######## multicycle_ctrl ########
Figure 1. PDN straps and rails (multicycle_ctrl).
The bar under the picture is 20 um long. Pins as bars on the die edge.
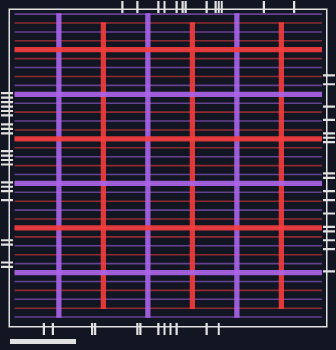

File: src/rtl/cpu_defs_pkg.sv
// Shared definitions for the multi-cycle MIPS-subset control unit: state codes,
// opcodes, ALU operation codes, mux encodings and the decoded control word.
package cpu_defs_pkg;

    // HALT shares code 3'b000 with IF; a separate halt flag tells them apart.
    typedef enum logic [2:0] {
        StIf     = 3'b000,
        StId     = 3'b001,
        StExeMem = 3'b010,
        StMem    = 3'b011,
        StWbLd   = 3'b100,
        StExeBr  = 3'b101,
        StExeAl  = 3'b110,
        StWbAl   = 3'b111
    } ctrlStateE;

    localparam logic [5:0] OpAdd   = 6'b000000;
    localparam logic [5:0] OpSub   = 6'b000001;
    localparam logic [5:0] OpAddiu = 6'b000010;
    localparam logic [5:0] OpAnd   = 6'b010000;
    localparam logic [5:0] OpAndi  = 6'b010001;
    localparam logic [5:0] OpOri   = 6'b010010;
    localparam logic [5:0] OpXori  = 6'b010011;
    localparam logic [5:0] OpSll   = 6'b011000;
    localparam logic [5:0] OpSlt   = 6'b100110;
    localparam logic [5:0] OpSlti  = 6'b100111;
    localparam logic [5:0] OpSw    = 6'b110000;
    localparam logic [5:0] OpLw    = 6'b110001;
    localparam logic [5:0] OpBeq   = 6'b110100;
    localparam logic [5:0] OpBne   = 6'b110101;
    localparam logic [5:0] OpBltz  = 6'b110110;
    localparam logic [5:0] OpJ     = 6'b111000;
    localparam logic [5:0] OpJr    = 6'b111001;
    localparam logic [5:0] OpJal   = 6'b111010;
    localparam logic [5:0] OpHalt  = 6'b111111;

    localparam logic [2:0] AluAdd = 3'b000;
    localparam logic [2:0] AluSub = 3'b001;
    localparam logic [2:0] AluSll = 3'b010;
    localparam logic [2:0] AluOr  = 3'b011;
    localparam logic [2:0] AluAnd = 3'b100;
    localparam logic [2:0] AluSlt = 3'b101;
    localparam logic [2:0] AluXor = 3'b110;

    localparam logic [1:0] PcNext   = 2'b00;
    localparam logic [1:0] PcBranch = 2'b01;
    localparam logic [1:0] PcReg    = 2'b10;
    localparam logic [1:0] PcJump   = 2'b11;

    localparam logic [1:0] DstRa = 2'b00;
    localparam logic [1:0] DstRt = 2'b01;
    localparam logic [1:0] DstRd = 2'b10;

    typedef struct packed {
        logic       pcWre;
        logic       irWre;
        logic       aluSrcA;
        logic       aluSrcB;
        logic [2:0] aluOp;
        logic       extSel;
        logic       regWre;
        logic [1:0] regDst;
        logic       wrRegDSrc;
        logic       dbDataSrc;
        logic       mRd;
        logic       mWr;
        logic [1:0] pcSrc;
    } ctrlWordT;

    function automatic logic isRAlu(logic [5:0] op);
        return op inside {OpAdd, OpSub, OpAnd, OpSll, OpSlt};
    endfunction

    function automatic logic isIAlu(logic [5:0] op);
        return op inside {OpAddiu, OpAndi, OpOri, OpXori, OpSlti};
    endfunction

    function automatic logic [2:0] aluOpOf(logic [5:0] op);
        logic [2:0] res;
        case (op)
            OpSub:          res = AluSub;
            OpSll:          res = AluSll;
            OpOri:          res = AluOr;
            OpAnd, OpAndi:  res = AluAnd;
            OpSlt, OpSlti:  res = AluSlt;
            OpXori:         res = AluXor;
            default:        res = AluAdd;
        endcase
        return res;
    endfunction

endpackage

File: src/rtl/ctrl_decode.sv
// Combinational half of the control FSM: current state, halt flag, opcode and
// ALU flags in; control word, next state and next halt flag out.
module ctrl_decode
    import cpu_defs_pkg::*;
(
    input  ctrlStateE  state,
    input  logic       halted,
    input  logic [5:0] opcode,
    input  logic       zero,
    input  logic       sign,
    output ctrlWordT   ctrl,
    output ctrlStateE  nextState,
    output logic       nextHalt
);

    // Decode the control word and the next state from the current state.
    always_comb begin
        ctrl      = '0;
        nextState = state;
        nextHalt  = halted;
        if (halted) begin
            // Absorbing: everything stays deasserted until Reset.
            nextState = StIf;
        end else begin
            unique case (state)
                StIf: begin
                    ctrl.irWre = 1'b1;
                    nextState  = StId;
                end
                StId: begin
                    case (opcode)
                        OpJ: begin
                            ctrl.pcWre = 1'b1;
                            ctrl.pcSrc = PcJump;
                            nextState  = StIf;
                        end
                        OpJal: begin
                            ctrl.pcWre     = 1'b1;
                            ctrl.pcSrc     = PcJump;
                            ctrl.regWre    = 1'b1;
                            ctrl.regDst    = DstRa;
                            ctrl.wrRegDSrc = 1'b0;
                            nextState      = StIf;
                        end
                        OpJr: begin
                            ctrl.pcWre = 1'b1;
                            ctrl.pcSrc = PcReg;
                            nextState  = StIf;
                        end
                        OpHalt: begin
                            nextHalt  = 1'b1;
                            nextState = StIf;
                        end
                        OpBeq, OpBne, OpBltz: nextState = StExeBr;
                        OpSw, OpLw:           nextState = StExeMem;
                        default: begin
                            if (isRAlu(opcode) || isIAlu(opcode)) begin
                                nextState = StExeAl;
                            end else begin
                                // Unknown opcode retires as a NOP.
                                ctrl.pcWre = 1'b1;
                                nextState  = StIf;
                            end
                        end
                    endcase
                end
                StExeAl: begin
                    ctrl.aluSrcA = (opcode == OpSll);
                    ctrl.aluSrcB = isIAlu(opcode);
                    ctrl.extSel  = (opcode == OpAddiu) || (opcode == OpSlti);
                    ctrl.aluOp   = aluOpOf(opcode);
                    nextState    = StWbAl;
                end
                StWbAl: begin
                    ctrl.regWre    = 1'b1;
                    ctrl.wrRegDSrc = 1'b1;
                    ctrl.regDst    = isIAlu(opcode) ? DstRt : DstRd;
                    ctrl.pcWre     = 1'b1;
                    nextState      = StIf;
                end
                StExeBr: begin
                    ctrl.aluOp  = (opcode == OpBltz) ? AluSlt : AluSub;
                    // Branch offset is a signed word displacement.
                    ctrl.extSel = 1'b1;
                    if ((opcode == OpBeq && zero) || (opcode == OpBne && !zero) ||
                        (opcode == OpBltz && sign)) begin
                        ctrl.pcSrc = PcBranch;
                    end else begin
                        ctrl.pcSrc = PcNext;
                    end
                    ctrl.pcWre = 1'b1;
                    nextState  = StIf;
                end
                StExeMem: begin
                    ctrl.aluSrcB = 1'b1;
                    ctrl.extSel  = 1'b1;
                    ctrl.aluOp   = AluAdd;
                    nextState    = StMem;
                end
                StMem: begin
                    if (opcode == OpSw) begin
                        ctrl.mWr   = 1'b1;
                        ctrl.pcWre = 1'b1;
                        nextState  = StIf;
                    end else begin
                        ctrl.mRd  = 1'b1;
                        nextState = StWbLd;
                    end
                end
                StWbLd: begin
                    ctrl.regWre    = 1'b1;
                    ctrl.dbDataSrc = 1'b1;
                    ctrl.wrRegDSrc = 1'b1;
                    ctrl.regDst    = DstRt;
                    ctrl.pcWre     = 1'b1;
                    nextState      = StIf;
                end
            endcase
        end
    end

endmodule

File: src/rtl/multicycle_ctrl.sv
// Multi-cycle control unit: state register, halt flag and retired-instruction
// counter; the control word itself comes from ctrl_decode.
module multicycle_ctrl
    import cpu_defs_pkg::*;
#(
    parameter int unsigned CNT_W = 32
) (
    input  logic             CLK,
    input  logic             Reset,
    input  logic [5:0]       opcode,
    input  logic             zero,
    input  logic             sign,
    output logic             PCWre,
    output logic             IRWre,
    output logic             ALUSrcA,
    output logic             ALUSrcB,
    output logic [2:0]       ALUOp,
    output logic             ExtSel,
    output logic             RegWre,
    output logic [1:0]       RegDst,
    output logic             WrRegDSrc,
    output logic             DBDataSrc,
    output logic             mRD,
    output logic             mWR,
    output logic [1:0]       PCSrc,
    output logic [2:0]       state,
    output logic [CNT_W-1:0] instr_cnt,
    output logic             halted
);

    ctrlStateE        stateQ, stateD;
    logic             haltQ, haltD;
    logic [CNT_W-1:0] instrCntQ, instrCntD;
    ctrlWordT         ctrl, ctrlOut;

    ctrl_decode uDecode (
        .state     (stateQ),
        .halted    (haltQ),
        .opcode    (opcode),
        .zero      (zero),
        .sign      (sign),
        .ctrl      (ctrl),
        .nextState (stateD),
        .nextHalt  (haltD)
    );

    // Hold every control output low while Reset is asserted.
    always_comb begin
        ctrlOut = ctrl;
        if (Reset) begin
            ctrlOut = '0;
        end
    end

    // One instruction retires on each PCWre cycle; the counter wraps silently.
    always_comb begin
        instrCntD = instrCntQ + CNT_W'(ctrlOut.pcWre);
    end

    // State, halt flag and counter registers.
    always_ff @(posedge CLK or posedge Reset) begin
        if (Reset) begin
            stateQ    <= StIf;
            haltQ     <= 1'b0;
            instrCntQ <= '0;
        end else begin
            stateQ    <= stateD;
            haltQ     <= haltD;
            instrCntQ <= instrCntD;
        end
    end

    assign PCWre     = ctrlOut.pcWre;
    assign IRWre     = ctrlOut.irWre;
    assign ALUSrcA   = ctrlOut.aluSrcA;
    assign ALUSrcB   = ctrlOut.aluSrcB;
    assign ALUOp     = ctrlOut.aluOp;
    assign ExtSel    = ctrlOut.extSel;
    assign RegWre    = ctrlOut.regWre;
    assign RegDst    = ctrlOut.regDst;
    assign WrRegDSrc = ctrlOut.wrRegDSrc;
    assign DBDataSrc = ctrlOut.dbDataSrc;
    assign mRD       = ctrlOut.mRd;
    assign mWR       = ctrlOut.mWr;
    assign PCSrc     = ctrlOut.pcSrc;
    assign state     = stateQ;
    assign instr_cnt = instrCntQ;
    assign halted    = haltQ;

endmodule

File: config.mk
export PLATFORM = sky130hd
export DESIGN_NAME = multicycle_ctrl
export DESIGN_NICKNAME = d
export VERILOG_FILES = /design/src/rtl/cpu_defs_pkg.sv /design/src/rtl/ctrl_decode.sv /design/src/rtl/multicycle_ctrl.sv
export SDC_FILE = /design/constraint.sdc
export NUM_CORES = 1
export LEC_CHECK = 0
export ABC_AREA = 1
export ABC_CLOCK_PERIOD_IN_PS = 2900
export CORE_UTILIZATION = 30
export DETAILED_ROUTE_END_ITERATION = 6
export PLACE_DENSITY_LB_ADDON = 0.08
export SYNTH_ARGS = -nofsm -noshare
export SYNTH_HDL_FRONTEND = slang
export SYNTH_HIERARCHICAL = 1
export SYNTH_SLANG_ARGS = --single-unit
File: constraint.sdc
create_clock -name CLK -period 2.9 [get_ports CLK]
set_clock_uncertainty 0.15 [all_clocks]
set_input_delay 0.725 -clock CLK [delete_from_list [all_inputs] [get_ports CLK]]
set_output_delay 0.725 -clock CLK [all_outputs]
set_load 0.1 [all_outputs]
######## mips_cpu_mult ########
==> src/rtl/mips_cpu_mult.sv <==
// rtl/mips_cpu_mult.sv - sequential 32x32->64 shift-add multiplier for MULT/MULTU
// Optional feature: MIPS_CPU_MULT_EARLY_EXIT_EN ends iteration as soon as the
// remaining multiplier magnitude is zero (latency becomes data dependent).
// Ports:
//   clk           rising-edge clock
//   reset         synchronous, active-high reset
//   start         request, accepted only in IDLE or DONE
//   sign          1 = signed (MULT), 0 = unsigned (MULTU), sampled with start
//   multiplicand  operand A, sampled with start
//   multiplier    operand B, sampled with start
//   hi, lo        registered product[63:32] / product[31:0]
//   done          one-cycle pulse when hi/lo become valid
//   busy          high while iterating
module mips_cpu_mult (
  input  logic        clk,
  input  logic        reset,
  input  logic        start,
  input  logic        sign,
  input  logic [31:0] multiplicand,
  input  logic [31:0] multiplier,
  output logic [31:0] hi,
  output logic [31:0] lo,
  output logic        done,
  output logic        busy
);

  typedef enum logic [1:0] {
    S_IDLE = 2'd0,
    S_BUSY = 2'd1,
    S_DONE = 2'd2
  } state_t;

  state_t      state;
  logic [63:0] a_mag;
  logic [63:0] acc;
  logic [31:0] b_mag;
  logic        neg;
  logic [5:0]  count;

  logic [31:0] a_abs;
  logic [31:0] b_abs;
  logic        exit_now;
  logic [63:0] result;

  always_comb begin
    // Magnitudes of the operands; -2^31 negates to itself and is then read
    // as the unsigned value 0x80000000, which is exactly its magnitude.
    a_abs = (sign && multiplicand[31]) ? (~multiplicand + 32'd1) : multiplicand;
    b_abs = (sign && multiplier[31])   ? (~multiplier + 32'd1)   : multiplier;
`ifdef MIPS_CPU_MULT_EARLY_EXIT_EN
    // Once no multiplier bits remain, further iterations cannot change acc.
    exit_now = (count == 6'd32) || (b_mag == 32'd0);
`else
    exit_now = (count == 6'd32);
`endif
    result = neg ? (~acc + 64'd1) : acc;
  end

  always_ff @(posedge clk) begin
    if (reset) begin
      state <= S_IDLE;
      a_mag <= 64'd0;
      b_mag <= 32'd0;
      acc   <= 64'd0;
      neg   <= 1'b0;
      count <= 6'd0;
      hi    <= 32'd0;
      lo    <= 32'd0;
      done  <= 1'b0;
      busy  <= 1'b0;
    end else begin
      case (state)
        S_IDLE, S_DONE: begin
          done <= 1'b0;
          if (start) begin
            state <= S_BUSY;
            busy  <= 1'b1;
            a_mag <= {32'd0, a_abs};
            b_mag <= b_abs;
            neg   <= sign & (multiplicand[31] ^ multiplier[31]);
            count <= 6'd0;
            acc   <= 64'd0;
          end else begin
            state <= S_IDLE;
          end
        end
        S_BUSY: begin
          if (exit_now) begin
            {hi, lo} <= result;
            done     <= 1'b1;
            busy     <= 1'b0;
            state    <= S_DONE;
          end else begin
            if (b_mag[0]) begin
              acc <= acc + a_mag;
            end
            a_mag <= a_mag << 1;
            b_mag <= b_mag >> 1;
            count <= count + 6'd1;
          end
        end
        default: begin
          state <= S_IDLE;
          done  <= 1'b0;
          busy  <= 1'b0;
        end
      endcase
    end
  end

endmodule

==> config.mk <==
export PLATFORM = sky130hd
export DESIGN_NAME = mips_cpu_mult
export DESIGN_NICKNAME = d
export VERILOG_FILES = /design/src/rtl/mips_cpu_mult.sv
export SDC_FILE = /design/constraint.sdc
export NUM_CORES = 1
export LEC_CHECK = 0
export CAP_MARGIN = 25
export CORE_UTILIZATION = 43
export DETAILED_ROUTE_END_ITERATION = 7
export SYNTH_ARGS = -nofsm -noshare
export SYNTH_HDL_FRONTEND = slang
export SYNTH_SLANG_ARGS = --single-unit
==> constraint.sdc <==
create_clock -name clk -period 4.8 [get_ports clk]
set_clock_uncertainty 0.05 [all_clocks]
set_input_delay 1.2 -clock clk [delete_from_list [all_inputs] [get_ports clk]]
set_output_delay 1.2 -clock clk [all_outputs]
set_load 0.01 [all_outputs]
Figure 2. Clock routing (mips_cpu_mult).
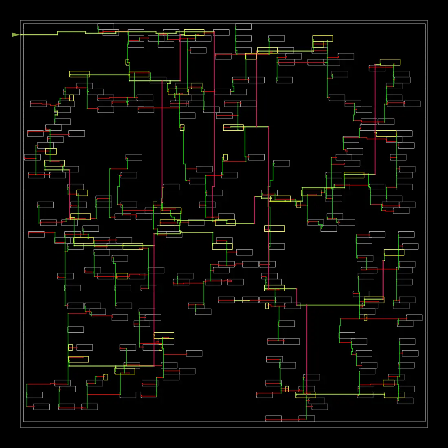
Num CTS Buffers: 28
Flops: 235
clock buffer count in the final layout: 41

Figure 3. Clock wires, drivers and flops (mips_cpu_mult).
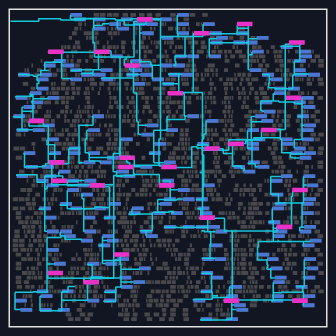
[magenta] cells driving clock nets | count: 28
[blue] flip-flops | count: 235
[cyan] clock wires | length: 3400 um
routed clock nets	29
flops lie	all over the die
power in the clock group: 0.00203 W
Clk network pwr share: 0.425
worst skew pair latency: 550 ps

==> notes.md, mips_cpu_mult <==
Figures from the implementation reports.

- The async set-or-reset flop fraction in the synthesized netlist reads 0.
- The library cells used most frequently in the layout, excluding fill and tap cells, are nor2_1, dfxtp_1, a21oi_1.
- Per the synthesis report, the adder-cell share of the synthesized area is 0.0595.
- The routability congestion estimate from global placement is 0.929.
- The report lists the cells along the critical path as or4_1 -> nor3_1 -> nand4_1 -> or2_2 -> o21ai_1 -> nand2_1 -> a21oi_1 -> xnor2_1 -> nand2_1 -> a21oi_1.
- The number of ordinary and repair buffers in the finished layout is 153.
- The run finished with clean final reports.
- For this design the top-level I/O count stands at between 100 and 150.
- The number of logic inverters in the finished layout is 29.
- The multi-input logic area reads approximately 0.0094 mm^2.
- The max-cap violation count reads 0.
- The number of nets at floorplan is between 2000 and 2500.
- The report shows a maximum critical-path fanout of 7.
- Counting endpoints that fail hold in the final report gives 0.
- The main area contributors are dfxtp_1, xor2_1, nor2_1.
- The startpoint type of the worst setup path reads a flip-flop.
- The hold path startpoint is b_mag[1].
- The die span in x is 186 um.
- The number of sinks on the clock net is 235.
- As logged by OpenROAD, the buffers inserted on ports number 133.
- The total of hold buffers inserted after clock tree synthesis is 0.
- According to the timing report, the data required time at the worst endpoint equals 5220 ps.
- The DRC violation total left in the routed layout is recorded as 0.
- The post-synthesis register bit count is between 200 and 250.
## mips_cpu_mult: cells by family (layout without fill, tap and decap cells)
family	after synthesis	after routing
other cells	0	2
compound gates	635	635
mux	3	3
buf+inv	154	230
simple gates	608	608
flops	235	235
xor+xnor	168	168
fa+ha+maj	69	69
## mips_cpu_mult: layer usage
metal	vias up	part of all wire	track usage
li1	6952	-	-
met1	6281	0.48	0.335
met2	359	0.44	0.366
met3	63	0.057	0.0342
met4	4	0.025	0.0629
met5	-	0.00051	0
## mips_cpu_mult: metrics by stage
step	hold WS (ps)	cells	power (W)	util
after detailed placement	395	2348	0.00278	0.485
after global routing	419	2398	0.00498	0.511
after floorplan	382	1872	0.00255	-
after global placement	389	2348	0.00278	0.485
after CTS	401	2396	0.00482	0.511
final	399	2398	0.00477	0.511
## mips_cpu_mult: registers in the layout, summed over array words and instances (netlist names)
signal / count
busy: 1
count: 6
a_mag: 64
hi: 32
lo: 32
done: 1
b_mag: 32
state: 2
neg: 1
acc: 64
## mips_cpu_mult: report_power, final
part	switching [W]	internal (W)
registers	0.0000559	0.00201
clock network	0.000831	0.00120
logic	0.000416	0.000259
Figure 4. Wiring by layer (multicycle_ctrl).
The bar under the picture is 20 um long. Two of the layers only.
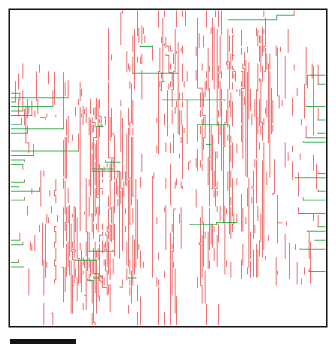
colour	layer	wire length
green	met3	340 um
red	met2	3890 um

Notes on Figure 1 above:
colour	net
red	VDD
purple	VSS
rows	34
met5 straps	6
height of the die: 96.5 um
worst supply voltage drop on vdd: 0.000171 V
core box area: 0.00868 mm^2
horizontal die dimension: 96.5 um

==> notes.md, multicycle_ctrl <==
Figures from the implementation reports.

- The number of nets at floorplan is between 400 and 500.
- The share of the clock period used by the worst path reads 0.975.
- The fraction of synthesized cell area taken by the top area cell type is 0.337.
- The master cell of the clock root buffer is clkbuf_8.
- The number of warnings reported in the yosys synthesis log reads 6.
- The number of design-rule violations left by the first detailed-router iteration is between 100 and 150.
- The detailed router placed around 2800 vias in this run.
- The number of nets in the final layout reads ~510.
- Setup repair after global routing could not meet its margin everywhere.
- The run finished with clean final reports.
- The startpoint of the worst register-to-register path is state[1].
- The layout report lists the clock-cell share of area as 0.0264.
- The layout has 5 clock buffers.
- The number of sinks on the clock net reads 36.
- The total power of the final layout is 0.00106 W.
- The required time at the worst-slack endpoint is 2030 ps.
==> multicycle_ctrl: per-layer routing <==
layer  global-route usage  vias up  part of all wire
li1                     -     1429                 -
met2                0.320       70              0.51
met4               0.0441        0             0.012
met1                0.216     1284              0.44
met3               0.0329        6             0.044
met5                    0        -                 0
==> multicycle_ctrl: cells in the mapped netlist <==
cell type	n
a21oi_1	7
a21oi_2	1
a31oi_1	1
and2_1	2
clkbuf_1	4
dfrtp_1	36
ha_1	2
inv_1	49
inv_2	6
nand2_1	113
nand2_2	9
nand2_4	2
nand2_8	1
nand3_1	25
nand3_2	3
nand3b_1	7
nand4_1	2
nor2_1	75
nor2_2	3
nor2_4	10
nor2_8	3
nor3_1	5
nor4_1	2
o211ai_1	2
o21ai_0	6
o21ai_1	1
o221ai_1	1
o31ai_1	1
xnor2_1	4
xor2_1	9
xor2_2	2
==> multicycle_ctrl: worst max-delay path, stage by stage <==
cell and delay, ps:
buf_2 140, inv_2 70, nor2_4 120, nand2_2 80, buf_4 140, o21ai_2 140, o21ai_1 80, nor2_1 110
inv_1 70, nor2_4 100, buf_12 180
==> multicycle_ctrl: flip-flops by register name, summed over array words and instances, names as in the netlist <==
register   cells
instr_cnt     32
halted         1
state          3

######## decode_stage_flat ########
Figure 5. Wiring by layer (decode_stage_flat).
The bar under the picture is 100 um long. Two of the layers only.
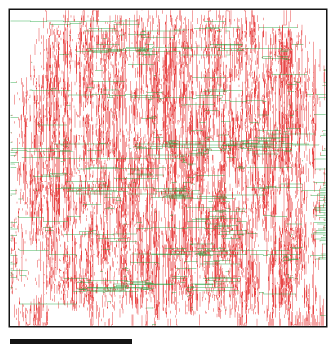

File: config.mk
export PLATFORM = sky130hd
export DESIGN_NAME = decode_stage_flat
export DESIGN_NICKNAME = d
export VERILOG_FILES = /design/src/rtl/decode_stage_if.sv /design/src/rtl/decode_stage.sv /design/src/flat_wrapper.sv
export SDC_FILE = /design/constraint.sdc
export NUM_CORES = 1
export LEC_CHECK = 0
export CAP_MARGIN = 0
export CORE_MARGIN = 1
export CORE_UTILIZATION = 47
export CTS_BUF_LIST = sky130_fd_sc_hd__clkbuf_8
export CTS_CLUSTER_SIZE = 14
export DETAILED_ROUTE_END_ITERATION = 6
export GPL_ROUTABILITY_DRIVEN = 0
export HOLD_SLACK_MARGIN = 0.05
export PLACE_DENSITY_LB_ADDON = 0.05
export SLEW_MARGIN = 20
export SYNTH_ARGS = -nofsm -noshare
export SYNTH_HDL_FRONTEND = slang
export SYNTH_SLANG_ARGS = --single-unit
File: constraint.sdc
create_clock -name clk -period 2.2 [get_ports clk]
set_clock_uncertainty 0.05 [all_clocks]
set_input_delay 0.22 -clock clk [delete_from_list [all_inputs] [get_ports clk]]
set_output_delay 0.22 -clock clk [all_outputs]
set_load 0.03 [all_outputs]
File: src/rtl/decode_stage_if.sv
// Decode-to-execute bundle: the D/E pipeline register contents presented to execute.
// The decode stage drives it through the master modport; execute consumes it as slave.
interface decode_stage_if;
   logic [31:0] rd1_e;
   logic [31:0] rd2_e;
   logic [31:0] imm_ext_e;
   logic [3:0]  rs1_e;
   logic [3:0]  rs2_e;
   logic [3:0]  rd_e;
   logic [14:0] pc_e;
   logic        reg_write_e;
   logic        mem_write_e;
   logic        result_src_e;
   logic        alu_src_e;
   logic        branch_e;
   logic        jump_e;
   logic [1:0]  alu_control_e;

   modport master (
      output rd1_e, rd2_e, imm_ext_e, rs1_e, rs2_e, rd_e, pc_e,
      output reg_write_e, mem_write_e, result_src_e, alu_src_e, branch_e, jump_e,
      output alu_control_e
   );

   modport slave (
      input rd1_e, rd2_e, imm_ext_e, rs1_e, rs2_e, rd_e, pc_e,
      input reg_write_e, mem_write_e, result_src_e, alu_src_e, branch_e, jump_e,
      input alu_control_e
   );
endinterface

File: src/rtl/decode_stage.sv
// Decode stage: instruction decode, 16x32 register file, load-use stall and flush squash,
// D/E pipeline register. Define DECODE_WB_BYPASS_EN to forward same-cycle writeback data.
module decode_stage (
   input  logic               clk,
   input  logic               reset,
   input  logic [19:0]        instr_d,
   input  logic [14:0]        pc_d,
   input  logic               reg_write_w,
   input  logic [3:0]         rd_w,
   input  logic [31:0]        result_w,
   input  logic               flush_e,
   decode_stage_if.master     de,
   output logic               stall_d,
   output logic               illegal_d
);

   localparam logic [3:0] OP_NOP  = 4'd0;
   localparam logic [3:0] OP_ADD  = 4'd1;
   localparam logic [3:0] OP_SUB  = 4'd2;
   localparam logic [3:0] OP_AND  = 4'd3;
   localparam logic [3:0] OP_OR   = 4'd4;
   localparam logic [3:0] OP_ADDI = 4'd5;
   localparam logic [3:0] OP_LDR  = 4'd6;
   localparam logic [3:0] OP_STR  = 4'd7;
   localparam logic [3:0] OP_BEQ  = 4'd8;
   localparam logic [3:0] OP_B    = 4'd9;

   typedef struct packed {
      logic [31:0] rd1;
      logic [31:0] rd2;
      logic [31:0] imm;
      logic [3:0]  rs1;
      logic [3:0]  rs2;
      logic [3:0]  rd;
      logic [14:0] pc;
      logic        reg_write;
      logic        mem_write;
      logic        result_src;
      logic        alu_src;
      logic        branch;
      logic        jump;
      logic [1:0]  alu_control;
   } de_t;

   logic [3:0]  op;
   logic [3:0]  rd_f;
   logic [3:0]  rs1_f;
   logic [3:0]  rs2_f;
   logic [7:0]  imm8;

   logic        reg_write_d;
   logic        mem_write_d;
   logic        result_src_d;
   logic        alu_src_d;
   logic        branch_d;
   logic        jump_d;
   logic [1:0]  alu_control_d;
   logic [31:0] imm_ext_d;
   logic        use_rs1_d;
   logic        use_rs2_d;
   logic [3:0]  rs2_sel_d;

   logic [31:0] regs_reg [16];
   logic [31:0] rd1_d;
   logic [31:0] rd2_d;

   logic        load_use;
   logic        bubble;
   logic        squash_reg;
   de_t         de_reg;
   de_t         de_next;

   assign op    = instr_d[19:16];
   assign rd_f  = instr_d[15:12];
   assign rs1_f = instr_d[11:8];
   assign rs2_f = instr_d[7:4];
   assign imm8  = instr_d[7:0];

   always_comb begin
      reg_write_d   = 1'b0;
      mem_write_d   = 1'b0;
      result_src_d  = 1'b0;
      alu_src_d     = 1'b0;
      branch_d      = 1'b0;
      jump_d        = 1'b0;
      alu_control_d = 2'b00;
      imm_ext_d     = 32'd0;
      use_rs1_d     = 1'b0;
      use_rs2_d     = 1'b0;
      rs2_sel_d     = rs2_f;
      illegal_d     = 1'b0;
      case (op)
         OP_NOP: ;
         OP_ADD, OP_SUB, OP_AND, OP_OR: begin
            reg_write_d = 1'b1;
            use_rs1_d   = 1'b1;
            use_rs2_d   = 1'b1;
            case (op)
               OP_ADD:  alu_control_d = 2'b00;
               OP_SUB:  alu_control_d = 2'b01;
               OP_AND:  alu_control_d = 2'b10;
               default: alu_control_d = 2'b11;
            endcase
         end
         OP_ADDI, OP_LDR: begin
            reg_write_d  = 1'b1;
            alu_src_d    = 1'b1;
            result_src_d = (op == OP_LDR);
            use_rs1_d    = 1'b1;
            imm_ext_d    = {{24{imm8[7]}}, imm8};
         end
         OP_STR: begin
            // Store data register sits in the rd field and is read on the second port
            mem_write_d = 1'b1;
            alu_src_d   = 1'b1;
            use_rs1_d   = 1'b1;
            use_rs2_d   = 1'b1;
            rs2_sel_d   = rd_f;
            imm_ext_d   = {{24{imm8[7]}}, imm8};
         end
         OP_BEQ: begin
            branch_d      = 1'b1;
            alu_control_d = 2'b01;
            use_rs1_d     = 1'b1;
            use_rs2_d     = 1'b1;
            imm_ext_d     = {{24{rd_f[3]}}, rd_f, instr_d[3:0]};
         end
         OP_B: begin
            jump_d    = 1'b1;
            imm_ext_d = {{17{instr_d[14]}}, instr_d[14:0]};
         end
         default: illegal_d = 1'b1;
      endcase
   end

   always_ff @(posedge clk or negedge reset) begin
      if (!reset) begin
         for (int i = 0; i < 16; i++) begin
            regs_reg[i] <= 32'd0;
         end
      end else if (reg_write_w && (rd_w != 4'd0)) begin
         regs_reg[rd_w] <= result_w;
      end
   end

   function automatic logic [31:0] read_port(input logic [3:0] addr);
      logic [31:0] val;
      val = (addr == 4'd0) ? 32'd0 : regs_reg[addr];
`ifdef DECODE_WB_BYPASS_EN
      if (reg_write_w && (rd_w != 4'd0) && (rd_w == addr)) begin
         val = result_w;
      end
`endif
      return val;
   endfunction

   assign rd1_d = read_port(rs1_f);
   assign rd2_d = read_port(rs2_sel_d);

   // Only registers the instruction really consumes may trigger a load-use stall
   assign load_use = de_reg.result_src && de_reg.reg_write && (de_reg.rd != 4'd0) &&
                     ((use_rs1_d && (rs1_f == de_reg.rd)) ||
                      (use_rs2_d && (rs2_sel_d == de_reg.rd)));
   assign stall_d  = load_use && !squash_reg;
   assign bubble   = flush_e || squash_reg || stall_d;

   always_comb begin
      de_next             = '0;
      de_next.rd1         = rd1_d;
      de_next.rd2         = rd2_d;
      de_next.imm         = imm_ext_d;
      de_next.rs1         = rs1_f;
      de_next.rs2         = rs2_sel_d;
      de_next.pc          = pc_d;
      if (!bubble) begin
         de_next.rd          = reg_write_d ? rd_f : 4'd0;
         de_next.reg_write   = reg_write_d;
         de_next.mem_write   = mem_write_d;
         de_next.result_src  = result_src_d;
         de_next.alu_src     = alu_src_d;
         de_next.branch      = branch_d;
         de_next.jump        = jump_d;
         de_next.alu_control = alu_control_d;
      end
   end

   // squash_reg marks the second bubble after a flush; a new flush simply re-arms it
   always_ff @(posedge clk or negedge reset) begin
      if (!reset) begin
         de_reg     <= '0;
         squash_reg <= 1'b0;
      end else begin
         de_reg     <= de_next;
         squash_reg <= flush_e;
      end
   end

   assign de.rd1_e         = de_reg.rd1;
   assign de.rd2_e         = de_reg.rd2;
   assign de.imm_ext_e     = de_reg.imm;
   assign de.rs1_e         = de_reg.rs1;
   assign de.rs2_e         = de_reg.rs2;
   assign de.rd_e          = de_reg.rd;
   assign de.pc_e          = de_reg.pc;
   assign de.reg_write_e   = de_reg.reg_write;
   assign de.mem_write_e   = de_reg.mem_write;
   assign de.result_src_e  = de_reg.result_src;
   assign de.alu_src_e     = de_reg.alu_src;
   assign de.branch_e      = de_reg.branch;
   assign de.jump_e        = de_reg.jump;
   assign de.alu_control_e = de_reg.alu_control;

endmodule

File: src/flat_wrapper.sv
// flat-port wrapper written by rule: the top's interface ports become plain ports
module decode_stage_flat 
  (clk, reset, instr_d, pc_d, reg_write_w, rd_w, result_w, flush_e, stall_d, illegal_d, de_rd1_e, de_rd2_e, de_imm_ext_e, de_rs1_e, de_rs2_e, de_rd_e, de_pc_e, de_reg_write_e, de_mem_write_e, de_result_src_e, de_alu_src_e, de_branch_e, de_jump_e, de_alu_control_e);
  decode_stage_if de_i ();
  input  logic clk;
  input  logic reset;
  input  logic [19:0] instr_d;
  input  logic [14:0] pc_d;
  input  logic reg_write_w;
  input  logic [3:0] rd_w;
  input  logic [31:0] result_w;
  input  logic flush_e;
  output logic stall_d;
  output logic illegal_d;
  output wire logic [$bits(de_i.rd1_e)-1:0] de_rd1_e;
  output wire logic [$bits(de_i.rd2_e)-1:0] de_rd2_e;
  output wire logic [$bits(de_i.imm_ext_e)-1:0] de_imm_ext_e;
  output wire logic [$bits(de_i.rs1_e)-1:0] de_rs1_e;
  output wire logic [$bits(de_i.rs2_e)-1:0] de_rs2_e;
  output wire logic [$bits(de_i.rd_e)-1:0] de_rd_e;
  output wire logic [$bits(de_i.pc_e)-1:0] de_pc_e;
  output wire logic [$bits(de_i.reg_write_e)-1:0] de_reg_write_e;
  output wire logic [$bits(de_i.mem_write_e)-1:0] de_mem_write_e;
  output wire logic [$bits(de_i.result_src_e)-1:0] de_result_src_e;
  output wire logic [$bits(de_i.alu_src_e)-1:0] de_alu_src_e;
  output wire logic [$bits(de_i.branch_e)-1:0] de_branch_e;
  output wire logic [$bits(de_i.jump_e)-1:0] de_jump_e;
  output wire logic [$bits(de_i.alu_control_e)-1:0] de_alu_control_e;
  assign de_rd1_e = de_i.rd1_e;
  assign de_rd2_e = de_i.rd2_e;
  assign de_imm_ext_e = de_i.imm_ext_e;
  assign de_rs1_e = de_i.rs1_e;
  assign de_rs2_e = de_i.rs2_e;
  assign de_rd_e = de_i.rd_e;
  assign de_pc_e = de_i.pc_e;
  assign de_reg_write_e = de_i.reg_write_e;
  assign de_mem_write_e = de_i.mem_write_e;
  assign de_result_src_e = de_i.result_src_e;
  assign de_alu_src_e = de_i.alu_src_e;
  assign de_branch_e = de_i.branch_e;
  assign de_jump_e = de_i.jump_e;
  assign de_alu_control_e = de_i.alu_control_e;
  decode_stage u_core (.clk(clk), .reset(reset), .instr_d(instr_d), .pc_d(pc_d), .reg_write_w(reg_write_w), .rd_w(rd_w), .result_w(result_w), .flush_e(flush_e), .de(de_i), .stall_d(stall_d), .illegal_d(illegal_d));
endmodule
######## fifo_push_arbiter ########
$ cat src/rtl/fifo_push_arbiter.sv
// Round-robin push arbiter with burst locking in front of a circular FIFO whose occupancy it tracks.
// Optional per-requester saturating grant counters are built when FIFO_ARB_GRANT_CNT_EN is defined.
module fifo_push_arbiter #(
    parameter int WIDTH = 8,
    parameter int DEPTH = 8,
    parameter int NREQ  = 4,
    parameter int BURST = 4
) (
    input  logic                       clk,
    input  logic                       rst,
    input  logic [NREQ-1:0]            req,
    input  logic [NREQ*WIDTH-1:0]      req_data,
    output logic [NREQ-1:0]            gnt,
    input  logic                       pop_in,
    output logic                       fifo_push,
    output logic [WIDTH-1:0]           fifo_data,
    output logic                       fifo_pop,
    output logic [$clog2(DEPTH+1)-1:0] count,
    output logic                       full,
    output logic                       empty,
`ifdef FIFO_ARB_GRANT_CNT_EN
    output logic [NREQ*8-1:0]          gnt_cnt,
`endif
    output logic                       dbg_state
);
    localparam int CW = $clog2(DEPTH+1);
    localparam int OW = $clog2(NREQ);
    localparam int BW = $clog2(BURST+1);

    localparam logic [0:0] ST_IDLE = 1'b0;
    localparam logic [0:0] ST_LOCK = 1'b1;

    // Handshake: a word moves on any cycle where req[i] and gnt[i] are both high; gnt is
    // combinational and never asserted toward a requester whose req is low.

    logic [0:0]    state_q, state_d;
    logic [OW-1:0] owner_q, owner_d;
    logic [OW-1:0] rr_ptr_q, rr_ptr_d;
    logic [BW-1:0] beats_q, beats_d;
    logic [CW-1:0] count_q, count_d;

    logic          rr_found;
    logic [OW-1:0] rr_pick;
    logic [OW-1:0] rr_cand;
    logic          gnt_valid;
    logic [OW-1:0] gnt_idx;
    logic [BW-1:0] beats_inc;

    function automatic logic [OW-1:0] ptr_after(input logic [OW-1:0] p);
        if (int'(p) == NREQ - 1) begin
            return '0;
        end
        return p + OW'(1);
    endfunction

    assign full      = (count_q == CW'(DEPTH));
    assign empty     = (count_q == '0);
    assign count     = count_q;
    assign dbg_state = state_q;

    // Circular search for the first requester at or after the round-robin pointer.
    always_comb begin
        rr_found = 1'b0;
        rr_pick  = '0;
        rr_cand  = '0;
        for (int k = 0; k < NREQ; k++) begin
            rr_cand = OW'((int'(rr_ptr_q) + k) % NREQ);
            if (!rr_found && req[rr_cand]) begin
                rr_found = 1'b1;
                rr_pick  = rr_cand;
            end
        end
    end

    always_comb begin
        state_d   = state_q;
        owner_d   = owner_q;
        beats_d   = beats_q;
        rr_ptr_d  = rr_ptr_q;
        gnt_valid = 1'b0;
        gnt_idx   = '0;
        beats_inc = beats_q + BW'(1);
        if (rst) begin
            case (state_q)
                ST_IDLE: begin
                    if (!full && rr_found) begin
                        gnt_valid = 1'b1;
                        gnt_idx   = rr_pick;
                        if (BURST == 1) begin
                            rr_ptr_d = ptr_after(rr_pick);
                        end else begin
                            state_d = ST_LOCK;
                            owner_d = rr_pick;
                            beats_d = BW'(1);
                        end
                    end
                end
                ST_LOCK: begin
                    // Owner letting go costs one idle cycle; a full FIFO just stalls the burst.
                    if (!req[owner_q]) begin
                        state_d  = ST_IDLE;
                        rr_ptr_d = ptr_after(owner_q);
                    end else if (!full) begin
                        gnt_valid = 1'b1;
                        gnt_idx   = owner_q;
                        beats_d   = beats_inc;
                        if (beats_inc == BW'(BURST)) begin
                            state_d  = ST_IDLE;
                            rr_ptr_d = ptr_after(owner_q);
                        end
                    end
                end
                default: begin
                    state_d = ST_IDLE;
                end
            endcase
        end
    end

    always_comb begin
        gnt       = '0;
        fifo_data = '0;
        if (gnt_valid) begin
            gnt[gnt_idx] = 1'b1;
            fifo_data    = req_data[gnt_idx*WIDTH +: WIDTH];
        end
    end

    assign fifo_push = gnt_valid;
    assign fifo_pop  = rst & pop_in & ~empty;

    always_comb begin
        count_d = count_q + CW'(fifo_push) - CW'(fifo_pop);
    end

    always_ff @(posedge clk) begin
        if (!rst) begin
            state_q  <= ST_IDLE;
            owner_q  <= '0;
            beats_q  <= BW'(1);
            rr_ptr_q <= '0;
            count_q  <= '0;
        end else begin
            state_q  <= state_d;
            owner_q  <= owner_d;
            beats_q  <= beats_d;
            rr_ptr_q <= rr_ptr_d;
            count_q  <= count_d;
        end
    end

`ifdef FIFO_ARB_GRANT_CNT_EN
    logic [NREQ*8-1:0] gnt_cnt_q, gnt_cnt_d;

    // Each counter sticks at 255 rather than wrapping.
    always_comb begin
        gnt_cnt_d = gnt_cnt_q;
        for (int i = 0; i < NREQ; i++) begin
            if (gnt[i] && (gnt_cnt_q[i*8 +: 8] != 8'hFF)) begin
                gnt_cnt_d[i*8 +: 8] = gnt_cnt_q[i*8 +: 8] + 8'd1;
            end
        end
    end

    always_ff @(posedge clk) begin
        if (!rst) begin
            gnt_cnt_q <= '0;
        end else begin
            gnt_cnt_q <= gnt_cnt_d;
        end
    end

    assign gnt_cnt = gnt_cnt_q;
`else
    // Grant counters are not built in this configuration.
`endif

endmodule

$ cat config.mk
export PLATFORM = sky130hd
export DESIGN_NAME = fifo_push_arbiter
export DESIGN_NICKNAME = d
export VERILOG_FILES = /design/src/rtl/fifo_push_arbiter.sv
export SDC_FILE = /design/constraint.sdc
export NUM_CORES = 1
export LEC_CHECK = 0
export CORE_ASPECT_RATIO = 2
export CORE_MARGIN = 2
export CORE_UTILIZATION = 42
export CTS_CLUSTER_SIZE = 40
export DETAILED_ROUTE_END_ITERATION = 8
export GPL_ROUTABILITY_DRIVEN = 1
export PLACE_DENSITY = 0.93
export REMOVE_ABC_BUFFERS = 1
export SYNTH_ARGS = -nofsm -noshare
export SYNTH_HDL_FRONTEND = slang
export SYNTH_SLANG_ARGS = --single-unit
$ cat constraint.sdc
create_clock -name clk -period 3.8 [get_ports clk]
set_input_delay 0.95 -clock clk [delete_from_list [all_inputs] [get_ports clk]]
set_output_delay 0.95 -clock clk [all_outputs]
set_load 0.02 [all_outputs]

==> layout pictures side by side <==
Clock wires, drivers and flops.
image #1
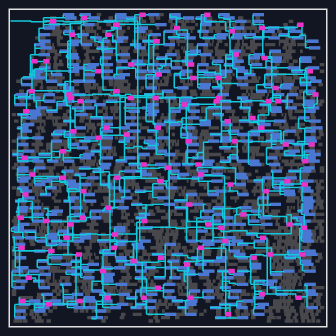
image #2
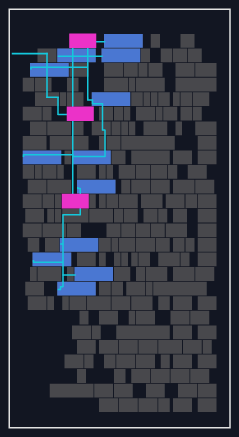
- most sequential cells: image #1
decode_stage_flat: image #1
fifo_push_arbiter: image #2

Key to image #1:
[blue] flip-flops | count: 627
[magenta] cells driving clock nets | count: 107
[cyan] clock wires | length: 8930 um
flops lie	all over the die
routed clock nets	108

Figure 6. Placed cells, one colour a class (fifo_push_arbiter).
Fill, decap, tap and diode cells in grey.
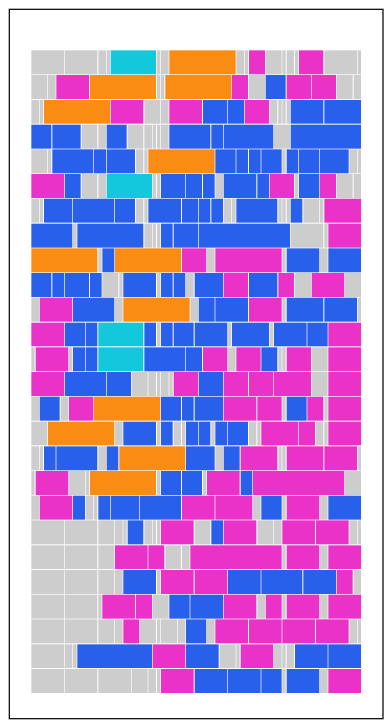
colour	class	cells	share of their area
cyan	clock drivers and dummy loads	4	2.8%
orange	flip-flops	12	12%
blue	all other logic	119	47%
magenta	other buffers and delay cells	79	38%
share of the final layout cell area in sequential cells: 0.120
core box area: 0.00257 mm^2
end-of-flow core utilization: 0.780
number of rows created at floorplan: 26

==> notes.md, fifo_push_arbiter <==
Figures from the implementation reports.

- The post-synthesis cell area reads 0.00114 mm^2.
- The tally of filler cells in the layout reads 164.
- Along the worst path, the maximum fanout reaches 10.
- The startpoint of the worst register-to-register path is count[2].
- In this run the maximum-capacitance check reported violations numbering 0.
- The count of final setup violators reads 0.
- The share of synthesized area in the top cell type comes to 0.210.
- By instance count, the leading cell after synthesis is mux2i_1.
- The total power of the final layout is 0.000982 W.
- The final HPWL from detailed placement reads 2.97 mm.
- On the worst path, the slowest cell contributes a delay of 370 ps.
- The tree is rooted in a clkbuf_8.
- The flow ran to the end, and the final reports show no timing, DRC or antenna violations.
- The number of global-route vias before repair is 1415.
- The first-pass GRT wire length is about 6.5 mm.
- The critical path capture point type reads a primary output.
fifo_push_arbiter: kinds of logic (layout without fill, tap and decap cells):
logic type / count (synthesis) / in the layout
DFF: 12 / 12
buffers and inverters: 16 / 93
muxes: 23 / 23
xor gates and xnor gates: 3 / 3
and+or+nand+nor: 44 / 44
AOI/OAI and AO/OA: 29 / 29
adders and majority gates: 10 / 10
fifo_push_arbiter: where the power goes:
part	leakage, nW	switching, W	total (W)	internal (W)
clock network	0.0288	0.0000451	0.000136	0.0000913
logic	0.720	0.000319	0.000646	0.000328
registers	0.0987	0.0000417	0.000200	0.000158
fifo_push_arbiter: cells in the final DEF (no fill, tap or decap), types with 2 or more instances in the layout:
cell              n
buf_16            2
inv_1             9
mux2i_1          20
dfxtp_1          12
and2_1            3
clkdlybuf4s15_2   3
o21ai_1           2
nand2b_1          3
and3_1            2
clkbuf_2          4
clkdlybuf4s50_1  43
buf_4            15
o21ai_0           2
o22ai_1           8
buf_2             7
buf_6             3
a21oi_1           4
clkbuf_8          4
a21boi_1          3
nor2_1           10
nor2b_1           5
xor2_1            2
mux2_2            2
nand2_1          12
ha_1              9
Figure 7. Placed cells, one colour a class (decode_stage_flat).
Fill, decap, tap and diode cells in grey.
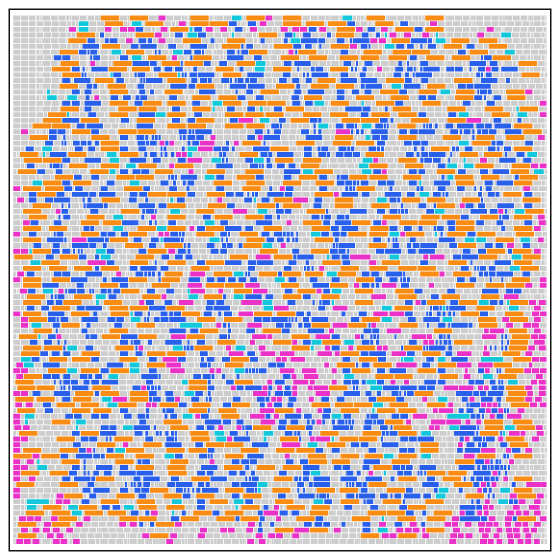
colour	class	cells	share of their area
orange	flip-flops	627	42%
blue	all other logic	1443	39%
cyan	clock drivers and dummy loads	194	6.1%
magenta	other buffers and delay cells	448	13%
final std cell area, no fill: 0.0383 mm^2
end-of-flow core utilization: 0.594

Notes on Figure 5 above:
colour	layer	wire length
green	met3	6200 um
red	met2	44.8 mm
aggregate global-route resource usage: 0.289
drt total wl: 94.8 mm
average wire per cell in the routed design: 26.6 um
Via Count: 21600

==> notes.md, decode_stage_flat <==
Figures from the implementation reports.

- The run finished, with violations left.
- The final reports fail on setup timing.
- The count of nets left with antenna violations after detail routing is 0.
- The post-route report lists met1 wire length as 41.4 mm.
- The end of the worst hold path is u_core.de.imm_ext_e[12].
- The final hold violation count is 0.
- The dominant delay contributor by cell family on the critical path reads AND-OR/OR-AND gates.
- Walking the worst path, the cells encountered are xor2_1 -> a211oi_1 -> o22ai_1 -> or4_4 -> a2111oi_4 -> buf_4.
- The critical path capture point type is a primary output.
- The worst voltage drop across the vdd grid reads 0.000770 V.
- The floorplan has 93 rows.
- The final power report lists total power as between 0.03 and 0.04 W.
- The number of nets in the final layout is 2702.
- The number of clock buffers inserted by TritonCTS is roughly 110.
- Sorting the Yosys area breakdown by cell type puts at the top dfrtp_1.
- Yosys attributes the largest share of cell area to dfrtp_1, mux2_2, mux4_2.
- The count of buffering cells on the critical path with inverters included reads 1.
- Leaving out fill and tap cells, the most frequent cells in the layout are dfrtp_1, mux2_2, nand2_1.
- The critical path class is reg2out.
- For reference, the top cells by count after synthesis are dfrtp_1, mux2_2, nand2_1.
- The most instantiated library cell after synthesis is dfrtp_1.
- The path type of the worst min-delay path is in2reg.
- The count of final setup violators is 12.
- The CTS tree is yes.
- The non-filler instance count after layout reads about 3600.
- The power dissipated in the clock network is 0.0111 W.
- The startpoint type of the worst setup path reads a flip-flop.
- The worst setup slack after layout is -828 ps.
- Of the post-synthesis cell area, the dominant cell type holds 0.509.
-- decode_stage_flat: final cells by class --
| type | instances | area, um^2 | share of cell area |
|---|---|---|---|
| Clock buffer | 140 | 1930 | 0.0503 |
| Timing Repair Buffer | 448 | 4880 | 0.127 |
| Clock inverter | 54 | 363 | 0.00947 |
| Sequential cell | 627 | 15700 | 0.409 |
| Antenna cell | 2 | 5.00 | 0.000131 |
| Multi-Input combinational cell | 1435 | 14400 | 0.374 |
| Tap cell | 855 | 1070 | 0.0279 |
| Inverter | 8 | 42.5 | 0.00111 |
-- decode_stage_flat: layer usage --
metal,up-vias,GRT usage
li1,9181,-
met1,11400,0.408
met2,846,0.453
met3,177,0.0554
met4,2,0.0876
met5,-,0
-- decode_stage_flat: how the worst max path moves through the flow --
stage                   end  slack (ps)  depth (start not counted)
finish              stall_d        -830                          6
global route        stall_d        -940                          6
CTS                 stall_d        -810                          6
detailed placement  stall_d        -750                          8
global placement    stall_d        -820                          8
floorplan           stall_d        -120                          6
-- decode_stage_flat: logic make-up after synthesis --
group / Yosys count / synth area share
xor+xnor: 9 / 0.00256
buf+inv: 265 / 0.0350
compound gates: 210 / 0.0475
mux: 800 / 0.345
simple gates: 416 / 0.0606
flops: 627 / 0.509

######## nfc_arbiter ########
Figure 8. PDN straps and rails (nfc_arbiter).
The bar under the picture is 20 um long. Pins as bars on the die edge.
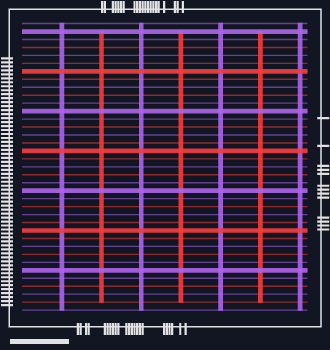

<file path="config.mk">
export PLATFORM = sky130hd
export DESIGN_NAME = nfc_arbiter
export DESIGN_NICKNAME = d
export VERILOG_FILES = /design/src/rtl/nfc_arbiter.sv
export SDC_FILE = /design/constraint.sdc
export NUM_CORES = 1
export LEC_CHECK = 0
export ABC_AREA = 0
export CELL_PAD_IN_SITES_DETAIL_PLACEMENT = 1
export CELL_PAD_IN_SITES_GLOBAL_PLACEMENT = 1
export CORE_AREA = 4 4 102 104
export CTS_BUF_LIST = sky130_fd_sc_hd__clkbuf_2 sky130_fd_sc_hd__clkbuf_4 sky130_fd_sc_hd__clkbuf_8
export CTS_CLUSTER_SIZE = 8
export DETAILED_ROUTE_END_ITERATION = 10
export DIE_AREA = 0 0 106 108
export PLACE_DENSITY = 0.9
export SLEW_MARGIN = 20
export SYNTH_ARGS = -nofsm -noshare
export SYNTH_HDL_FRONTEND = slang
export SYNTH_SLANG_ARGS = --single-unit
</file>
<file path="constraint.sdc">
create_clock -name clk -period 4.5 [get_ports clk]
set_clock_uncertainty 0.1 [all_clocks]
set_input_delay 1.35 -clock clk [delete_from_list [all_inputs] [get_ports clk]]
set_output_delay 1.35 -clock clk [all_outputs]
set_load 0.02 [all_outputs]
</file>
<file path="src/rtl/nfc_arbiter.sv">
// nfc_arbiter
// Round-robin arbiter in front of a single NAND flash controller. One host
// requester at a time is granted, its command/address is forwarded to the
// controller, and the owner is told when the operation finished, failed or
// timed out. Only one operation is ever outstanding.
module nfc_arbiter #(
    parameter int NumReq        = 4,
    parameter int AddressWidth  = 16,
    parameter int CommandWidth  = 3,
    parameter int TimeoutCycles = 1024
) (
    input  logic                             clk,
    input  logic                             Reset,
    input  logic [NumReq-1:0]                req_valid,
    input  logic [NumReq*CommandWidth-1:0]   req_cmd,
    input  logic [NumReq*AddressWidth-1:0]   req_addr,
    output logic [NumReq-1:0]                req_ready,
    output logic [NumReq-1:0]                req_done,
    output logic [NumReq-1:0]                req_error,
    output logic [CommandWidth-1:0]          nfc_cmd,
    output logic [AddressWidth-1:0]          RWA,
    output logic                             nfc_start,
    input  logic                             nfc_done,
    input  logic                             command_error,
    output logic                             busy,
    output logic [$clog2(NumReq)-1:0]        grant_id,
    output logic                             timeout
);

    localparam int IdW = $clog2(NumReq);

    // Requester count widened by one bit so it can be compared with a raw sum.
    localparam logic [IdW:0] NumWide = (IdW + 1)'(NumReq);

    // Last counter value before the wait is declared lost.
    localparam logic [15:0] TimeoutLast = 16'(TimeoutCycles - 1);

    localparam logic [1:0] S_IDLE     = 2'd0;
    localparam logic [1:0] S_ISSUE    = 2'd1;
    localparam logic [1:0] S_WAIT     = 2'd2;
    localparam logic [1:0] S_COMPLETE = 2'd3;

    // (base + offs) modulo NumReq; both operands are already below NumReq,
    // so a single conditional subtraction is enough.
    function automatic logic [IdW-1:0] wrap_add(input logic [IdW-1:0] base,
                                                input logic [IdW-1:0] offs);
        logic [IdW:0] sum;
        sum = {1'b0, base} + {1'b0, offs};
        sum = (sum >= NumWide) ? (sum - NumWide) : sum;
        return sum[IdW-1:0];
    endfunction

    // One-hot vector with only bit idx set.
    function automatic logic [NumReq-1:0] onehot(input logic [IdW-1:0] idx);
        logic [NumReq-1:0] one;
        one = {{(NumReq - 1){1'b0}}, 1'b1};
        return one << idx;
    endfunction

    logic [1:0]              r_state;
    logic [IdW-1:0]          r_rr_ptr;
    logic [IdW-1:0]          r_grant;
    logic [CommandWidth-1:0] r_cmd_q;
    logic [AddressWidth-1:0] r_addr_q;
    logic [15:0]             r_cnt;
    logic [NumReq-1:0]       r_ready;
    logic [NumReq-1:0]       r_done;
    logic [NumReq-1:0]       r_error;
    logic [CommandWidth-1:0] r_nfc_cmd;
    logic [AddressWidth-1:0] r_rwa;
    logic                    r_start;
    logic                    r_busy;
    logic                    r_timeout;

    logic                    w_found;
    logic [IdW-1:0]          w_grant;
    logic                    w_expired;
    logic                    w_err;

    // Round-robin pick: first pending requester at or after the pointer.
    always_comb begin
        w_found = 1'b0;
        w_grant = '0;
        for (int i = 0; i < NumReq; i++) begin
            if (!w_found && req_valid[wrap_add(r_rr_ptr, IdW'(i))]) begin
                w_found = 1'b1;
                w_grant = wrap_add(r_rr_ptr, IdW'(i));
            end else begin
                w_found = w_found;
                w_grant = w_grant;
            end
        end
    end

    // Completion status: a real nfc_done always beats an expiring counter.
    always_comb begin
        w_expired = (r_cnt == TimeoutLast);
        if (nfc_done) begin
            w_err = command_error;
        end else begin
            w_err = 1'b1;
        end
    end

    // Main FSM; every output is a register loaded on the transition into
    // the state in which it must be visible.
    always_ff @(posedge clk) begin
        if (Reset) begin
            r_state   <= S_IDLE;
            r_rr_ptr  <= '0;
            r_grant   <= '0;
            r_cmd_q   <= '0;
            r_addr_q  <= '0;
            r_cnt     <= 16'd0;
            r_ready   <= '0;
            r_done    <= '0;
            r_error   <= '0;
            r_nfc_cmd <= '0;
            r_rwa     <= '0;
            r_start   <= 1'b0;
            r_busy    <= 1'b0;
            r_timeout <= 1'b0;
        end else begin
            // Pulse outputs fall back to zero unless a state re-arms them.
            r_ready <= '0;
            r_done  <= '0;
            r_error <= '0;
            r_start <= 1'b0;
            case (r_state)
                S_IDLE: begin
                    if (w_found) begin
                        r_ready  <= onehot(w_grant);
                        r_cmd_q  <= req_cmd[w_grant*CommandWidth +: CommandWidth];
                        r_addr_q <= req_addr[w_grant*AddressWidth +: AddressWidth];
                        r_grant  <= w_grant;
                        r_busy   <= 1'b1;
                        r_state  <= S_ISSUE;
                    end else begin
                        r_busy   <= 1'b0;
                        r_state  <= S_IDLE;
                    end
                end
                S_ISSUE: begin
                    r_start   <= 1'b1;
                    r_nfc_cmd <= r_cmd_q;
                    r_rwa     <= r_addr_q;
                    r_cnt     <= 16'd0;
                    r_busy    <= 1'b1;
                    r_state   <= S_WAIT;
                end
                S_WAIT: begin
                    r_busy <= 1'b1;
                    if (nfc_done || w_expired) begin
                        // r_error is the per-owner copy of the captured error.
                        r_done    <= onehot(r_grant);
                        r_error   <= onehot(r_grant) & {NumReq{w_err}};
                        r_timeout <= r_timeout | !nfc_done;
                        r_state   <= S_COMPLETE;
                    end else begin
                        r_cnt     <= r_cnt + 16'd1;
                        r_state   <= S_WAIT;
                    end
                end
                S_COMPLETE: begin
                    r_rr_ptr <= wrap_add(r_grant, IdW'(1));
                    r_busy   <= 1'b0;
                    r_state  <= S_IDLE;
                end
                default: begin
                    r_busy  <= 1'b0;
                    r_state <= S_IDLE;
                end
            endcase
        end
    end

    assign req_ready = r_ready;
    assign req_done  = r_done;
    assign req_error = r_error;
    assign nfc_cmd   = r_nfc_cmd;
    assign RWA       = r_rwa;
    assign nfc_start = r_start;
    assign busy      = r_busy;
    assign grant_id  = r_grant;
    assign timeout   = r_timeout;

endmodule
</file>
######## uart_tx_serializer ########
<file path="src/rtl/uart_pkg.sv">
// Shared UART definitions: state encoding, default baud divisor, line idle level.
// Parity-capable state encoding is always present; the PARITY state is used only under UART_TX_PARITY_EN.
package uart_pkg;

  typedef enum logic [2:0] {
    ST_IDLE   = 3'd0,
    ST_START  = 3'd1,
    ST_DATA   = 3'd2,
    ST_PARITY = 3'd3,
    ST_STOP   = 3'd4,
    ST_DONE   = 3'd5
  } uart_state_e;

  localparam int unsigned CLKS_PER_BIT_DEFAULT = 868;
  localparam logic        LINE_IDLE            = 1'b1;

endpackage

</file>
<file path="src/rtl/uart_baud_gen.sv">
// Bit-period counter: counts 0..CLKS_PER_BIT-1, flags the last cycle of each period.
// Shared between the UART transmitter and receiver.
module uart_baud_gen
  import uart_pkg::*;
#(
  parameter int unsigned CLKS_PER_BIT = CLKS_PER_BIT_DEFAULT
) (
  input  logic clk,
  input  logic rst,
  input  logic i_clr,
  output logic o_bit_end_c
);

  localparam int unsigned CNT_W = $clog2(CLKS_PER_BIT);

  logic [CNT_W-1:0] r_cnt;

  assign o_bit_end_c = (r_cnt == CNT_W'(CLKS_PER_BIT - 1));

  always_ff @(posedge clk) begin
    if (rst || i_clr || o_bit_end_c) begin
      r_cnt <= '0;
    end else begin
      r_cnt <= r_cnt + CNT_W'(1);
    end
  end

endmodule

</file>
<file path="src/rtl/uart_tx_serializer.sv">
// UART transmitter: latches a byte on request and sends it LSB-first as 8N1
// (8E1 when UART_TX_PARITY_EN is defined), pulsing t_done after the stop bit.
module uart_tx_serializer
  import uart_pkg::*;
#(
  parameter int unsigned CLKS_PER_BIT = CLKS_PER_BIT_DEFAULT,
  parameter int unsigned DATA_BITS    = 8
) (
  input  logic                 clk,
  input  logic                 rst,
  input  logic                 transmit,
  input  logic [DATA_BITS-1:0] data_in,
  output logic                 tx,
  output logic                 busy,
  output logic                 t_done
);

  localparam int unsigned IDX_W = $clog2(DATA_BITS);

  uart_state_e          r_state;
  logic                 r_tx;
  logic                 r_busy;
  logic                 r_t_done;
  logic [IDX_W-1:0]     r_bit_idx;
  logic [DATA_BITS-1:0] r_shift;
`ifdef UART_TX_PARITY_EN
  logic                 r_parity;
`endif

  logic w_bit_end;
  logic w_baud_clr;

  // Counter held at zero outside the frame so START always gets a full bit period.
  assign w_baud_clr = (r_state == ST_IDLE) || (r_state == ST_DONE);

  uart_baud_gen #(
    .CLKS_PER_BIT(CLKS_PER_BIT)
  ) u_baud_gen (
    .clk        (clk),
    .rst        (rst),
    .i_clr      (w_baud_clr),
    .o_bit_end_c(w_bit_end)
  );

  // Each transition loads tx with the level of the state being entered, keeping tx registered.
  always_ff @(posedge clk) begin
    if (rst) begin
      r_state   <= ST_IDLE;
      r_tx      <= LINE_IDLE;
      r_busy    <= 1'b0;
      r_t_done  <= 1'b0;
      r_bit_idx <= '0;
      r_shift   <= '0;
`ifdef UART_TX_PARITY_EN
      r_parity  <= 1'b0;
`endif
    end else begin
      r_t_done <= 1'b0;
      case (r_state)
        ST_IDLE: begin
          r_tx   <= LINE_IDLE;
          r_busy <= 1'b0;
          if (transmit) begin
            r_shift <= data_in;
`ifdef UART_TX_PARITY_EN
            r_parity <= ^data_in;
`endif
            r_state <= ST_START;
            r_tx    <= 1'b0;
            r_busy  <= 1'b1;
          end
        end
        ST_START: begin
          if (w_bit_end) begin
            r_state   <= ST_DATA;
            r_bit_idx <= '0;
            r_tx      <= r_shift[0];
          end
        end
        ST_DATA: begin
          if (w_bit_end) begin
            r_shift <= r_shift >> 1;
            if (r_bit_idx == IDX_W'(DATA_BITS - 1)) begin
`ifdef UART_TX_PARITY_EN
              r_state <= ST_PARITY;
              r_tx    <= r_parity;
`else
              r_state <= ST_STOP;
              r_tx    <= LINE_IDLE;
`endif
            end else begin
              r_bit_idx <= r_bit_idx + IDX_W'(1);
              r_tx      <= r_shift[1];
            end
          end
        end
`ifdef UART_TX_PARITY_EN
        ST_PARITY: begin
          if (w_bit_end) begin
            r_state <= ST_STOP;
            r_tx    <= LINE_IDLE;
          end
        end
`endif
        ST_STOP: begin
          if (w_bit_end) begin
            r_state  <= ST_DONE;
            r_busy   <= 1'b0;
            r_t_done <= 1'b1;
          end
        end
        ST_DONE: begin
          r_state <= ST_IDLE;
          r_tx    <= LINE_IDLE;
        end
        default: begin
          r_state <= ST_IDLE;
          r_tx    <= LINE_IDLE;
          r_busy  <= 1'b0;
        end
      endcase
    end
  end

  assign tx     = r_tx;
  assign busy   = r_busy;
  assign t_done = r_t_done;

endmodule

</file>
<file path="config.mk">
export PLATFORM = sky130hd
export DESIGN_NAME = uart_tx_serializer
export DESIGN_NICKNAME = d
export VERILOG_FILES = /design/src/rtl/uart_pkg.sv /design/src/rtl/uart_baud_gen.sv /design/src/rtl/uart_tx_serializer.sv
export SDC_FILE = /design/constraint.sdc
export NUM_CORES = 1
export LEC_CHECK = 0
export CORE_UTILIZATION = 50
export CTS_BUF_LIST = sky130_fd_sc_hd__clkbuf_8 sky130_fd_sc_hd__clkbuf_16
export DETAILED_ROUTE_END_ITERATION = 10
export HOLD_SLACK_MARGIN = 0.08
export PLACE_DENSITY = 0.74
export SETUP_SLACK_MARGIN = 0.02
export SKIP_LAST_GASP = 1
export SYNTH_ARGS = -nofsm -noshare
export SYNTH_HDL_FRONTEND = slang
export SYNTH_SLANG_ARGS = --single-unit
</file>
<file path="constraint.sdc">
create_clock -name clk -period 2.23 [get_ports clk]
set_input_delay 0.669 -clock clk [delete_from_list [all_inputs] [get_ports clk]]
set_output_delay 0.669 -clock clk [all_outputs]
set_load 0.01 [all_outputs]
</file>
######## pc_fetch ########
`src/rtl/pc_fetch.sv`:
```
// Instruction-fetch front end: owns the word-index PC, captures instructions into an IF/ID
// register with valid/ready hand-off, redirect flush. Optional bound check: PC_FETCH_BOUND_CHECK_EN.
module pc_fetch #(
    parameter logic [31:0] RESET_PC = 32'd0,
    parameter logic [31:0] LAST_PC  = 32'd2
) (
    input  logic        clk,
    input  logic        rst_n,
    output logic [31:0] pc,
    input  logic [31:0] instruction,
    output logic        if_valid,
    output logic [31:0] if_instr,
    output logic [31:0] if_pc,
    input  logic        id_ready,
    input  logic        redirect_valid,
    input  logic [31:0] redirect_target,
    output logic        halted,
    output logic [31:0] fetch_count
);

    typedef enum logic {
        FETCH = 1'b0,
        HALT  = 1'b1
    } state_t;

    state_t      state_q, state_d;
    logic [31:0] pc_q, pc_d;
    logic        if_valid_q, if_valid_d;
    logic [31:0] if_instr_q, if_instr_d;
    logic [31:0] if_pc_q, if_pc_d;
    logic [31:0] fetch_count_q, fetch_count_d;
    logic        cap;

    assign cap = (state_q == FETCH) && (!if_valid_q || id_ready) && !redirect_valid;

    always_comb begin
        // NOTE: every next-state signal starts from its held value so no path leaves it unassigned (no latch).
        state_d       = state_q;
        pc_d          = pc_q;
        if_valid_d    = if_valid_q;
        if_instr_d    = if_instr_q;
        if_pc_d       = if_pc_q;
        fetch_count_d = fetch_count_q;

        if (redirect_valid) begin
            // Flush wins over decode consuming the in-flight slot.
            pc_d       = redirect_target;
            if_valid_d = 1'b0;
`ifdef PC_FETCH_BOUND_CHECK_EN
            state_d    = (redirect_target > LAST_PC) ? HALT : FETCH;
`endif
        end else if (cap) begin
            if_instr_d    = instruction;
            if_pc_d       = pc_q;
            if_valid_d    = 1'b1;
            fetch_count_d = (fetch_count_q == 32'hFFFF_FFFF) ? fetch_count_q : fetch_count_q + 32'd1;
`ifdef PC_FETCH_BOUND_CHECK_EN
            if (pc_q == LAST_PC) begin
                state_d = HALT;
            end else begin
                pc_d = pc_q + 32'd1;
            end
`else
            pc_d = (pc_q == LAST_PC) ? RESET_PC : pc_q + 32'd1;
`endif
        end else if (if_valid_q && id_ready) begin
            if_valid_d = 1'b0;
        end
    end

    always_ff @(posedge clk or negedge rst_n) begin
        if (!rst_n) begin
            state_q       <= FETCH;
            pc_q          <= RESET_PC;
            if_valid_q    <= 1'b0;
            if_instr_q    <= 32'd0;
            if_pc_q       <= 32'd0;
            fetch_count_q <= 32'd0;
        end else begin
            // NOTE: non-blocking so every register samples the pre-edge values of the others.
            state_q       <= state_d;
            pc_q          <= pc_d;
            if_valid_q    <= if_valid_d;
            if_instr_q    <= if_instr_d;
            if_pc_q       <= if_pc_d;
            fetch_count_q <= fetch_count_d;
        end
    end

    assign pc          = pc_q;
    assign if_valid    = if_valid_q;
    assign if_instr    = if_instr_q;
    assign if_pc       = if_pc_q;
    assign fetch_count = fetch_count_q;

`ifdef PC_FETCH_BOUND_CHECK_EN
    assign halted = (state_q == HALT);
`else
    assign halted = 1'b0;
`endif

endmodule

```
`config.mk`:
```
export PLATFORM = sky130hd
export DESIGN_NAME = pc_fetch
export DESIGN_NICKNAME = d
export VERILOG_FILES = /design/src/rtl/pc_fetch.sv
export SDC_FILE = /design/constraint.sdc
export NUM_CORES = 1
export LEC_CHECK = 0
export CORE_ASPECT_RATIO = 1.5
export CORE_MARGIN = 3
export CORE_UTILIZATION = 40
export DETAILED_ROUTE_END_ITERATION = 6
export GPL_ROUTABILITY_DRIVEN = 1
export GPL_TIMING_DRIVEN = 0
export HOLD_SLACK_MARGIN = 0.08
export PLACE_DENSITY_LB_ADDON = 0.25
export SYNTH_ARGS = -nofsm -noshare
export SYNTH_HDL_FRONTEND = slang
export SYNTH_SLANG_ARGS = --single-unit
```
`constraint.sdc`:
```
create_clock -name clk -period 1.8 [get_ports clk]
set_clock_uncertainty 0.05 [all_clocks]
set_input_delay 0.27 -clock clk [delete_from_list [all_inputs] [get_ports clk]]
set_output_delay 0.27 -clock clk [all_outputs]
set_load 0.05 [all_outputs]
```
######## music_mode_ctrl ########
===== config.mk =====
export PLATFORM = sky130hd
export DESIGN_NAME = music_mode_ctrl
export DESIGN_NICKNAME = d
export VERILOG_FILES = /design/src/rtl/music_mode_ctrl.sv
export SDC_FILE = /design/constraint.sdc
export NUM_CORES = 1
export LEC_CHECK = 0
export CORE_ASPECT_RATIO = 1.4
export CORE_MARGIN = 2
export CORE_UTILIZATION = 45
export DETAILED_ROUTE_END_ITERATION = 12
export GPL_TIMING_DRIVEN = 0
export PLACE_DENSITY = 0.84
export SLEW_MARGIN = 20
export SYNTH_ARGS = -nofsm -noshare
export SYNTH_HDL_FRONTEND = slang
export SYNTH_SLANG_ARGS = --single-unit
export TNS_END_PERCENT = 20

===== constraint.sdc =====
create_clock -name clk -period 4.5 [get_ports clk]
set_input_delay 1.35 -clock clk [delete_from_list [all_inputs] [get_ports clk]]
set_output_delay 1.35 -clock clk [all_outputs]
set_load 0.02 [all_outputs]

===== src/rtl/music_mode_ctrl.sv =====
// Play-mode controller: debounced buttons, FREE/AUTO/LEARN mode FSM, song select and buzzer arbitration.
// Optional: define MUSIC_AUTO_ADVANCE_EN to let song_end advance the song while in AUTO.
module music_btn_db #(
  parameter int DEBOUNCE_CYCLES = 2_000_000
) (
  input  logic clk,
  input  logic reset,
  input  logic sync_ok,
  input  logic raw,
  output logic press
);
  localparam int CW = $clog2(DEBOUNCE_CYCLES + 1);
  localparam logic [CW-1:0] CNT_LAST = CW'(DEBOUNCE_CYCLES - 1);

  logic          s1, s2, acc, armed;
  logic [CW-1:0] cnt;

  // armed only after a genuine released level has been seen, so a button
  // held across reset never produces a press
  always_ff @(posedge clk or negedge reset) begin
    if (!reset) begin
      s1    <= 1'b0;
      s2    <= 1'b0;
      acc   <= 1'b0;
      armed <= 1'b0;
      cnt   <= '0;
      press <= 1'b0;
    end else begin
      s1    <= raw;
      s2    <= s1;
      press <= 1'b0;
      armed <= armed | (sync_ok & ~s2);
      if (s2 == acc) begin
        cnt <= '0;
      end else if (cnt == CNT_LAST) begin
        acc   <= s2;
        cnt   <= '0;
        press <= s2 & armed;
      end else begin
        cnt <= cnt + 1'b1;
      end
    end
  end
endmodule

module music_mode_ctrl #(
  parameter int DEBOUNCE_CYCLES = 2_000_000,
  parameter int NUM_SONGS       = 3
) (
  input  logic        clk,
  input  logic        reset,
  input  logic        btn_mode,
  input  logic        btn_next,
  input  logic        btn_prev,
  input  logic [6:0]  key_notes,
  input  logic [31:0] key_freq,
  input  logic [31:0] player_freq,
  input  logic [6:0]  expected_lights,
  input  logic        song_end,
  output logic [1:0]  mode,
  output logic [1:0]  present_song,
  output logic        modechange,
  output logic        is_auto,
  output logic        is_match,
  output logic [31:0] buzzer_freq
);
  typedef enum logic [1:0] {FREE = 2'd0, AUTO = 2'd1, LEARN = 2'd2, BAD = 2'd3} mode_e;
  localparam logic [1:0] LAST_SONG = 2'(NUM_SONGS - 1);

  mode_e      mode_q, mode_d;
  logic [1:0] song_q, song_d, song_inc, song_dec;
  logic       mc_d;
  logic [1:0] ok_q;
  logic [2:0] raw, press;

  assign raw = {btn_prev, btn_next, btn_mode};

  // marks when the synchronizers hold real input samples after reset
  always_ff @(posedge clk or negedge reset) begin
    if (!reset) ok_q <= '0;
    else        ok_q <= {ok_q[0], 1'b1};
  end

  for (genvar i = 0; i < 3; i++) begin : g_db
    music_btn_db #(.DEBOUNCE_CYCLES(DEBOUNCE_CYCLES)) u_db (
      .clk(clk), .reset(reset), .sync_ok(ok_q[1]), .raw(raw[i]), .press(press[i])
    );
  end

`ifndef MUSIC_AUTO_ADVANCE_EN
  logic unused_song_end;
  assign unused_song_end = song_end;
`endif

  assign song_inc = (song_q == LAST_SONG) ? 2'd0 : song_q + 2'd1;
  assign song_dec = (song_q == 2'd0) ? LAST_SONG : song_q - 2'd1;

  always_comb begin
    mode_d = mode_q;
    song_d = song_q;
    mc_d   = 1'b0;
    if (press[0] || mode_q == BAD) begin
      mc_d   = 1'b1;
      song_d = 2'd0;
      case (mode_q)
        FREE:    mode_d = AUTO;
        AUTO:    mode_d = LEARN;
        default: mode_d = FREE;
      endcase
    end else if (mode_q != FREE && press[1]) begin
      song_d = song_inc;
    end else if (mode_q != FREE && press[2]) begin
      song_d = song_dec;
`ifdef MUSIC_AUTO_ADVANCE_EN
    end else if (mode_q == AUTO && song_end) begin
      song_d = song_inc;
`endif
    end
  end

  always_ff @(posedge clk or negedge reset) begin
    if (!reset) begin
      mode_q      <= FREE;
      song_q      <= 2'd0;
      modechange  <= 1'b0;
      is_auto     <= 1'b0;
      is_match    <= 1'b0;
      buzzer_freq <= '0;
    end else begin
      mode_q     <= mode_d;
      song_q     <= song_d;
      modechange <= mc_d;
      is_auto    <= (mode_d == AUTO);
      is_match   <= (mode_q == LEARN) &&
                    (expected_lights == 7'd0 || key_notes == expected_lights);
      // LEARN gates on the registered match, hence one extra cycle there
      case (mode_q)
        FREE:    buzzer_freq <= key_freq;
        AUTO:    buzzer_freq <= player_freq;
        LEARN:   buzzer_freq <= is_match ? player_freq : 32'd0;
        default: buzzer_freq <= 32'd0;
      endcase
    end
  end

  assign mode         = mode_q;
  assign present_song = song_q;
endmodule

Figure 9. Clock routing (nfc_arbiter).
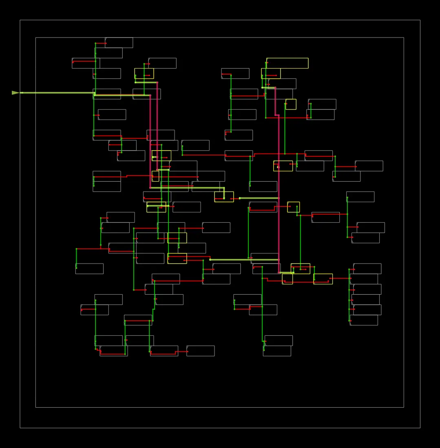
count of clock tree sinks: 75
Num CTS Buffers: 9
worst skew pair latency: 350 ps

## Picture notes: Figure 8
colour	net
purple	VSS
red	VDD
met1 rails	37
met4 straps	7

==> notes.md, nfc_arbiter <==
Figures from the implementation reports.

- Setup repair after global routing left no endpoint under its margin.
- Of the total power, the clock network draws 0.334.
- The total instance count after detailed placement reads 591.
- The arrival time of data at the critical path endpoint reads 3320 ps.
- The critical path's slowest cell is o32a_2.
- The number of tap cells inserted reads ~130.
- The largest cell class by area is combinational gates.
- The number of nets at floorplan is 446.
- The post-synthesis cell area reads 0.00353 mm^2.
- The yosys stat cell total is 352.
- The minimum setup slack among reg-to-reg paths reads 2350 ps.
- Per the OpenROAD floorplan log, the height of the die is approximately 110 um.
- Summed over all failing endpoints, the final setup total negative slack is 0 ps.
- The overall global routing resource usage reads 0.186.
- For this design the top-level I/O count stands at 120.
- The count of cells along the worst hold path is 2.
- The final timing report counts setup violations totalling 0.
- The max-slew violation count reads 0.
- The highest achievable clock rate reads about 310 MHz.
- In this run the critical register-to-register path is captured at r_cnt[8].
- The worst relative slew slack is 0.482.
- The most critical hold endpoint after final layout shows a slack of between 300 and 400 ps.
- The final route contains 3098 vias.
- The placed instance area is 0.00484 mm^2.
- The non-clock buffer area fraction after layout is 0.247.
- The run finished with clean final reports.
- The layout report lists the multi-input gate area as 0.00190 mm^2.
- The design internal power reads between 0.001 and 0.0015 W.
- The post-synth count of flops with an enable pin is 0.
- After the first detailed-routing iteration, the DRC count stood at 49.
- Dividing the final minimum period by the clock period gives 0.711.
- Prior to clock tree synthesis, the placed netlist has a worst setup slack of 926 ps.
- The switching portion of total power comes to 0.264.
- Of all flip-flops after synthesis, the portion carrying an async set or reset was 0.
- The final period demand of the worst path is 3200 ps.
## nfc_arbiter: state kept, by name, summed over array words and instances (netlist names)
| register | flops |
|---|---|
| RWA | 16 |
| r_addr_q | 16 |
| r_cnt | 16 |
| req_done | 4 |
| req_error | 4 |
| req_ready | 4 |
| nfc_cmd | 3 |
| r_cmd_q | 3 |
| grant_id | 2 |
| r_rr_ptr | 2 |
| r_state | 2 |
| busy | 1 |
| nfc_start | 1 |
| timeout | 1 |
## nfc_arbiter: layer usage
layer / vias up / routed length (um) / global-route usage
li1: 1479 / - / -
met5: - / 0 / 0
met2: 96 / 5410 / 0.350
met1: 1507 / 3980 / 0.198
met3: 16 / 643 / 0.0543
met4: 0 / 163 / 0.0629
## nfc_arbiter: power by group through the flow
stage	registers [W]	logic, W	clock network (W)
after floorplan	0.000752	0.000151	0
after global placement	0.000740	0.000295	0
after detailed placement	0.000743	0.000305	0
after CTS	0.000728	0.000307	0.000527
after global routing	0.000733	0.000327	0.000562
final	0.000727	0.000303	0.000516
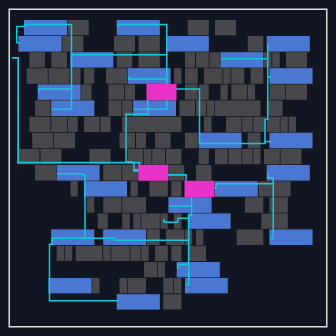
Figure 10: uart_tx_serializer, clock wires, drivers and flops.
[cyan] clock wires | length: 333 um
[blue] flip-flops | count: 27
[magenta] cells driving clock nets | count: 3
flops lie	all over the die
routed clock nets	4

==> notes.md, uart_tx_serializer <==
Figures from the implementation reports.

- The flow ran to the end, and the final reports show no timing, DRC or antenna violations.
- The max-slew violation count reads 0.
- The floorplan step records an initial core utilization of 0.531.
- The final period demand of the worst path is 1980 ps.
- The routability congestion estimate from global placement reads 0.845.
- The group drawing the most power is registers.
- The largest total area in the synthesized netlist belongs to dfxtp_1.
- The total grt overflow is 0.
- The net switching power figure reads slightly above 0.0002 W.
- The top fanout value on the critical path is 6.
- Looking at the clock tree report, the maximum root-to-sink buffer count equals 2.
- The number of iterations in the first detailed-routing pass is 5.
- The total number of multi-input combinational cells is slightly above 100.
- The worst relative slew slack is 0.704.
- The register share after synthesis is 0.411.
- In this run the maximum-capacitance check reported violations numbering 0.
- The final-layout setup total negative slack reads 0 ps.
- The final clock skew is about 5.9 ps.
- The overall global routing resource usage reads 0.188.
- The total die area reads 0.00284 mm^2.
- The minimum setup slack among reg-to-reg paths reads 250 ps.
- Summing all non-filler instances in the final layout gives an area of between 0.0015 and 0.002 mm^2.
- Routing resource usage on met2 recorded by global route was 0.279.
- The post-synthesis register bit count is 27.
- The proportion of cell area occupied by registers is 0.359.
- Clock-pin slew was measured on the worst setup and hold paths at 90 ps.
- The largest cell class by area reads combinational gates.
## uart_tx_serializer: worst max-delay path by stage
stage / endpoint / slack [ps] / depth (start not counted)
after floorplan: r_bit_idx[0] / 360 / 4
after global placement: r_shift[3] / 140 / 5
after detailed placement: r_shift[6] / 80 / 5
after CTS: r_shift[6] / 170 / 4
after global routing: r_shift[6] / 90 / 4
final: r_bit_idx[0] / 250 / 4
## uart_tx_serializer: registers in the layout, summed over array words and instances, names as in the netlist
signal	count
r_state	3
busy	1
r_bit_idx	3
tx	1
u_baud_gen.r_cnt	10
r_shift	8
t_done	1
## uart_tx_serializer: worst max-delay path, cell delays in order (launching register included)
cell     delay, ps
dfxtp_1        350
or4_4          580
or3_1          500
nor4_4         310
mux2_4         200
## uart_tx_serializer: stage by stage
step / setup WS (ps) / cells / hold WS, ps / power, W / utilization
6_report: 252 / 185 / 458 / 0.000876 / 0.607
3_3_place_gp: 140 / 181 / 434 / 0.000610 / 0.589
4_1_cts: 168 / 185 / 463 / 0.000879 / 0.607
2_1_floorplan: 364 / 144 / 418 / 0.000578 / -
3_5_place_dp: 77.7 / 181 / 447 / 0.000613 / 0.589
5_1_grt: 85.9 / 185 / 513 / 0.000908 / 0.607
Figure 11. Clock routing (music_mode_ctrl).
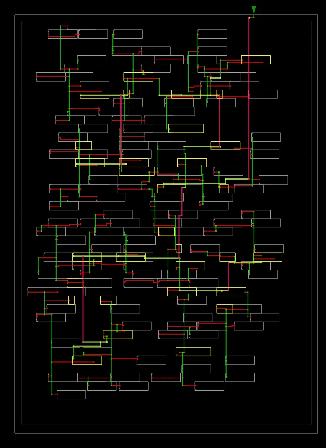
Flops: 119
Max Clock Skew: 6.88 ps
power in the clock group: 0.00141 W
Num CTS Buffers: 17
clock buffer count in the final layout: 23

Figure 12. Placed cells, one colour a class (music_mode_ctrl).
Fill, decap, tap and diode cells in grey.
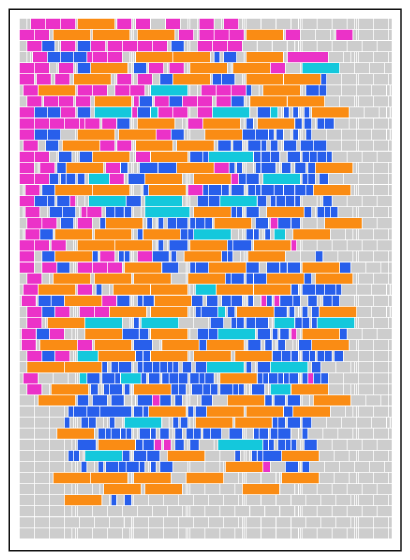
colour	class	cells	share of their area
orange	flip-flops	119	41%
cyan	clock drivers and dummy loads	31	8.7%
magenta	other buffers and delay cells	139	18%
blue	all other logic	360	32%
share of the final layout cell area in sequential cells: 0.404
number of rows created at floorplan: 47
end-of-flow core utilization: 0.629
core box area: 0.0117 mm^2

==> notes.md, music_mode_ctrl <==
Figures from the implementation reports.

- The flow ran to the end, and the final reports show no timing, DRC or antenna violations.
- The count of buffering cells on the critical path with inverters included is 1.
- The worst voltage drop across the vdd grid is 0.000279 V.
- The startpoint type of the worst setup path is a flip-flop.
- Looking at the area split, the leading class of cells is sequential cells.
- The final period demand of the worst path is 2870 ps.
- The leakage power summed over all cells reads approximately 3.0 nW.
- The top logic cell by instance count in the layout reads clkdlybuf4s50_1.
- The met2 routed wirelength is 7.22 mm.
- Per the post-place timing report, worst setup slack is 1890 ps.
- The later pin in the worst-skew pair is clocked with a latency of 410 ps.
- After detailed routing, the average wire length per cell comes to around 17 um.
- The post-synthesis cell type count reads 40.
- The total die area is 0.0127 mm^2.
- The antenna diode count is 0.
- The wire length on met1 reads 4.87 mm.
- The number of cells on the critical path reads 1.
- The initial antenna violation count reads 0.
- The effective utilization at floorplan reads 0.454.
- The total length of routed wires reads 13.2 mm.
- The design internal power reads 0.00216 W.
- The critical path class reads reg2out.
- The flow measured a signed area growth from synthesis to layout of 38.6%.
- The clock-pin slew of the registers on the worst-case setup and hold paths is 50 ps.
music_mode_ctrl: power groups by stage:
stage          Clock [W]  Sequential [W]  Combinational (W)
3_5_place_dp           0         0.00113           0.000199
2_1_floorplan          0         0.00115          0.0000408
3_3_place_gp           0         0.00113           0.000191
5_1_grt          0.00148         0.00111           0.000215
6_report         0.00141         0.00111           0.000199
4_1_cts          0.00143         0.00111           0.000202
music_mode_ctrl: flip-flops by register name, summed over array words and instances (netlist names):
signal / cells
g_db.u_db.armed: 3
ok_q: 2
modechange: 1
g_db.u_db.s1: 3
present_song: 2
g_db.u_db.s2: 3
is_auto: 1
mode: 2
g_db.u_db.press: 3
buzzer_freq: 32
is_match: 1
g_db.u_db.acc: 3
g_db.u_db.cnt: 63
music_mode_ctrl: cells by family (layout without fill, tap and decap cells):
family,after synthesis,count (layout),synth area share
AOI/OAI and AO/OA,85,85,0.112
other,1,1,0.000705
DFF,119,119,0.560
adders and majority gates,6,6,0.0141
xor gates and xnor gates,48,48,0.0791
buffers and inverters,35,188,0.0261
muxes,4,4,0.00824
and+or+nand+nor,198,198,0.200
Figure 13. PDN straps and rails (pc_fetch).
The bar under the picture is 20 um long. Pins as bars on the die edge.
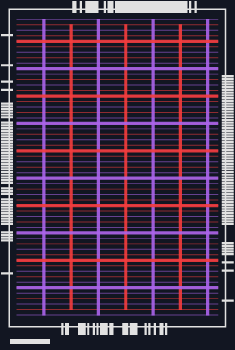
colour	net
red	VDD
purple	VSS
met4 straps	7
met5 straps	10
rows	54
worst supply voltage drop on vdd: 0.000565 V
horizontal die dimension: 107 um

Figure 14. Placed cells, one colour a class (pc_fetch).
Fill, decap, tap and diode cells in grey.
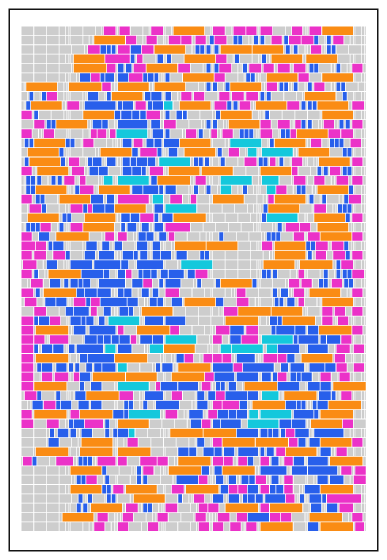
colour	class	cells	share of their area
magenta	other buffers and delay cells	281	26%
orange	flip-flops	129	34%
cyan	clock drivers and dummy loads	32	5.7%
blue	all other logic	498	34%

==> notes.md, pc_fetch <==
Figures from the implementation reports.

- The run finished, with violations left.
- The power report puts the net switching power at between 0.003 and 0.004 W.
- The initial antenna violation count reads 0.
- The final reports fail on setup timing.
- In the routed design, unresolved DRC markers number 0.
- After floorplanning, the core was sized to cover between 0.01 and 0.015 mm^2.
- The worst relative slew slack reads 0.573.
- The register share after synthesis is 0.531.
- The post-synthesis cell area is 0.00608 mm^2.
- The master cell of the clock root buffer reads clkbuf_16.
- Excluding fillers, the count of instances in the completed layout stands at 1136.
- The maximum level of the CTS H-tree reads 4.
- The count of final setup violators reads 38.
- Among the stages of the critical path, the cell type that occurs most often is a21o_1.
- TritonCTS built the clock tree.
- The critical path in the final layout is reported with a setup slack of -292 ps.
- The required time at the worst-slack endpoint reads around 2000 ps.
- The count of buffering cells on the critical path with inverters included reads 2.
- The top fanout value on the critical path is 6.
- Traced cell by cell, the critical path runs through inv_2 -> ha_4 -> nor4b_4 -> nand4_1 -> o21a_4 -> clkbuf_16 -> a21o_1 -> a21o_1.
- The mean instance size in the synthesized netlist is roughly 9.2 um^2.
- Compared with the post-synthesis result, the final layout area differs by 63.8%.
- The arrival time of data at the critical path endpoint reads 2340 ps.
- The clock-pin slew of the registers on the worst-case setup and hold paths is 70 ps.
pc_fetch: routing by layer:
| metal | track usage | vias to the layer above | share of wire |
|---|---|---|---|
| li1 | - | 2797 | - |
| met1 | 0.283 | 2851 | 0.39 |
| met2 | 0.419 | 217 | 0.52 |
| met3 | 0.0509 | 61 | 0.056 |
| met4 | 0.111 | 0 | 0.039 |
| met5 | 0 | - | 0 |
pc_fetch: cells by family (layout without fill, tap and decap cells):
family | Yosys count | in the layout | synth area share
xor+xnor | 45 | 45 | 0.0648
simple gates | 373 | 373 | 0.294
other cells | 1 | 1 | 0.000617
flops | 129 | 129 | 0.531
compound gates | 65 | 65 | 0.0694
fa+ha+maj | 3 | 3 | 0.00618
mux | 4 | 4 | 0.00741
buf+inv | 41 | 320 | 0.0270
pc_fetch: area by class of cell:
cell class,instances,share of cell area
repair buffers,251,0.232
inverters,7,0.00264
plain buffers,30,0.0246
flip-flops and latches,129,0.330
clock inverters,13,0.0106
multi-input cells,491,0.330
clock buffers,19,0.0455
well taps,196,0.0246
pc_fetch: flip-flops by register name, indices dropped and copies added, names as in the netlist:
name         count
pc              32
if_instr        32
if_valid         1
fetch_count     32
if_pc           32

==> layout pictures side by side <==
Wiring by layer.
The bar under the picture is 20 um long. Two of the layers only.
panel A
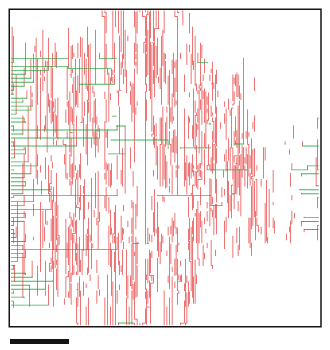
panel B
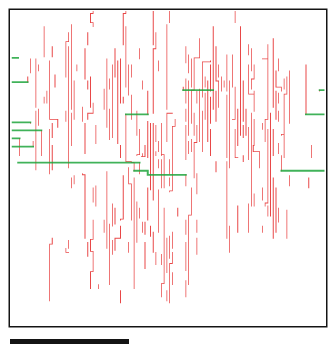
panel C
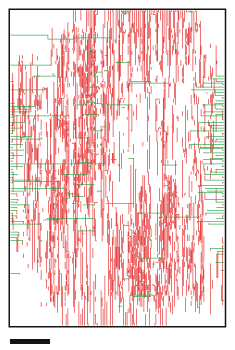
panel D
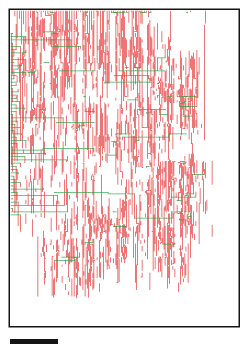
| picture | from |
|---|---|
| panel D | music_mode_ctrl |
| panel A | nfc_arbiter |
| panel C | pc_fetch |
| panel B | uart_tx_serializer |
Of these, least wire: panel B
Of these, smallest die: panel B


######## gameover_screen ########
Figure 15. Wiring by layer (gameover_screen).
The bar under the picture is 20 um long. Two of the layers only.
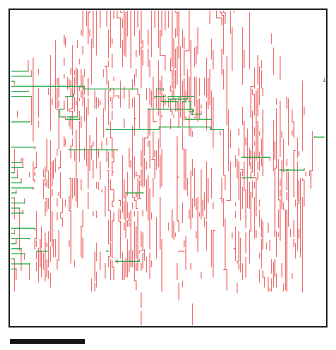

File: config.mk
export PLATFORM = sky130hd
export DESIGN_NAME = gameover_screen
export DESIGN_NICKNAME = d
export VERILOG_FILES = /design/src/rtl/gameover_screen.sv
export SDC_FILE = /design/constraint.sdc
export NUM_CORES = 1
export LEC_CHECK = 0
export CORE_UTILIZATION = 45
export DETAILED_ROUTE_END_ITERATION = 6
export PLACE_DENSITY = 0.72
export RECOVER_POWER = 50
export SLEW_MARGIN = 5
export SYNTH_ARGS = -nofsm -noshare
export SYNTH_HDL_FRONTEND = slang
export SYNTH_SLANG_ARGS = --single-unit
File: constraint.sdc
create_clock -name clk -period 4.1 [get_ports clk]
set_clock_uncertainty 0.15 [all_clocks]
set_input_delay 0.615 -clock clk [delete_from_list [all_inputs] [get_ports clk]]
set_output_delay 0.615 -clock clk [all_outputs]
set_load 0.1 [all_outputs]
File: src/rtl/gameover_screen.sv
`default_nettype none
// ============================================================================
//  Module      : gameover_screen
//  Description : Final pixel compositor with fade-out, blinking game-over
//                banner, debounced start button and restart pulse.
//  Revision    : 1.0  initial release
// ============================================================================
module gameover_screen #(
    parameter int FADE_FRAMES_PER_STEP = 8,
    parameter int BLINK_FRAMES         = 30,
    parameter int RESTART_CYCLES       = 16,
    parameter int DEBOUNCE_CYCLES      = 1000000
) (
    input  logic        clk,
    input  logic        reset,
    input  logic [9:0]  x,
    input  logic [9:0]  y,
    input  logic        video_on,
    input  logic [11:0] background_rgb,
    input  logic        sprite_on,
    input  logic [11:0] sprite_rgb,
    input  logic        gameover,
    input  logic        btn_start,
    output logic [11:0] rgb_out,
    output logic        game_reset,
    output logic [1:0]  state_o
);

    localparam int c_FADE_W  = (FADE_FRAMES_PER_STEP > 1) ? $clog2(FADE_FRAMES_PER_STEP) : 1;
    localparam int c_BLINK_W = (BLINK_FRAMES > 1)         ? $clog2(BLINK_FRAMES)         : 1;
    localparam int c_RST_W   = (RESTART_CYCLES > 1)       ? $clog2(RESTART_CYCLES)       : 1;
    localparam int c_DB_W    = (DEBOUNCE_CYCLES > 1)      ? $clog2(DEBOUNCE_CYCLES)      : 1;

    localparam logic [c_FADE_W-1:0]  c_FADE_LAST  = c_FADE_W'(FADE_FRAMES_PER_STEP - 1);
    localparam logic [c_BLINK_W-1:0] c_BLINK_LAST = c_BLINK_W'(BLINK_FRAMES - 1);
    localparam logic [c_RST_W-1:0]   c_RST_LAST   = c_RST_W'(RESTART_CYCLES - 1);
    localparam logic [c_DB_W-1:0]    c_DB_LAST    = c_DB_W'(DEBOUNCE_CYCLES - 1);

    localparam logic [1:0] c_ST_PLAY    = 2'd0;
    localparam logic [1:0] c_ST_FADE    = 2'd1;
    localparam logic [1:0] c_ST_OVER    = 2'd2;
    localparam logic [1:0] c_ST_RESTART = 2'd3;

    logic [1:0]           state_q, state_d;
    logic [1:0]           lvl_q, lvl_d;
    logic [c_FADE_W-1:0]  fcnt_q, fcnt_d;
    logic [c_BLINK_W-1:0] bcnt_q, bcnt_d;
    logic                 phase_q, phase_d;
    logic [c_RST_W-1:0]   rcnt_q, rcnt_d;
    logic [11:0]          rgb_q, rgb_d;
    logic                 game_reset_q, game_reset_d;
    logic                 origin_q;
    logic                 sync1_q, sync2_q;
    logic [c_DB_W-1:0]    db_cnt_q, db_cnt_d;
    logic                 db_level_q, db_level_d;

    logic        w_origin, w_tick, w_db_flip, w_press;
    logic        w_in_banner, w_border;
    logic [11:0] w_pix, w_faded, w_banner;

    assign w_origin = (x == 10'd0) && (y == 10'd0);
    assign w_tick   = w_origin && !origin_q;

    assign w_pix   = !video_on ? 12'h000 : (sprite_on ? sprite_rgb : background_rgb);
    assign w_faded = {w_pix[11:8] >> lvl_q, w_pix[7:4] >> lvl_q, w_pix[3:0] >> lvl_q};

    assign w_in_banner = video_on && (x >= 10'd240) && (x <= 10'd399) &&
                         (y >= 10'd200) && (y <= 10'd279);
    assign w_border    = (x < 10'd242) || (x > 10'd397) || (y < 10'd202) || (y > 10'd277);
    assign w_banner    = !w_in_banner ? 12'h000 :
                         w_border     ? 12'hFFF :
                         phase_q      ? 12'hF00 : 12'h400;

    // Level flips once the synced button has disagreed with it for DEBOUNCE_CYCLES edges.
    assign w_db_flip  = (sync2_q != db_level_q) && (db_cnt_q == c_DB_LAST);
    assign w_press    = w_db_flip && !db_level_q;
    assign db_level_d = db_level_q ^ w_db_flip;
    assign db_cnt_d   = ((sync2_q == db_level_q) || w_db_flip) ? '0 : db_cnt_q + 1'b1;

    always_comb begin
        state_d = state_q;
        lvl_d   = lvl_q;
        fcnt_d  = fcnt_q;
        bcnt_d  = bcnt_q;
        phase_d = phase_q;
        rcnt_d  = rcnt_q;
        rgb_d   = 12'h000;
        case (state_q)
            c_ST_PLAY: begin
                rgb_d = w_pix;
                if (gameover) begin
                    state_d = c_ST_FADE;
                    lvl_d   = 2'd0;
                    fcnt_d  = '0;
                    // A tick coinciding with entry counts as the first fade frame.
                    if (w_tick) begin
                        if (c_FADE_LAST == '0) lvl_d = 2'd1;
                        else                   fcnt_d = c_FADE_W'(1);
                    end
                end
            end
            c_ST_FADE: begin
                rgb_d = w_faded;
                if (w_tick) begin
                    if (fcnt_q == c_FADE_LAST) begin
                        fcnt_d = '0;
                        if (lvl_q == 2'd3) begin
                            state_d = c_ST_OVER;
                            bcnt_d  = '0;
                            phase_d = 1'b1;
                        end else begin
                            lvl_d = lvl_q + 2'd1;
                        end
                    end else begin
                        fcnt_d = fcnt_q + 1'b1;
                    end
                end
            end
            c_ST_OVER: begin
                rgb_d = w_banner;
                if (w_press) begin
                    state_d = c_ST_RESTART;
                    rcnt_d  = '0;
                end else if (w_tick) begin
                    if (bcnt_q == c_BLINK_LAST) begin
                        bcnt_d  = '0;
                        phase_d = !phase_q;
                    end else begin
                        bcnt_d = bcnt_q + 1'b1;
                    end
                end
            end
            default: begin
                if (rcnt_q == c_RST_LAST) state_d = c_ST_PLAY;
                else                      rcnt_d  = rcnt_q + 1'b1;
            end
        endcase
    end

    assign game_reset_d = (state_d == c_ST_RESTART);

    always_ff @(posedge clk or posedge reset) begin
        if (reset) begin
            state_q      <= c_ST_PLAY;
            lvl_q        <= 2'd0;
            fcnt_q       <= '0;
            bcnt_q       <= '0;
            phase_q      <= 1'b1;
            rcnt_q       <= '0;
            rgb_q        <= 12'h000;
            game_reset_q <= 1'b0;
            origin_q     <= 1'b0;
            sync1_q      <= 1'b0;
            sync2_q      <= 1'b0;
            db_cnt_q     <= '0;
            db_level_q   <= 1'b0;
        end else begin
            state_q      <= state_d;
            lvl_q        <= lvl_d;
            fcnt_q       <= fcnt_d;
            bcnt_q       <= bcnt_d;
            phase_q      <= phase_d;
            rcnt_q       <= rcnt_d;
            rgb_q        <= rgb_d;
            game_reset_q <= game_reset_d;
            origin_q     <= w_origin;
            sync1_q      <= btn_start;
            sync2_q      <= sync1_q;
            db_cnt_q     <= db_cnt_d;
            db_level_q   <= db_level_d;
        end
    end

    assign rgb_out    = rgb_q;
    assign game_reset = game_reset_q;
    assign state_o    = state_q;

endmodule
`default_nettype wire

######## seg_flow_scheduler ########
<file path="config.mk">
export PLATFORM = sky130hd
export DESIGN_NAME = seg_flow_scheduler
export DESIGN_NICKNAME = d
export VERILOG_FILES = /design/src/rtl/seg_flow_scheduler.sv
export SDC_FILE = /design/constraint.sdc
export NUM_CORES = 1
export LEC_CHECK = 0
export CAP_MARGIN = 20
export CORE_MARGIN = 1.5
export CORE_UTILIZATION = 37
export CTS_BUF_LIST = sky130_fd_sc_hd__clkbuf_16
export CTS_CLUSTER_SIZE = 12
export DETAILED_ROUTE_END_ITERATION = 16
export GPL_TIMING_DRIVEN = 0
export SLEW_MARGIN = 25
export SYNTH_ARGS = -nofsm -noshare
export SYNTH_HDL_FRONTEND = slang
export SYNTH_SLANG_ARGS = --single-unit
export TNS_END_PERCENT = 10
</file>
<file path="constraint.sdc">
create_clock -name clk -period 5.1 [get_ports clk]
set_input_delay 1.02 -clock clk [delete_from_list [all_inputs] [get_ports clk]]
set_output_delay 1.02 -clock clk [all_outputs]
set_load 0.01 [all_outputs]
</file>
<file path="src/rtl/seg_flow_scheduler.sv">
// Per-flow descriptor scheduler: queues {last, ptr} descriptors per flow and grants the read engine one
// flow at a time at packet granularity. Define SEG_SCHED_STRICT_PRIO_EN for strict-priority arbitration.
module seg_flow_scheduler #(
    parameter  int NUM_FLOWS    = 4,
    parameter  int BUF_SEG_AW   = 10,
    parameter  int DESC_DEPTH_W = 4,
    localparam int FLOW_W       = $clog2(NUM_FLOWS)
) (
    input  logic                  clk,
    input  logic                  rstn,
    input  logic                  desc_valid,
    output logic                  desc_ready,
    input  logic [FLOW_W-1:0]     desc_flow,
    input  logic [BUF_SEG_AW-1:0] desc_ptr,
    input  logic                  desc_last,
    input  logic [NUM_FLOWS-1:0]  flow_en,
    output logic                  out_valid,
    input  logic                  out_ready,
    output logic [BUF_SEG_AW-1:0] out_ptr,
    output logic                  out_last,
    output logic [FLOW_W-1:0]     out_flow,
    output logic [NUM_FLOWS-1:0]  flow_nonempty,
    output logic                  sched_locked
);

    localparam int DEPTH = 1 << DESC_DEPTH_W;
    localparam int CNT_W = DESC_DEPTH_W + 1;
    localparam int ENT_W = BUF_SEG_AW + 1;

    typedef enum logic {
        S_IDLE,
        S_LOCKED
    } state_t;

    state_t state, state_nxt;

    logic [ENT_W-1:0]        mem    [NUM_FLOWS][DEPTH];
    logic [DESC_DEPTH_W-1:0] wr_ptr [NUM_FLOWS];
    logic [DESC_DEPTH_W-1:0] rd_ptr [NUM_FLOWS];
    logic [CNT_W-1:0]        count  [NUM_FLOWS];
    logic [CNT_W-1:0]        count_nxt [NUM_FLOWS];

    logic [NUM_FLOWS-1:0] full;
    logic [NUM_FLOWS-1:0] eligible;
    logic [NUM_FLOWS-1:0] push_vec;
    logic [NUM_FLOWS-1:0] pop_vec;

    logic                 push;
    logic                 pop;
    logic [ENT_W-1:0]     head;
    logic [FLOW_W-1:0]    grant_flow;
    logic                 found;
    logic [FLOW_W-1:0]    pick;
    logic [BUF_SEG_AW-1:0] hold_ptr;
    logic                 hold_last;

    // Count can only reach DEPTH, so its MSB alone marks a full FIFO.
    always_comb begin
        for (int i = 0; i < NUM_FLOWS; i++) begin
            full[i]     = count[i][DESC_DEPTH_W];
            eligible[i] = flow_en[i] && (count[i] != '0);
            push_vec[i] = push && (desc_flow == FLOW_W'(i));
            pop_vec[i]  = pop && (grant_flow == FLOW_W'(i));
        end
    end

    assign desc_ready = !full[desc_flow];
    assign push       = desc_valid && desc_ready;
    assign head       = mem[grant_flow][rd_ptr[grant_flow]];

    assign sched_locked = (state == S_LOCKED);
    assign out_valid    = sched_locked && (count[grant_flow] != '0);
    assign pop          = out_valid && out_ready;
    assign out_flow     = grant_flow;
    assign out_ptr      = out_valid ? head[BUF_SEG_AW-1:0] : hold_ptr;
    assign out_last     = out_valid ? head[BUF_SEG_AW]     : hold_last;

    // NOTE: descriptor storage has no reset; counts and pointers gate every read, so stale entries are never seen.
    always_ff @(posedge clk) begin
        if (push) begin
            mem[desc_flow][wr_ptr[desc_flow]] <= {desc_last, desc_ptr};
        end
    end

    always_comb begin
        for (int i = 0; i < NUM_FLOWS; i++) begin
            count_nxt[i] = count[i];
            case ({push_vec[i], pop_vec[i]})
                2'b10:   count_nxt[i] = count[i] + CNT_W'(1);
                2'b01:   count_nxt[i] = count[i] - CNT_W'(1);
                default: count_nxt[i] = count[i];
            endcase
        end
    end

    always_ff @(posedge clk) begin
        if (!rstn) begin
            for (int i = 0; i < NUM_FLOWS; i++) begin
                wr_ptr[i] <= '0;
                rd_ptr[i] <= '0;
                count[i]  <= '0;
            end
            flow_nonempty <= '0;
        end else begin
            for (int i = 0; i < NUM_FLOWS; i++) begin
                if (push_vec[i]) wr_ptr[i] <= wr_ptr[i] + DESC_DEPTH_W'(1);
                if (pop_vec[i])  rd_ptr[i] <= rd_ptr[i] + DESC_DEPTH_W'(1);
                count[i]         <= count_nxt[i];
                flow_nonempty[i] <= (count_nxt[i] != '0);
            end
        end
    end

`ifdef SEG_SCHED_STRICT_PRIO_EN
    // Descending scan so the lowest-numbered eligible flow is the last to overwrite pick.
    always_comb begin
        found = 1'b0;
        pick  = '0;
        for (int i = NUM_FLOWS - 1; i >= 0; i--) begin
            if (eligible[i]) begin
                found = 1'b1;
                pick  = FLOW_W'(i);
            end
        end
    end
`else
    logic [FLOW_W-1:0] rr_ptr;

    // Offset NUM_FLOWS wraps back to rr_ptr itself, so the last winner is considered last.
    always_comb begin
        logic [FLOW_W-1:0] idx;
        found = 1'b0;
        pick  = '0;
        idx   = '0;
        for (int k = 1; k <= NUM_FLOWS; k++) begin
            idx = rr_ptr + FLOW_W'(k);
            if (!found && eligible[idx]) begin
                found = 1'b1;
                pick  = idx;
            end
        end
    end

    always_ff @(posedge clk) begin
        if (!rstn) begin
            rr_ptr <= FLOW_W'(NUM_FLOWS - 1);
        end else if (state == S_IDLE && found) begin
            rr_ptr <= pick;
        end
    end
`endif

    always_comb begin
        state_nxt = state;
        case (state)
            S_IDLE:   if (found) state_nxt = S_LOCKED;
            S_LOCKED: if (pop && head[BUF_SEG_AW]) state_nxt = S_IDLE;
            default:  state_nxt = S_IDLE;
        endcase
    end

    // NOTE: sequential state uses non-blocking assignments so every flop samples pre-edge values.
    always_ff @(posedge clk) begin
        if (!rstn) begin
            state      <= S_IDLE;
            grant_flow <= '0;
            hold_ptr   <= '0;
            hold_last  <= 1'b0;
        end else begin
            state <= state_nxt;
            if (state == S_IDLE && found) begin
                grant_flow <= pick;
            end
            if (pop) begin
                hold_ptr  <= head[BUF_SEG_AW-1:0];
                hold_last <= head[BUF_SEG_AW];
            end
        end
    end

endmodule
</file>
######## oam_dma ########
**src/rtl/oam_dma_pkg.sv**
```systemverilog
// -----------------------------------------------------------------------------
// oam_dma_pkg
// Shared NES CPU bus definitions used by the OAM DMA initiator:
//   - RW_READ / RW_WRITE : encoding of the CPU read/~write line
//   - ADDR_OAMDMA        : $4014, the register whose write triggers a DMA
//   - ADDR_OAMDATA       : $2004, the PPU OAM data port written by the DMA
//   - dma_state_t        : DMA sequencer states
//   - page_address()     : builds a CPU address from a page and byte index
// -----------------------------------------------------------------------------
package oam_dma_pkg;

  localparam logic        RW_READ      = 1'b1;
  localparam logic        RW_WRITE     = 1'b0;
  localparam logic [15:0] ADDR_OAMDMA  = 16'h4014;
  localparam logic [15:0] ADDR_OAMDATA = 16'h2004;

  typedef enum logic [2:0] {
    IDLE  = 3'd0,
    HALT  = 3'd1,
    ALIGN = 3'd2,
    READ  = 3'd3,
    WRITE = 3'd4
  } dma_state_t;

  // The low byte is the index itself, so a page never carries into the next.
  function automatic logic [15:0] page_address(input logic [7:0] page,
                                               input logic [7:0] index);
    return {page, index};
  endfunction

endpackage

```
**src/rtl/oam_dma.sv**
```systemverilog
// -----------------------------------------------------------------------------
// oam_dma
// CPU-side OAM DMA initiator. A CPU write to $4014 (decoded upstream into
// i_cs_n) halts the CPU through RDY and copies the 256-byte page named by the
// written value into PPU OAM by alternating a read of {page,index} with a
// write of that byte to $2004. All state changes on the falling clock edge,
// like the CPU bus itself. Reads are kept on even cycles, so a transfer that
// starts on the wrong parity inserts one dummy read (ALIGN).
//
// Ports:
//   i_clk         system clock (falling-edge active)
//   i_reset_n     asynchronous active-low reset
//   i_cs_n        $4014 chip select, active-low
//   i_rw          CPU read/~write
//   i_cpu_data    CPU data bus, supplies the page number on trigger
//   i_mem_data    memory read data during DMA read cycles
//   o_rdy         CPU RDY, 0 halts the CPU
//   o_bus_master  1 while the DMA drives o_address/o_rw/o_data
//   o_address     DMA bus address
//   o_rw          DMA read/~write (1 = read)
//   o_data        DMA write data, holds its last value outside WRITE
//   o_busy        1 from trigger until the final write completes
// -----------------------------------------------------------------------------
module oam_dma
  import oam_dma_pkg::*;
#(
  parameter logic [15:0] OAMDATA_ADDR = ADDR_OAMDATA,
  parameter int          NUM_BYTES    = 256
) (
  input  logic        i_clk,
  input  logic        i_reset_n,
  input  logic        i_cs_n,
  input  logic        i_rw,
  input  logic [7:0]  i_cpu_data,
  input  logic [7:0]  i_mem_data,
  output logic        o_rdy,
  output logic        o_bus_master,
  output logic [15:0] o_address,
  output logic        o_rw,
  output logic [7:0]  o_data,
  output logic        o_busy
);

  localparam logic [7:0] LAST_INDEX = 8'(NUM_BYTES - 1);

  dma_state_t  state_r;
  dma_state_t  state_next;
  logic [7:0]  index_r;
  logic [7:0]  index_next;
  logic [7:0]  page_r;
  logic [7:0]  page_next;
  logic        parity_r;

  logic        rdy_r;
  logic        bus_master_r;
  logic [15:0] address_r;
  logic        rw_r;
  logic [7:0]  data_r;
  logic        busy_r;

  logic        rdy_next;
  logic        bus_master_next;
  logic [15:0] address_next;
  logic        rw_next;
  logic [7:0]  data_next;
  logic        busy_next;

  // Next-state, counter and page logic of the DMA sequencer.
  always_comb begin
    state_next = state_r;
    index_next = index_r;
    page_next  = page_r;
    data_next  = data_r;
    case (state_r)
      IDLE: begin
        if (!i_cs_n && (i_rw == RW_WRITE)) begin
          page_next  = i_cpu_data;
          index_next = 8'd0;
          state_next = HALT;
        end else begin
          state_next = IDLE;
        end
      end
      HALT: begin
        // An odd HALT cycle means the following cycle is even: read at once.
        if (parity_r) begin
          state_next = READ;
        end else begin
          state_next = ALIGN;
        end
      end
      ALIGN: begin
        state_next = READ;
      end
      READ: begin
        // The byte read becomes the write data of the following cycle.
        data_next  = i_mem_data;
        state_next = WRITE;
      end
      WRITE: begin
        if (index_r == LAST_INDEX) begin
          state_next = IDLE;
        end else begin
          index_next = index_r + 8'd1;
          state_next = READ;
        end
      end
      default: begin
        state_next = IDLE;
      end
    endcase
  end

  // Output decode of the upcoming state so the bus signals come from flops.
  always_comb begin
    rdy_next        = 1'b1;
    bus_master_next = 1'b0;
    address_next    = 16'h0000;
    rw_next         = RW_READ;
    busy_next       = 1'b0;
    case (state_next)
      IDLE: begin
        rdy_next = 1'b1;
      end
      HALT: begin
        rdy_next  = 1'b0;
        busy_next = 1'b1;
      end
      ALIGN: begin
        rdy_next        = 1'b0;
        busy_next       = 1'b1;
        bus_master_next = 1'b1;
        address_next    = OAMDATA_ADDR;
      end
      READ: begin
        rdy_next        = 1'b0;
        busy_next       = 1'b1;
        bus_master_next = 1'b1;
        address_next    = page_address(page_next, index_next);
      end
      WRITE: begin
        rdy_next        = 1'b0;
        busy_next       = 1'b1;
        bus_master_next = 1'b1;
        rw_next         = RW_WRITE;
        address_next    = OAMDATA_ADDR;
      end
      default: begin
        rdy_next = 1'b1;
      end
    endcase
  end

  // Sequencer state, cycle parity and registered bus outputs.
  always_ff @(negedge i_clk or negedge i_reset_n) begin
    if (!i_reset_n) begin
      state_r      <= IDLE;
      index_r      <= 8'd0;
      page_r       <= 8'd0;
      parity_r     <= 1'b0;
      rdy_r        <= 1'b1;
      bus_master_r <= 1'b0;
      address_r    <= 16'h0000;
      rw_r         <= RW_READ;
      data_r       <= 8'h00;
      busy_r       <= 1'b0;
    end else begin
      state_r      <= state_next;
      index_r      <= index_next;
      page_r       <= page_next;
      parity_r     <= ~parity_r;
      rdy_r        <= rdy_next;
      bus_master_r <= bus_master_next;
      address_r    <= address_next;
      rw_r         <= rw_next;
      data_r       <= data_next;
      busy_r       <= busy_next;
    end
  end

  assign o_rdy        = rdy_r;
  assign o_bus_master = bus_master_r;
  assign o_address    = address_r;
  assign o_rw         = rw_r;
  assign o_data       = data_r;
  assign o_busy       = busy_r;

endmodule

```
**config.mk**
```make
export PLATFORM = sky130hd
export DESIGN_NAME = oam_dma
export DESIGN_NICKNAME = d
export VERILOG_FILES = /design/src/rtl/oam_dma_pkg.sv /design/src/rtl/oam_dma.sv
export SDC_FILE = /design/constraint.sdc
export NUM_CORES = 1
export LEC_CHECK = 0
export ABC_CLOCK_PERIOD_IN_PS = 1930
export CORE_UTILIZATION = 44
export DETAILED_ROUTE_END_ITERATION = 7
export PLACE_DENSITY = 0.81
export SLEW_MARGIN = 10
export SYNTH_ARGS = -nofsm -noshare
export SYNTH_HDL_FRONTEND = slang
export SYNTH_SLANG_ARGS = --single-unit
```
**constraint.sdc**
```tcl
create_clock -name i_clk -period 1.93 [get_ports i_clk]
set_input_delay 0.2895 -clock i_clk [delete_from_list [all_inputs] [get_ports i_clk]]
set_output_delay 0.2895 -clock i_clk [all_outputs]
set_load 0.05 [all_outputs]
```

==> layout pictures side by side <==
PDN straps and rails.
shot_01.png
The bar under the picture is 20 um long. Pins as bars on the die edge.
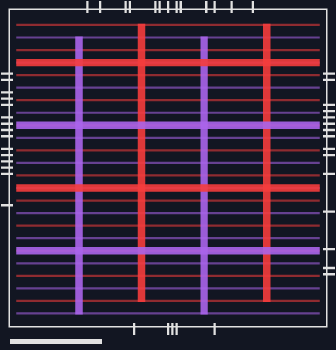
shot_02.png
The bar under the picture is 100 um long. Pins as bars on the die edge.
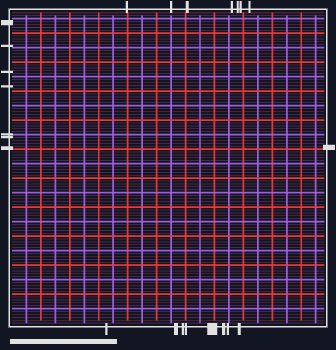
shot_03.png
The bar under the picture is 20 um long. Pins as bars on the die edge.
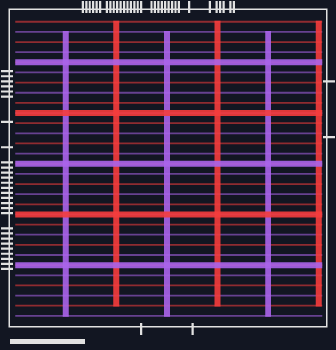
gameover_screen is shot_03.png.
oam_dma is shot_01.png.
seg_flow_scheduler is shot_02.png.
The one with the largest die is shot_02.png.
The one with the most pins is shot_03.png.

Figure 16. Clock routing (oam_dma).
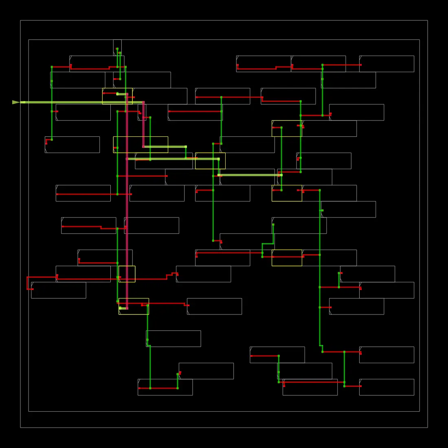
worst skew pair latency: 350 ps
Num CTS Buffers: 5
power in the clock group: 0.000726 W
clock buffer count in the final layout: 7

Figure 17. Wiring by layer (oam_dma).
The bar under the picture is 20 um long. Two of the layers only.
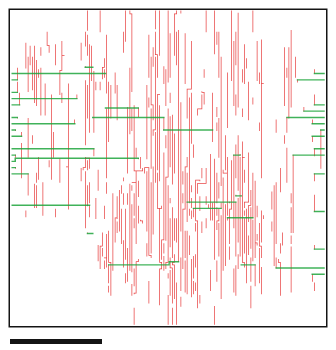
colour	layer	wire length
red	met2	2350 um
green	met3	259 um
average wire per cell in the routed design: 16.0 um
aggregate global-route resource usage: 0.214
drt total wl: 4.56 mm

==> notes.md, oam_dma <==
Figures from the implementation reports.

- The power report attributes to the sequential group a share of 0.313.
- The transition time of the tightest slew-check pin is approximately 620 ps.
- The final hold violation count is 0.
- The worst setup slack after layout reads -504 ps.
- The core area is 0.00412 mm^2.
- The critical path goes through buf_6 -> or4_4 -> nor2_4 -> mux2_4 -> nor2b_4.
- The arrival time of data at the critical path endpoint is between 1500 and 2000 ps.
- The first global-routing pass estimated roughly 7.1 mm of wire.
- After synthesis, the most frequently instantiated cells are dfrtn_1, nand2_1, nor2_1.
- The count of final setup violators reads 59.
- The count of cells along the worst hold path reads 1.
- The synthesis-to-layout area growth reads 59.9%.
- The top logic cell by instance count in the layout is dfrtn_1.
- The post-synthesis cell area reads between 0.0015 and 0.002 mm^2.
- The number of sinks on the clock net reads 48.
- The checks that failed: setup timing.
- The fraction of the mapped netlist area in compound gates reads 0.0752.
- The flow ran to the end, but the final reports show violations.
- The tree is rooted in a clkbuf_8.
- For this run, the chip area from Yosys synthesis comes to 0.00195 mm^2.
[oam_dma: cell type report]
class,instances,area share
clock buffer,7,0.0346
multi-input combinational,106,0.252
clock inverter,3,0.00482
inverter,4,0.00482
sequential,48,0.387
tap,50,0.0201
timing repair buffer,67,0.297
[oam_dma: flip-flops by register name, indices dropped and copies added, names as in the netlist]
name          cells
parity_r          1
o_busy            1
o_data            8
state_r           3
o_bus_master      1
page_r            8
o_rdy             1
o_rw              1
o_address        16
index_r           8
[oam_dma: metal layers]
metal	global-route usage	share of wire
met3	0.0609	0.057
met1	0.260	0.42
met2	0.344	0.51
met5	0	0
met4	0.109	0.013
[oam_dma: through the flow]
stage | cells | hold slack (ps) | instance area, um^2 | setup TNS, ps
after CTS | 281 | 349 | 3040 | -17810
after detailed placement | 267 | 333 | 2790 | -32730
after global placement | 267 | 326 | 2790 | -31740
final | 285 | 343 | 3110 | -18730
after floorplan | 166 | 310 | 1950 | -14550
after global routing | 285 | 365 | 3110 | -20450
[oam_dma: worst max-delay path: cells and delay by family]
| kind | cells | cell delay [ps] |
|---|---|---|
| buffers and inverters | 1 | 90 |
| multiplexers | 1 | 330 |
| AND/OR/NAND/NOR | 3 | 900 |
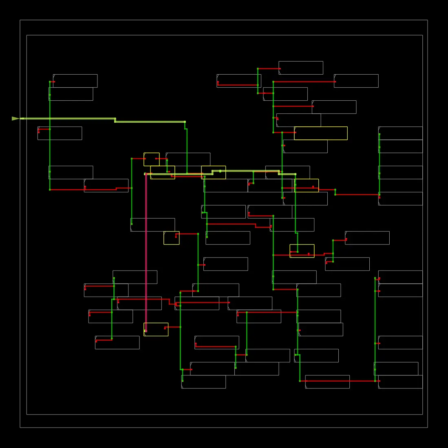
Figure 18: gameover_screen, clock routing.
Num CTS Buffers: 5
count of clock tree sinks: 54
worst skew pair latency: 310 ps

Notes on Figure 15 above:
colour	layer	wire length
green	met3	258 um
red	met2	3450 um
Via Count: 2674
average wire per cell in the routed design: 14.6 um
drt total wl: 6.85 mm
aggregate global-route resource usage: 0.197

==> notes.md, gameover_screen <==
Figures from the implementation reports.

- The flow ran to the end, and the final reports show no timing, DRC or antenna violations.
- The number of ordinary and repair buffers in the finished layout is 67.
- The final layout contains a sequential cell count of 54.
- STA lists the maximum fanout along the critical path as 11.
- The final HPWL from detailed placement reads 5.13 mm.
- The count of buffering cells on the critical path with inverters included reads 2.
- The clock-cell share of area is 0.0297.
- The core area reads between 0.006 and 0.007 mm^2.
- The total grt overflow is 0.
- Per the final timing report, the hold violations number 0.
- The post-synthesis cell type count is roughly 60.
- In this run the deepest clock path goes through 2 buffers.
- The initial antenna violation count is 0.
- The number of nets in the final layout is 447.
- The count of cells along the worst hold path reads 0.
- The critical path capture point type reads a flip-flop.
- The register share after synthesis is 0.439.
- Per the detailed placement report, the placed cell area equals 0.00380 mm^2.
- db_cnt_q holds more flip-flops than any other register.
- Ranking logic cells in the layout by count gives the top entries clkdlybuf4s50_1, dfrtp_1, nor2_1.
- The max-cap violation count is 0.
- The launch point of the critical path was reported as x[6].
- The power per standard cell area is ~280 mW/mm^2.
## gameover_screen: logic make-up (layout without fill, tap and decap cells)
group,Yosys count,in the layout,share of synthesized area
AND/OR/NAND/NOR,155,155,0.264
XOR/XNOR,21,21,0.0597
buffers and inverters,20,86,0.0276
flip-flops,54,54,0.439
AND-OR/OR-AND,47,47,0.111
multiplexers,21,21,0.0706
adder cells (fa/ha/maj),7,7,0.0284
## gameover_screen: how the worst max path moves through the flow
| stage | endpoint | slack (ps) |
|---|---|---|
| after global routing | state_o[1] | 740 |
| final | bcnt_q[4] | 1030 |
| after CTS | state_o[0] | 1100 |
| after detailed placement | bcnt_q[3] | 840 |
| after global placement | bcnt_q[4] | 880 |
| after floorplan | bcnt_q[0] | 1310 |
## gameover_screen: power by group
group / leakage, nW / internal (W) / switching (W)
clock network: 0.0591 / 0.000187 / 0.000185
registers: 0.705 / 0.000543 / 0.00000529
logic: 0.852 / 0.0000752 / 0.000107
total: 1.62 / 0.000805 / 0.000297
## gameover_screen: through the flow
step / std cells / hold slack (ps)
floorplan: 325 / 181
global placement: 460 / 185
detailed placement: 460 / 192
CTS: 468 / 202
global route: 468 / 206
finish: 468 / 203
Figure 19. Clock wires, drivers and flops (seg_flow_scheduler).
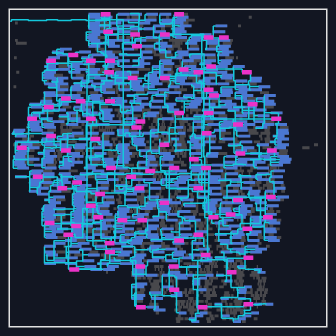
[magenta] cells driving clock nets | count: 82
[cyan] clock wires | length: 9210 um
[blue] flip-flops | count: 778
routed clock nets	83
flops lie	all over the die

==> notes.md, seg_flow_scheduler <==
Figures from the implementation reports.

- The run finished, with violations left.
- The final reports fail on setup timing.
- The end of the worst hold path reads rr_ptr[1].
- The vias after detailed routing is 17300.
- Across all hold checks on the routed design, the worst slack comes to 559 ps.
- The arrival time of data at the critical path endpoint reads 4100 ps.
- Setup repair after global routing could not meet its margin everywhere.
- Leaving out fill and tap cells, the most frequent cells in the layout are edfxtp_1, mux4_2, mux2i_1.
- The number of clock buffers inserted by TritonCTS is 82.
- Setup slack on the worst reg-to-reg path comes out at approximately 480 ps.
- Per the log, the first TritonRoute iteration ended with a DRC count of 1552.
- The dominant delay contributor by cell family on the critical path is buffers and inverters.
- The post-synthesis xor/xnor area fraction reads 0.0113.
- The most instantiated library cell after synthesis reads edfxtp_1.
- Setup slack on the critical path of the routed design comes to -23.2 ps.
- The antenna diode count is 0.
- TritonCTS built the clock tree.
- The commonest cells after synthesis are edfxtp_1, nor2_1, mux4_2.
- The count of final setup violators is 3.
- The H-tree was split into 3 levels.
- The residual DRC count is 0.
- The met1 layer usage reported by global route reads 0.245.
- The worst setup path is of the reg2out kind.
- The synthesis report lists the most area-consuming cells as edfxtp_1, mux4_2, mux2i_1.
- The most used flip-flop cell after synthesis reads edfxtp_1.
==> seg_flow_scheduler: where the power goes <==
part | switching [W] | internal [W]
clock network | 0.00243 | 0.00292
registers | 0.0000322 | 0.00705
logic | 0.000967 | 0.000595
==> seg_flow_scheduler: what timing repair did <==
item / in CTS / in global routing
resized: 170 / 37
pin swaps: 9 / 4
buffers inserted: 1 / 3
setup endpoints to repair: 11 / 8
cloned: 0 / 0
==> seg_flow_scheduler: sequential cells by signal (all words and copies together) (netlist names), named ones only <==
register / cells
hold_ptr: 10
sched_locked: 1
rr_ptr: 2
hold_last: 1
flow_nonempty: 4
out_flow: 2
mem: 704
rd_ptr: 16
count: 20
wr_ptr: 16
==> seg_flow_scheduler: layout make-up <==
class / count / area [um^2]
fill: 7356 / 48200
sequential: 778 / 22900
multi-input combinational: 921 / 9120
clock buffer: 82 / 2050
tap: 1144 / 1430
buffer: 104 / 648
timing repair buffer: 47 / 470
clock inverter: 53 / 314
inverter: 20 / 75.1


==> notes/layouts.md <==
Pictures saved along the way, in no particular order.

Wiring by layer.
(a)
The bar under the picture is 100 um long. Two of the layers only.
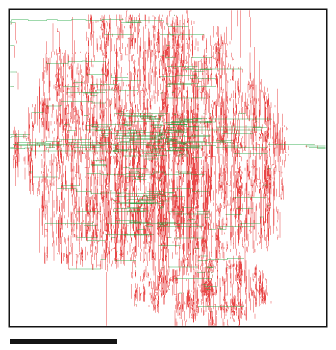
(b)
The bar under the picture is 10 um long. Two of the layers only.
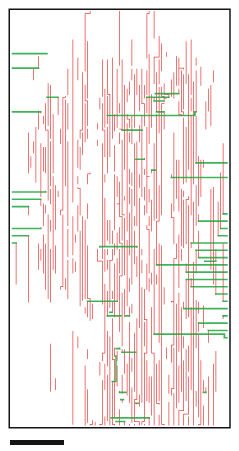
(c)
The bar under the picture is 50 um long. Two of the layers only.
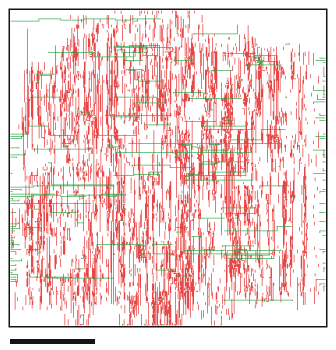
- smallest die: (b)
- least wire: (b)
- (a) = seg_flow_scheduler
- (b) = fifo_push_arbiter
- (c) = mips_cpu_mult


==> gallery <==
Clock routing.
picture 1
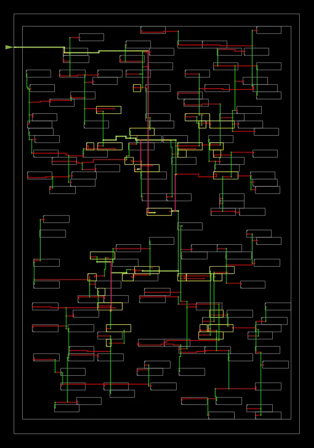
picture 2
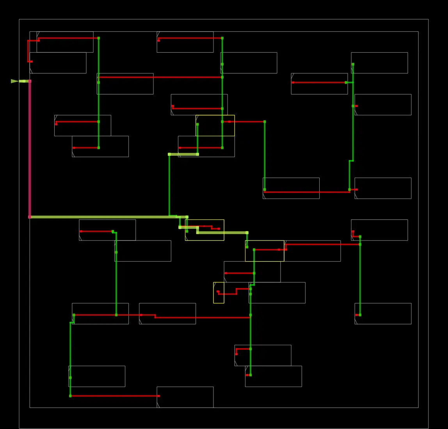
picture 3
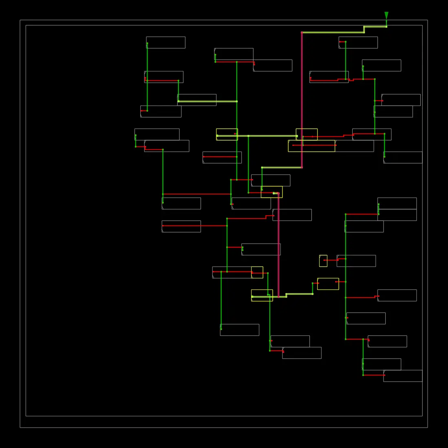
picture 4
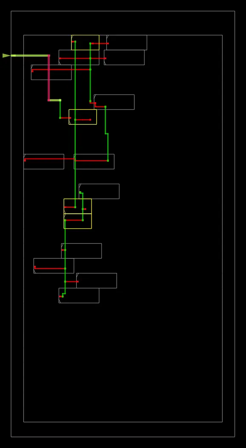
picture 5
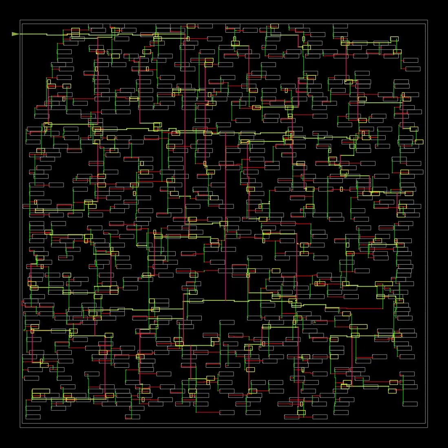
picture 6
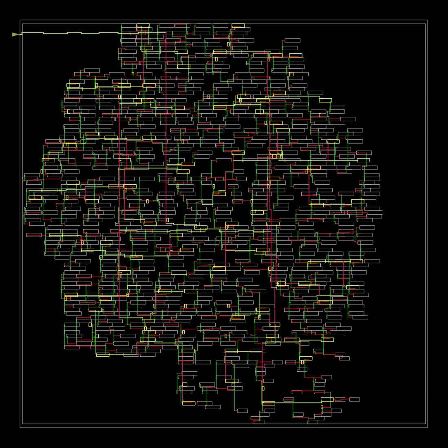
The one with the fewest sequential cells is picture 4.
The one with the most sequential cells is picture 6.
- multicycle_ctrl = picture 3
- fifo_push_arbiter = picture 4
- uart_tx_serializer = picture 2
- decode_stage_flat = picture 5
- pc_fetch = picture 1
- seg_flow_scheduler = picture 6

No activity file was given, so power comes from the tool's default toggle rates.
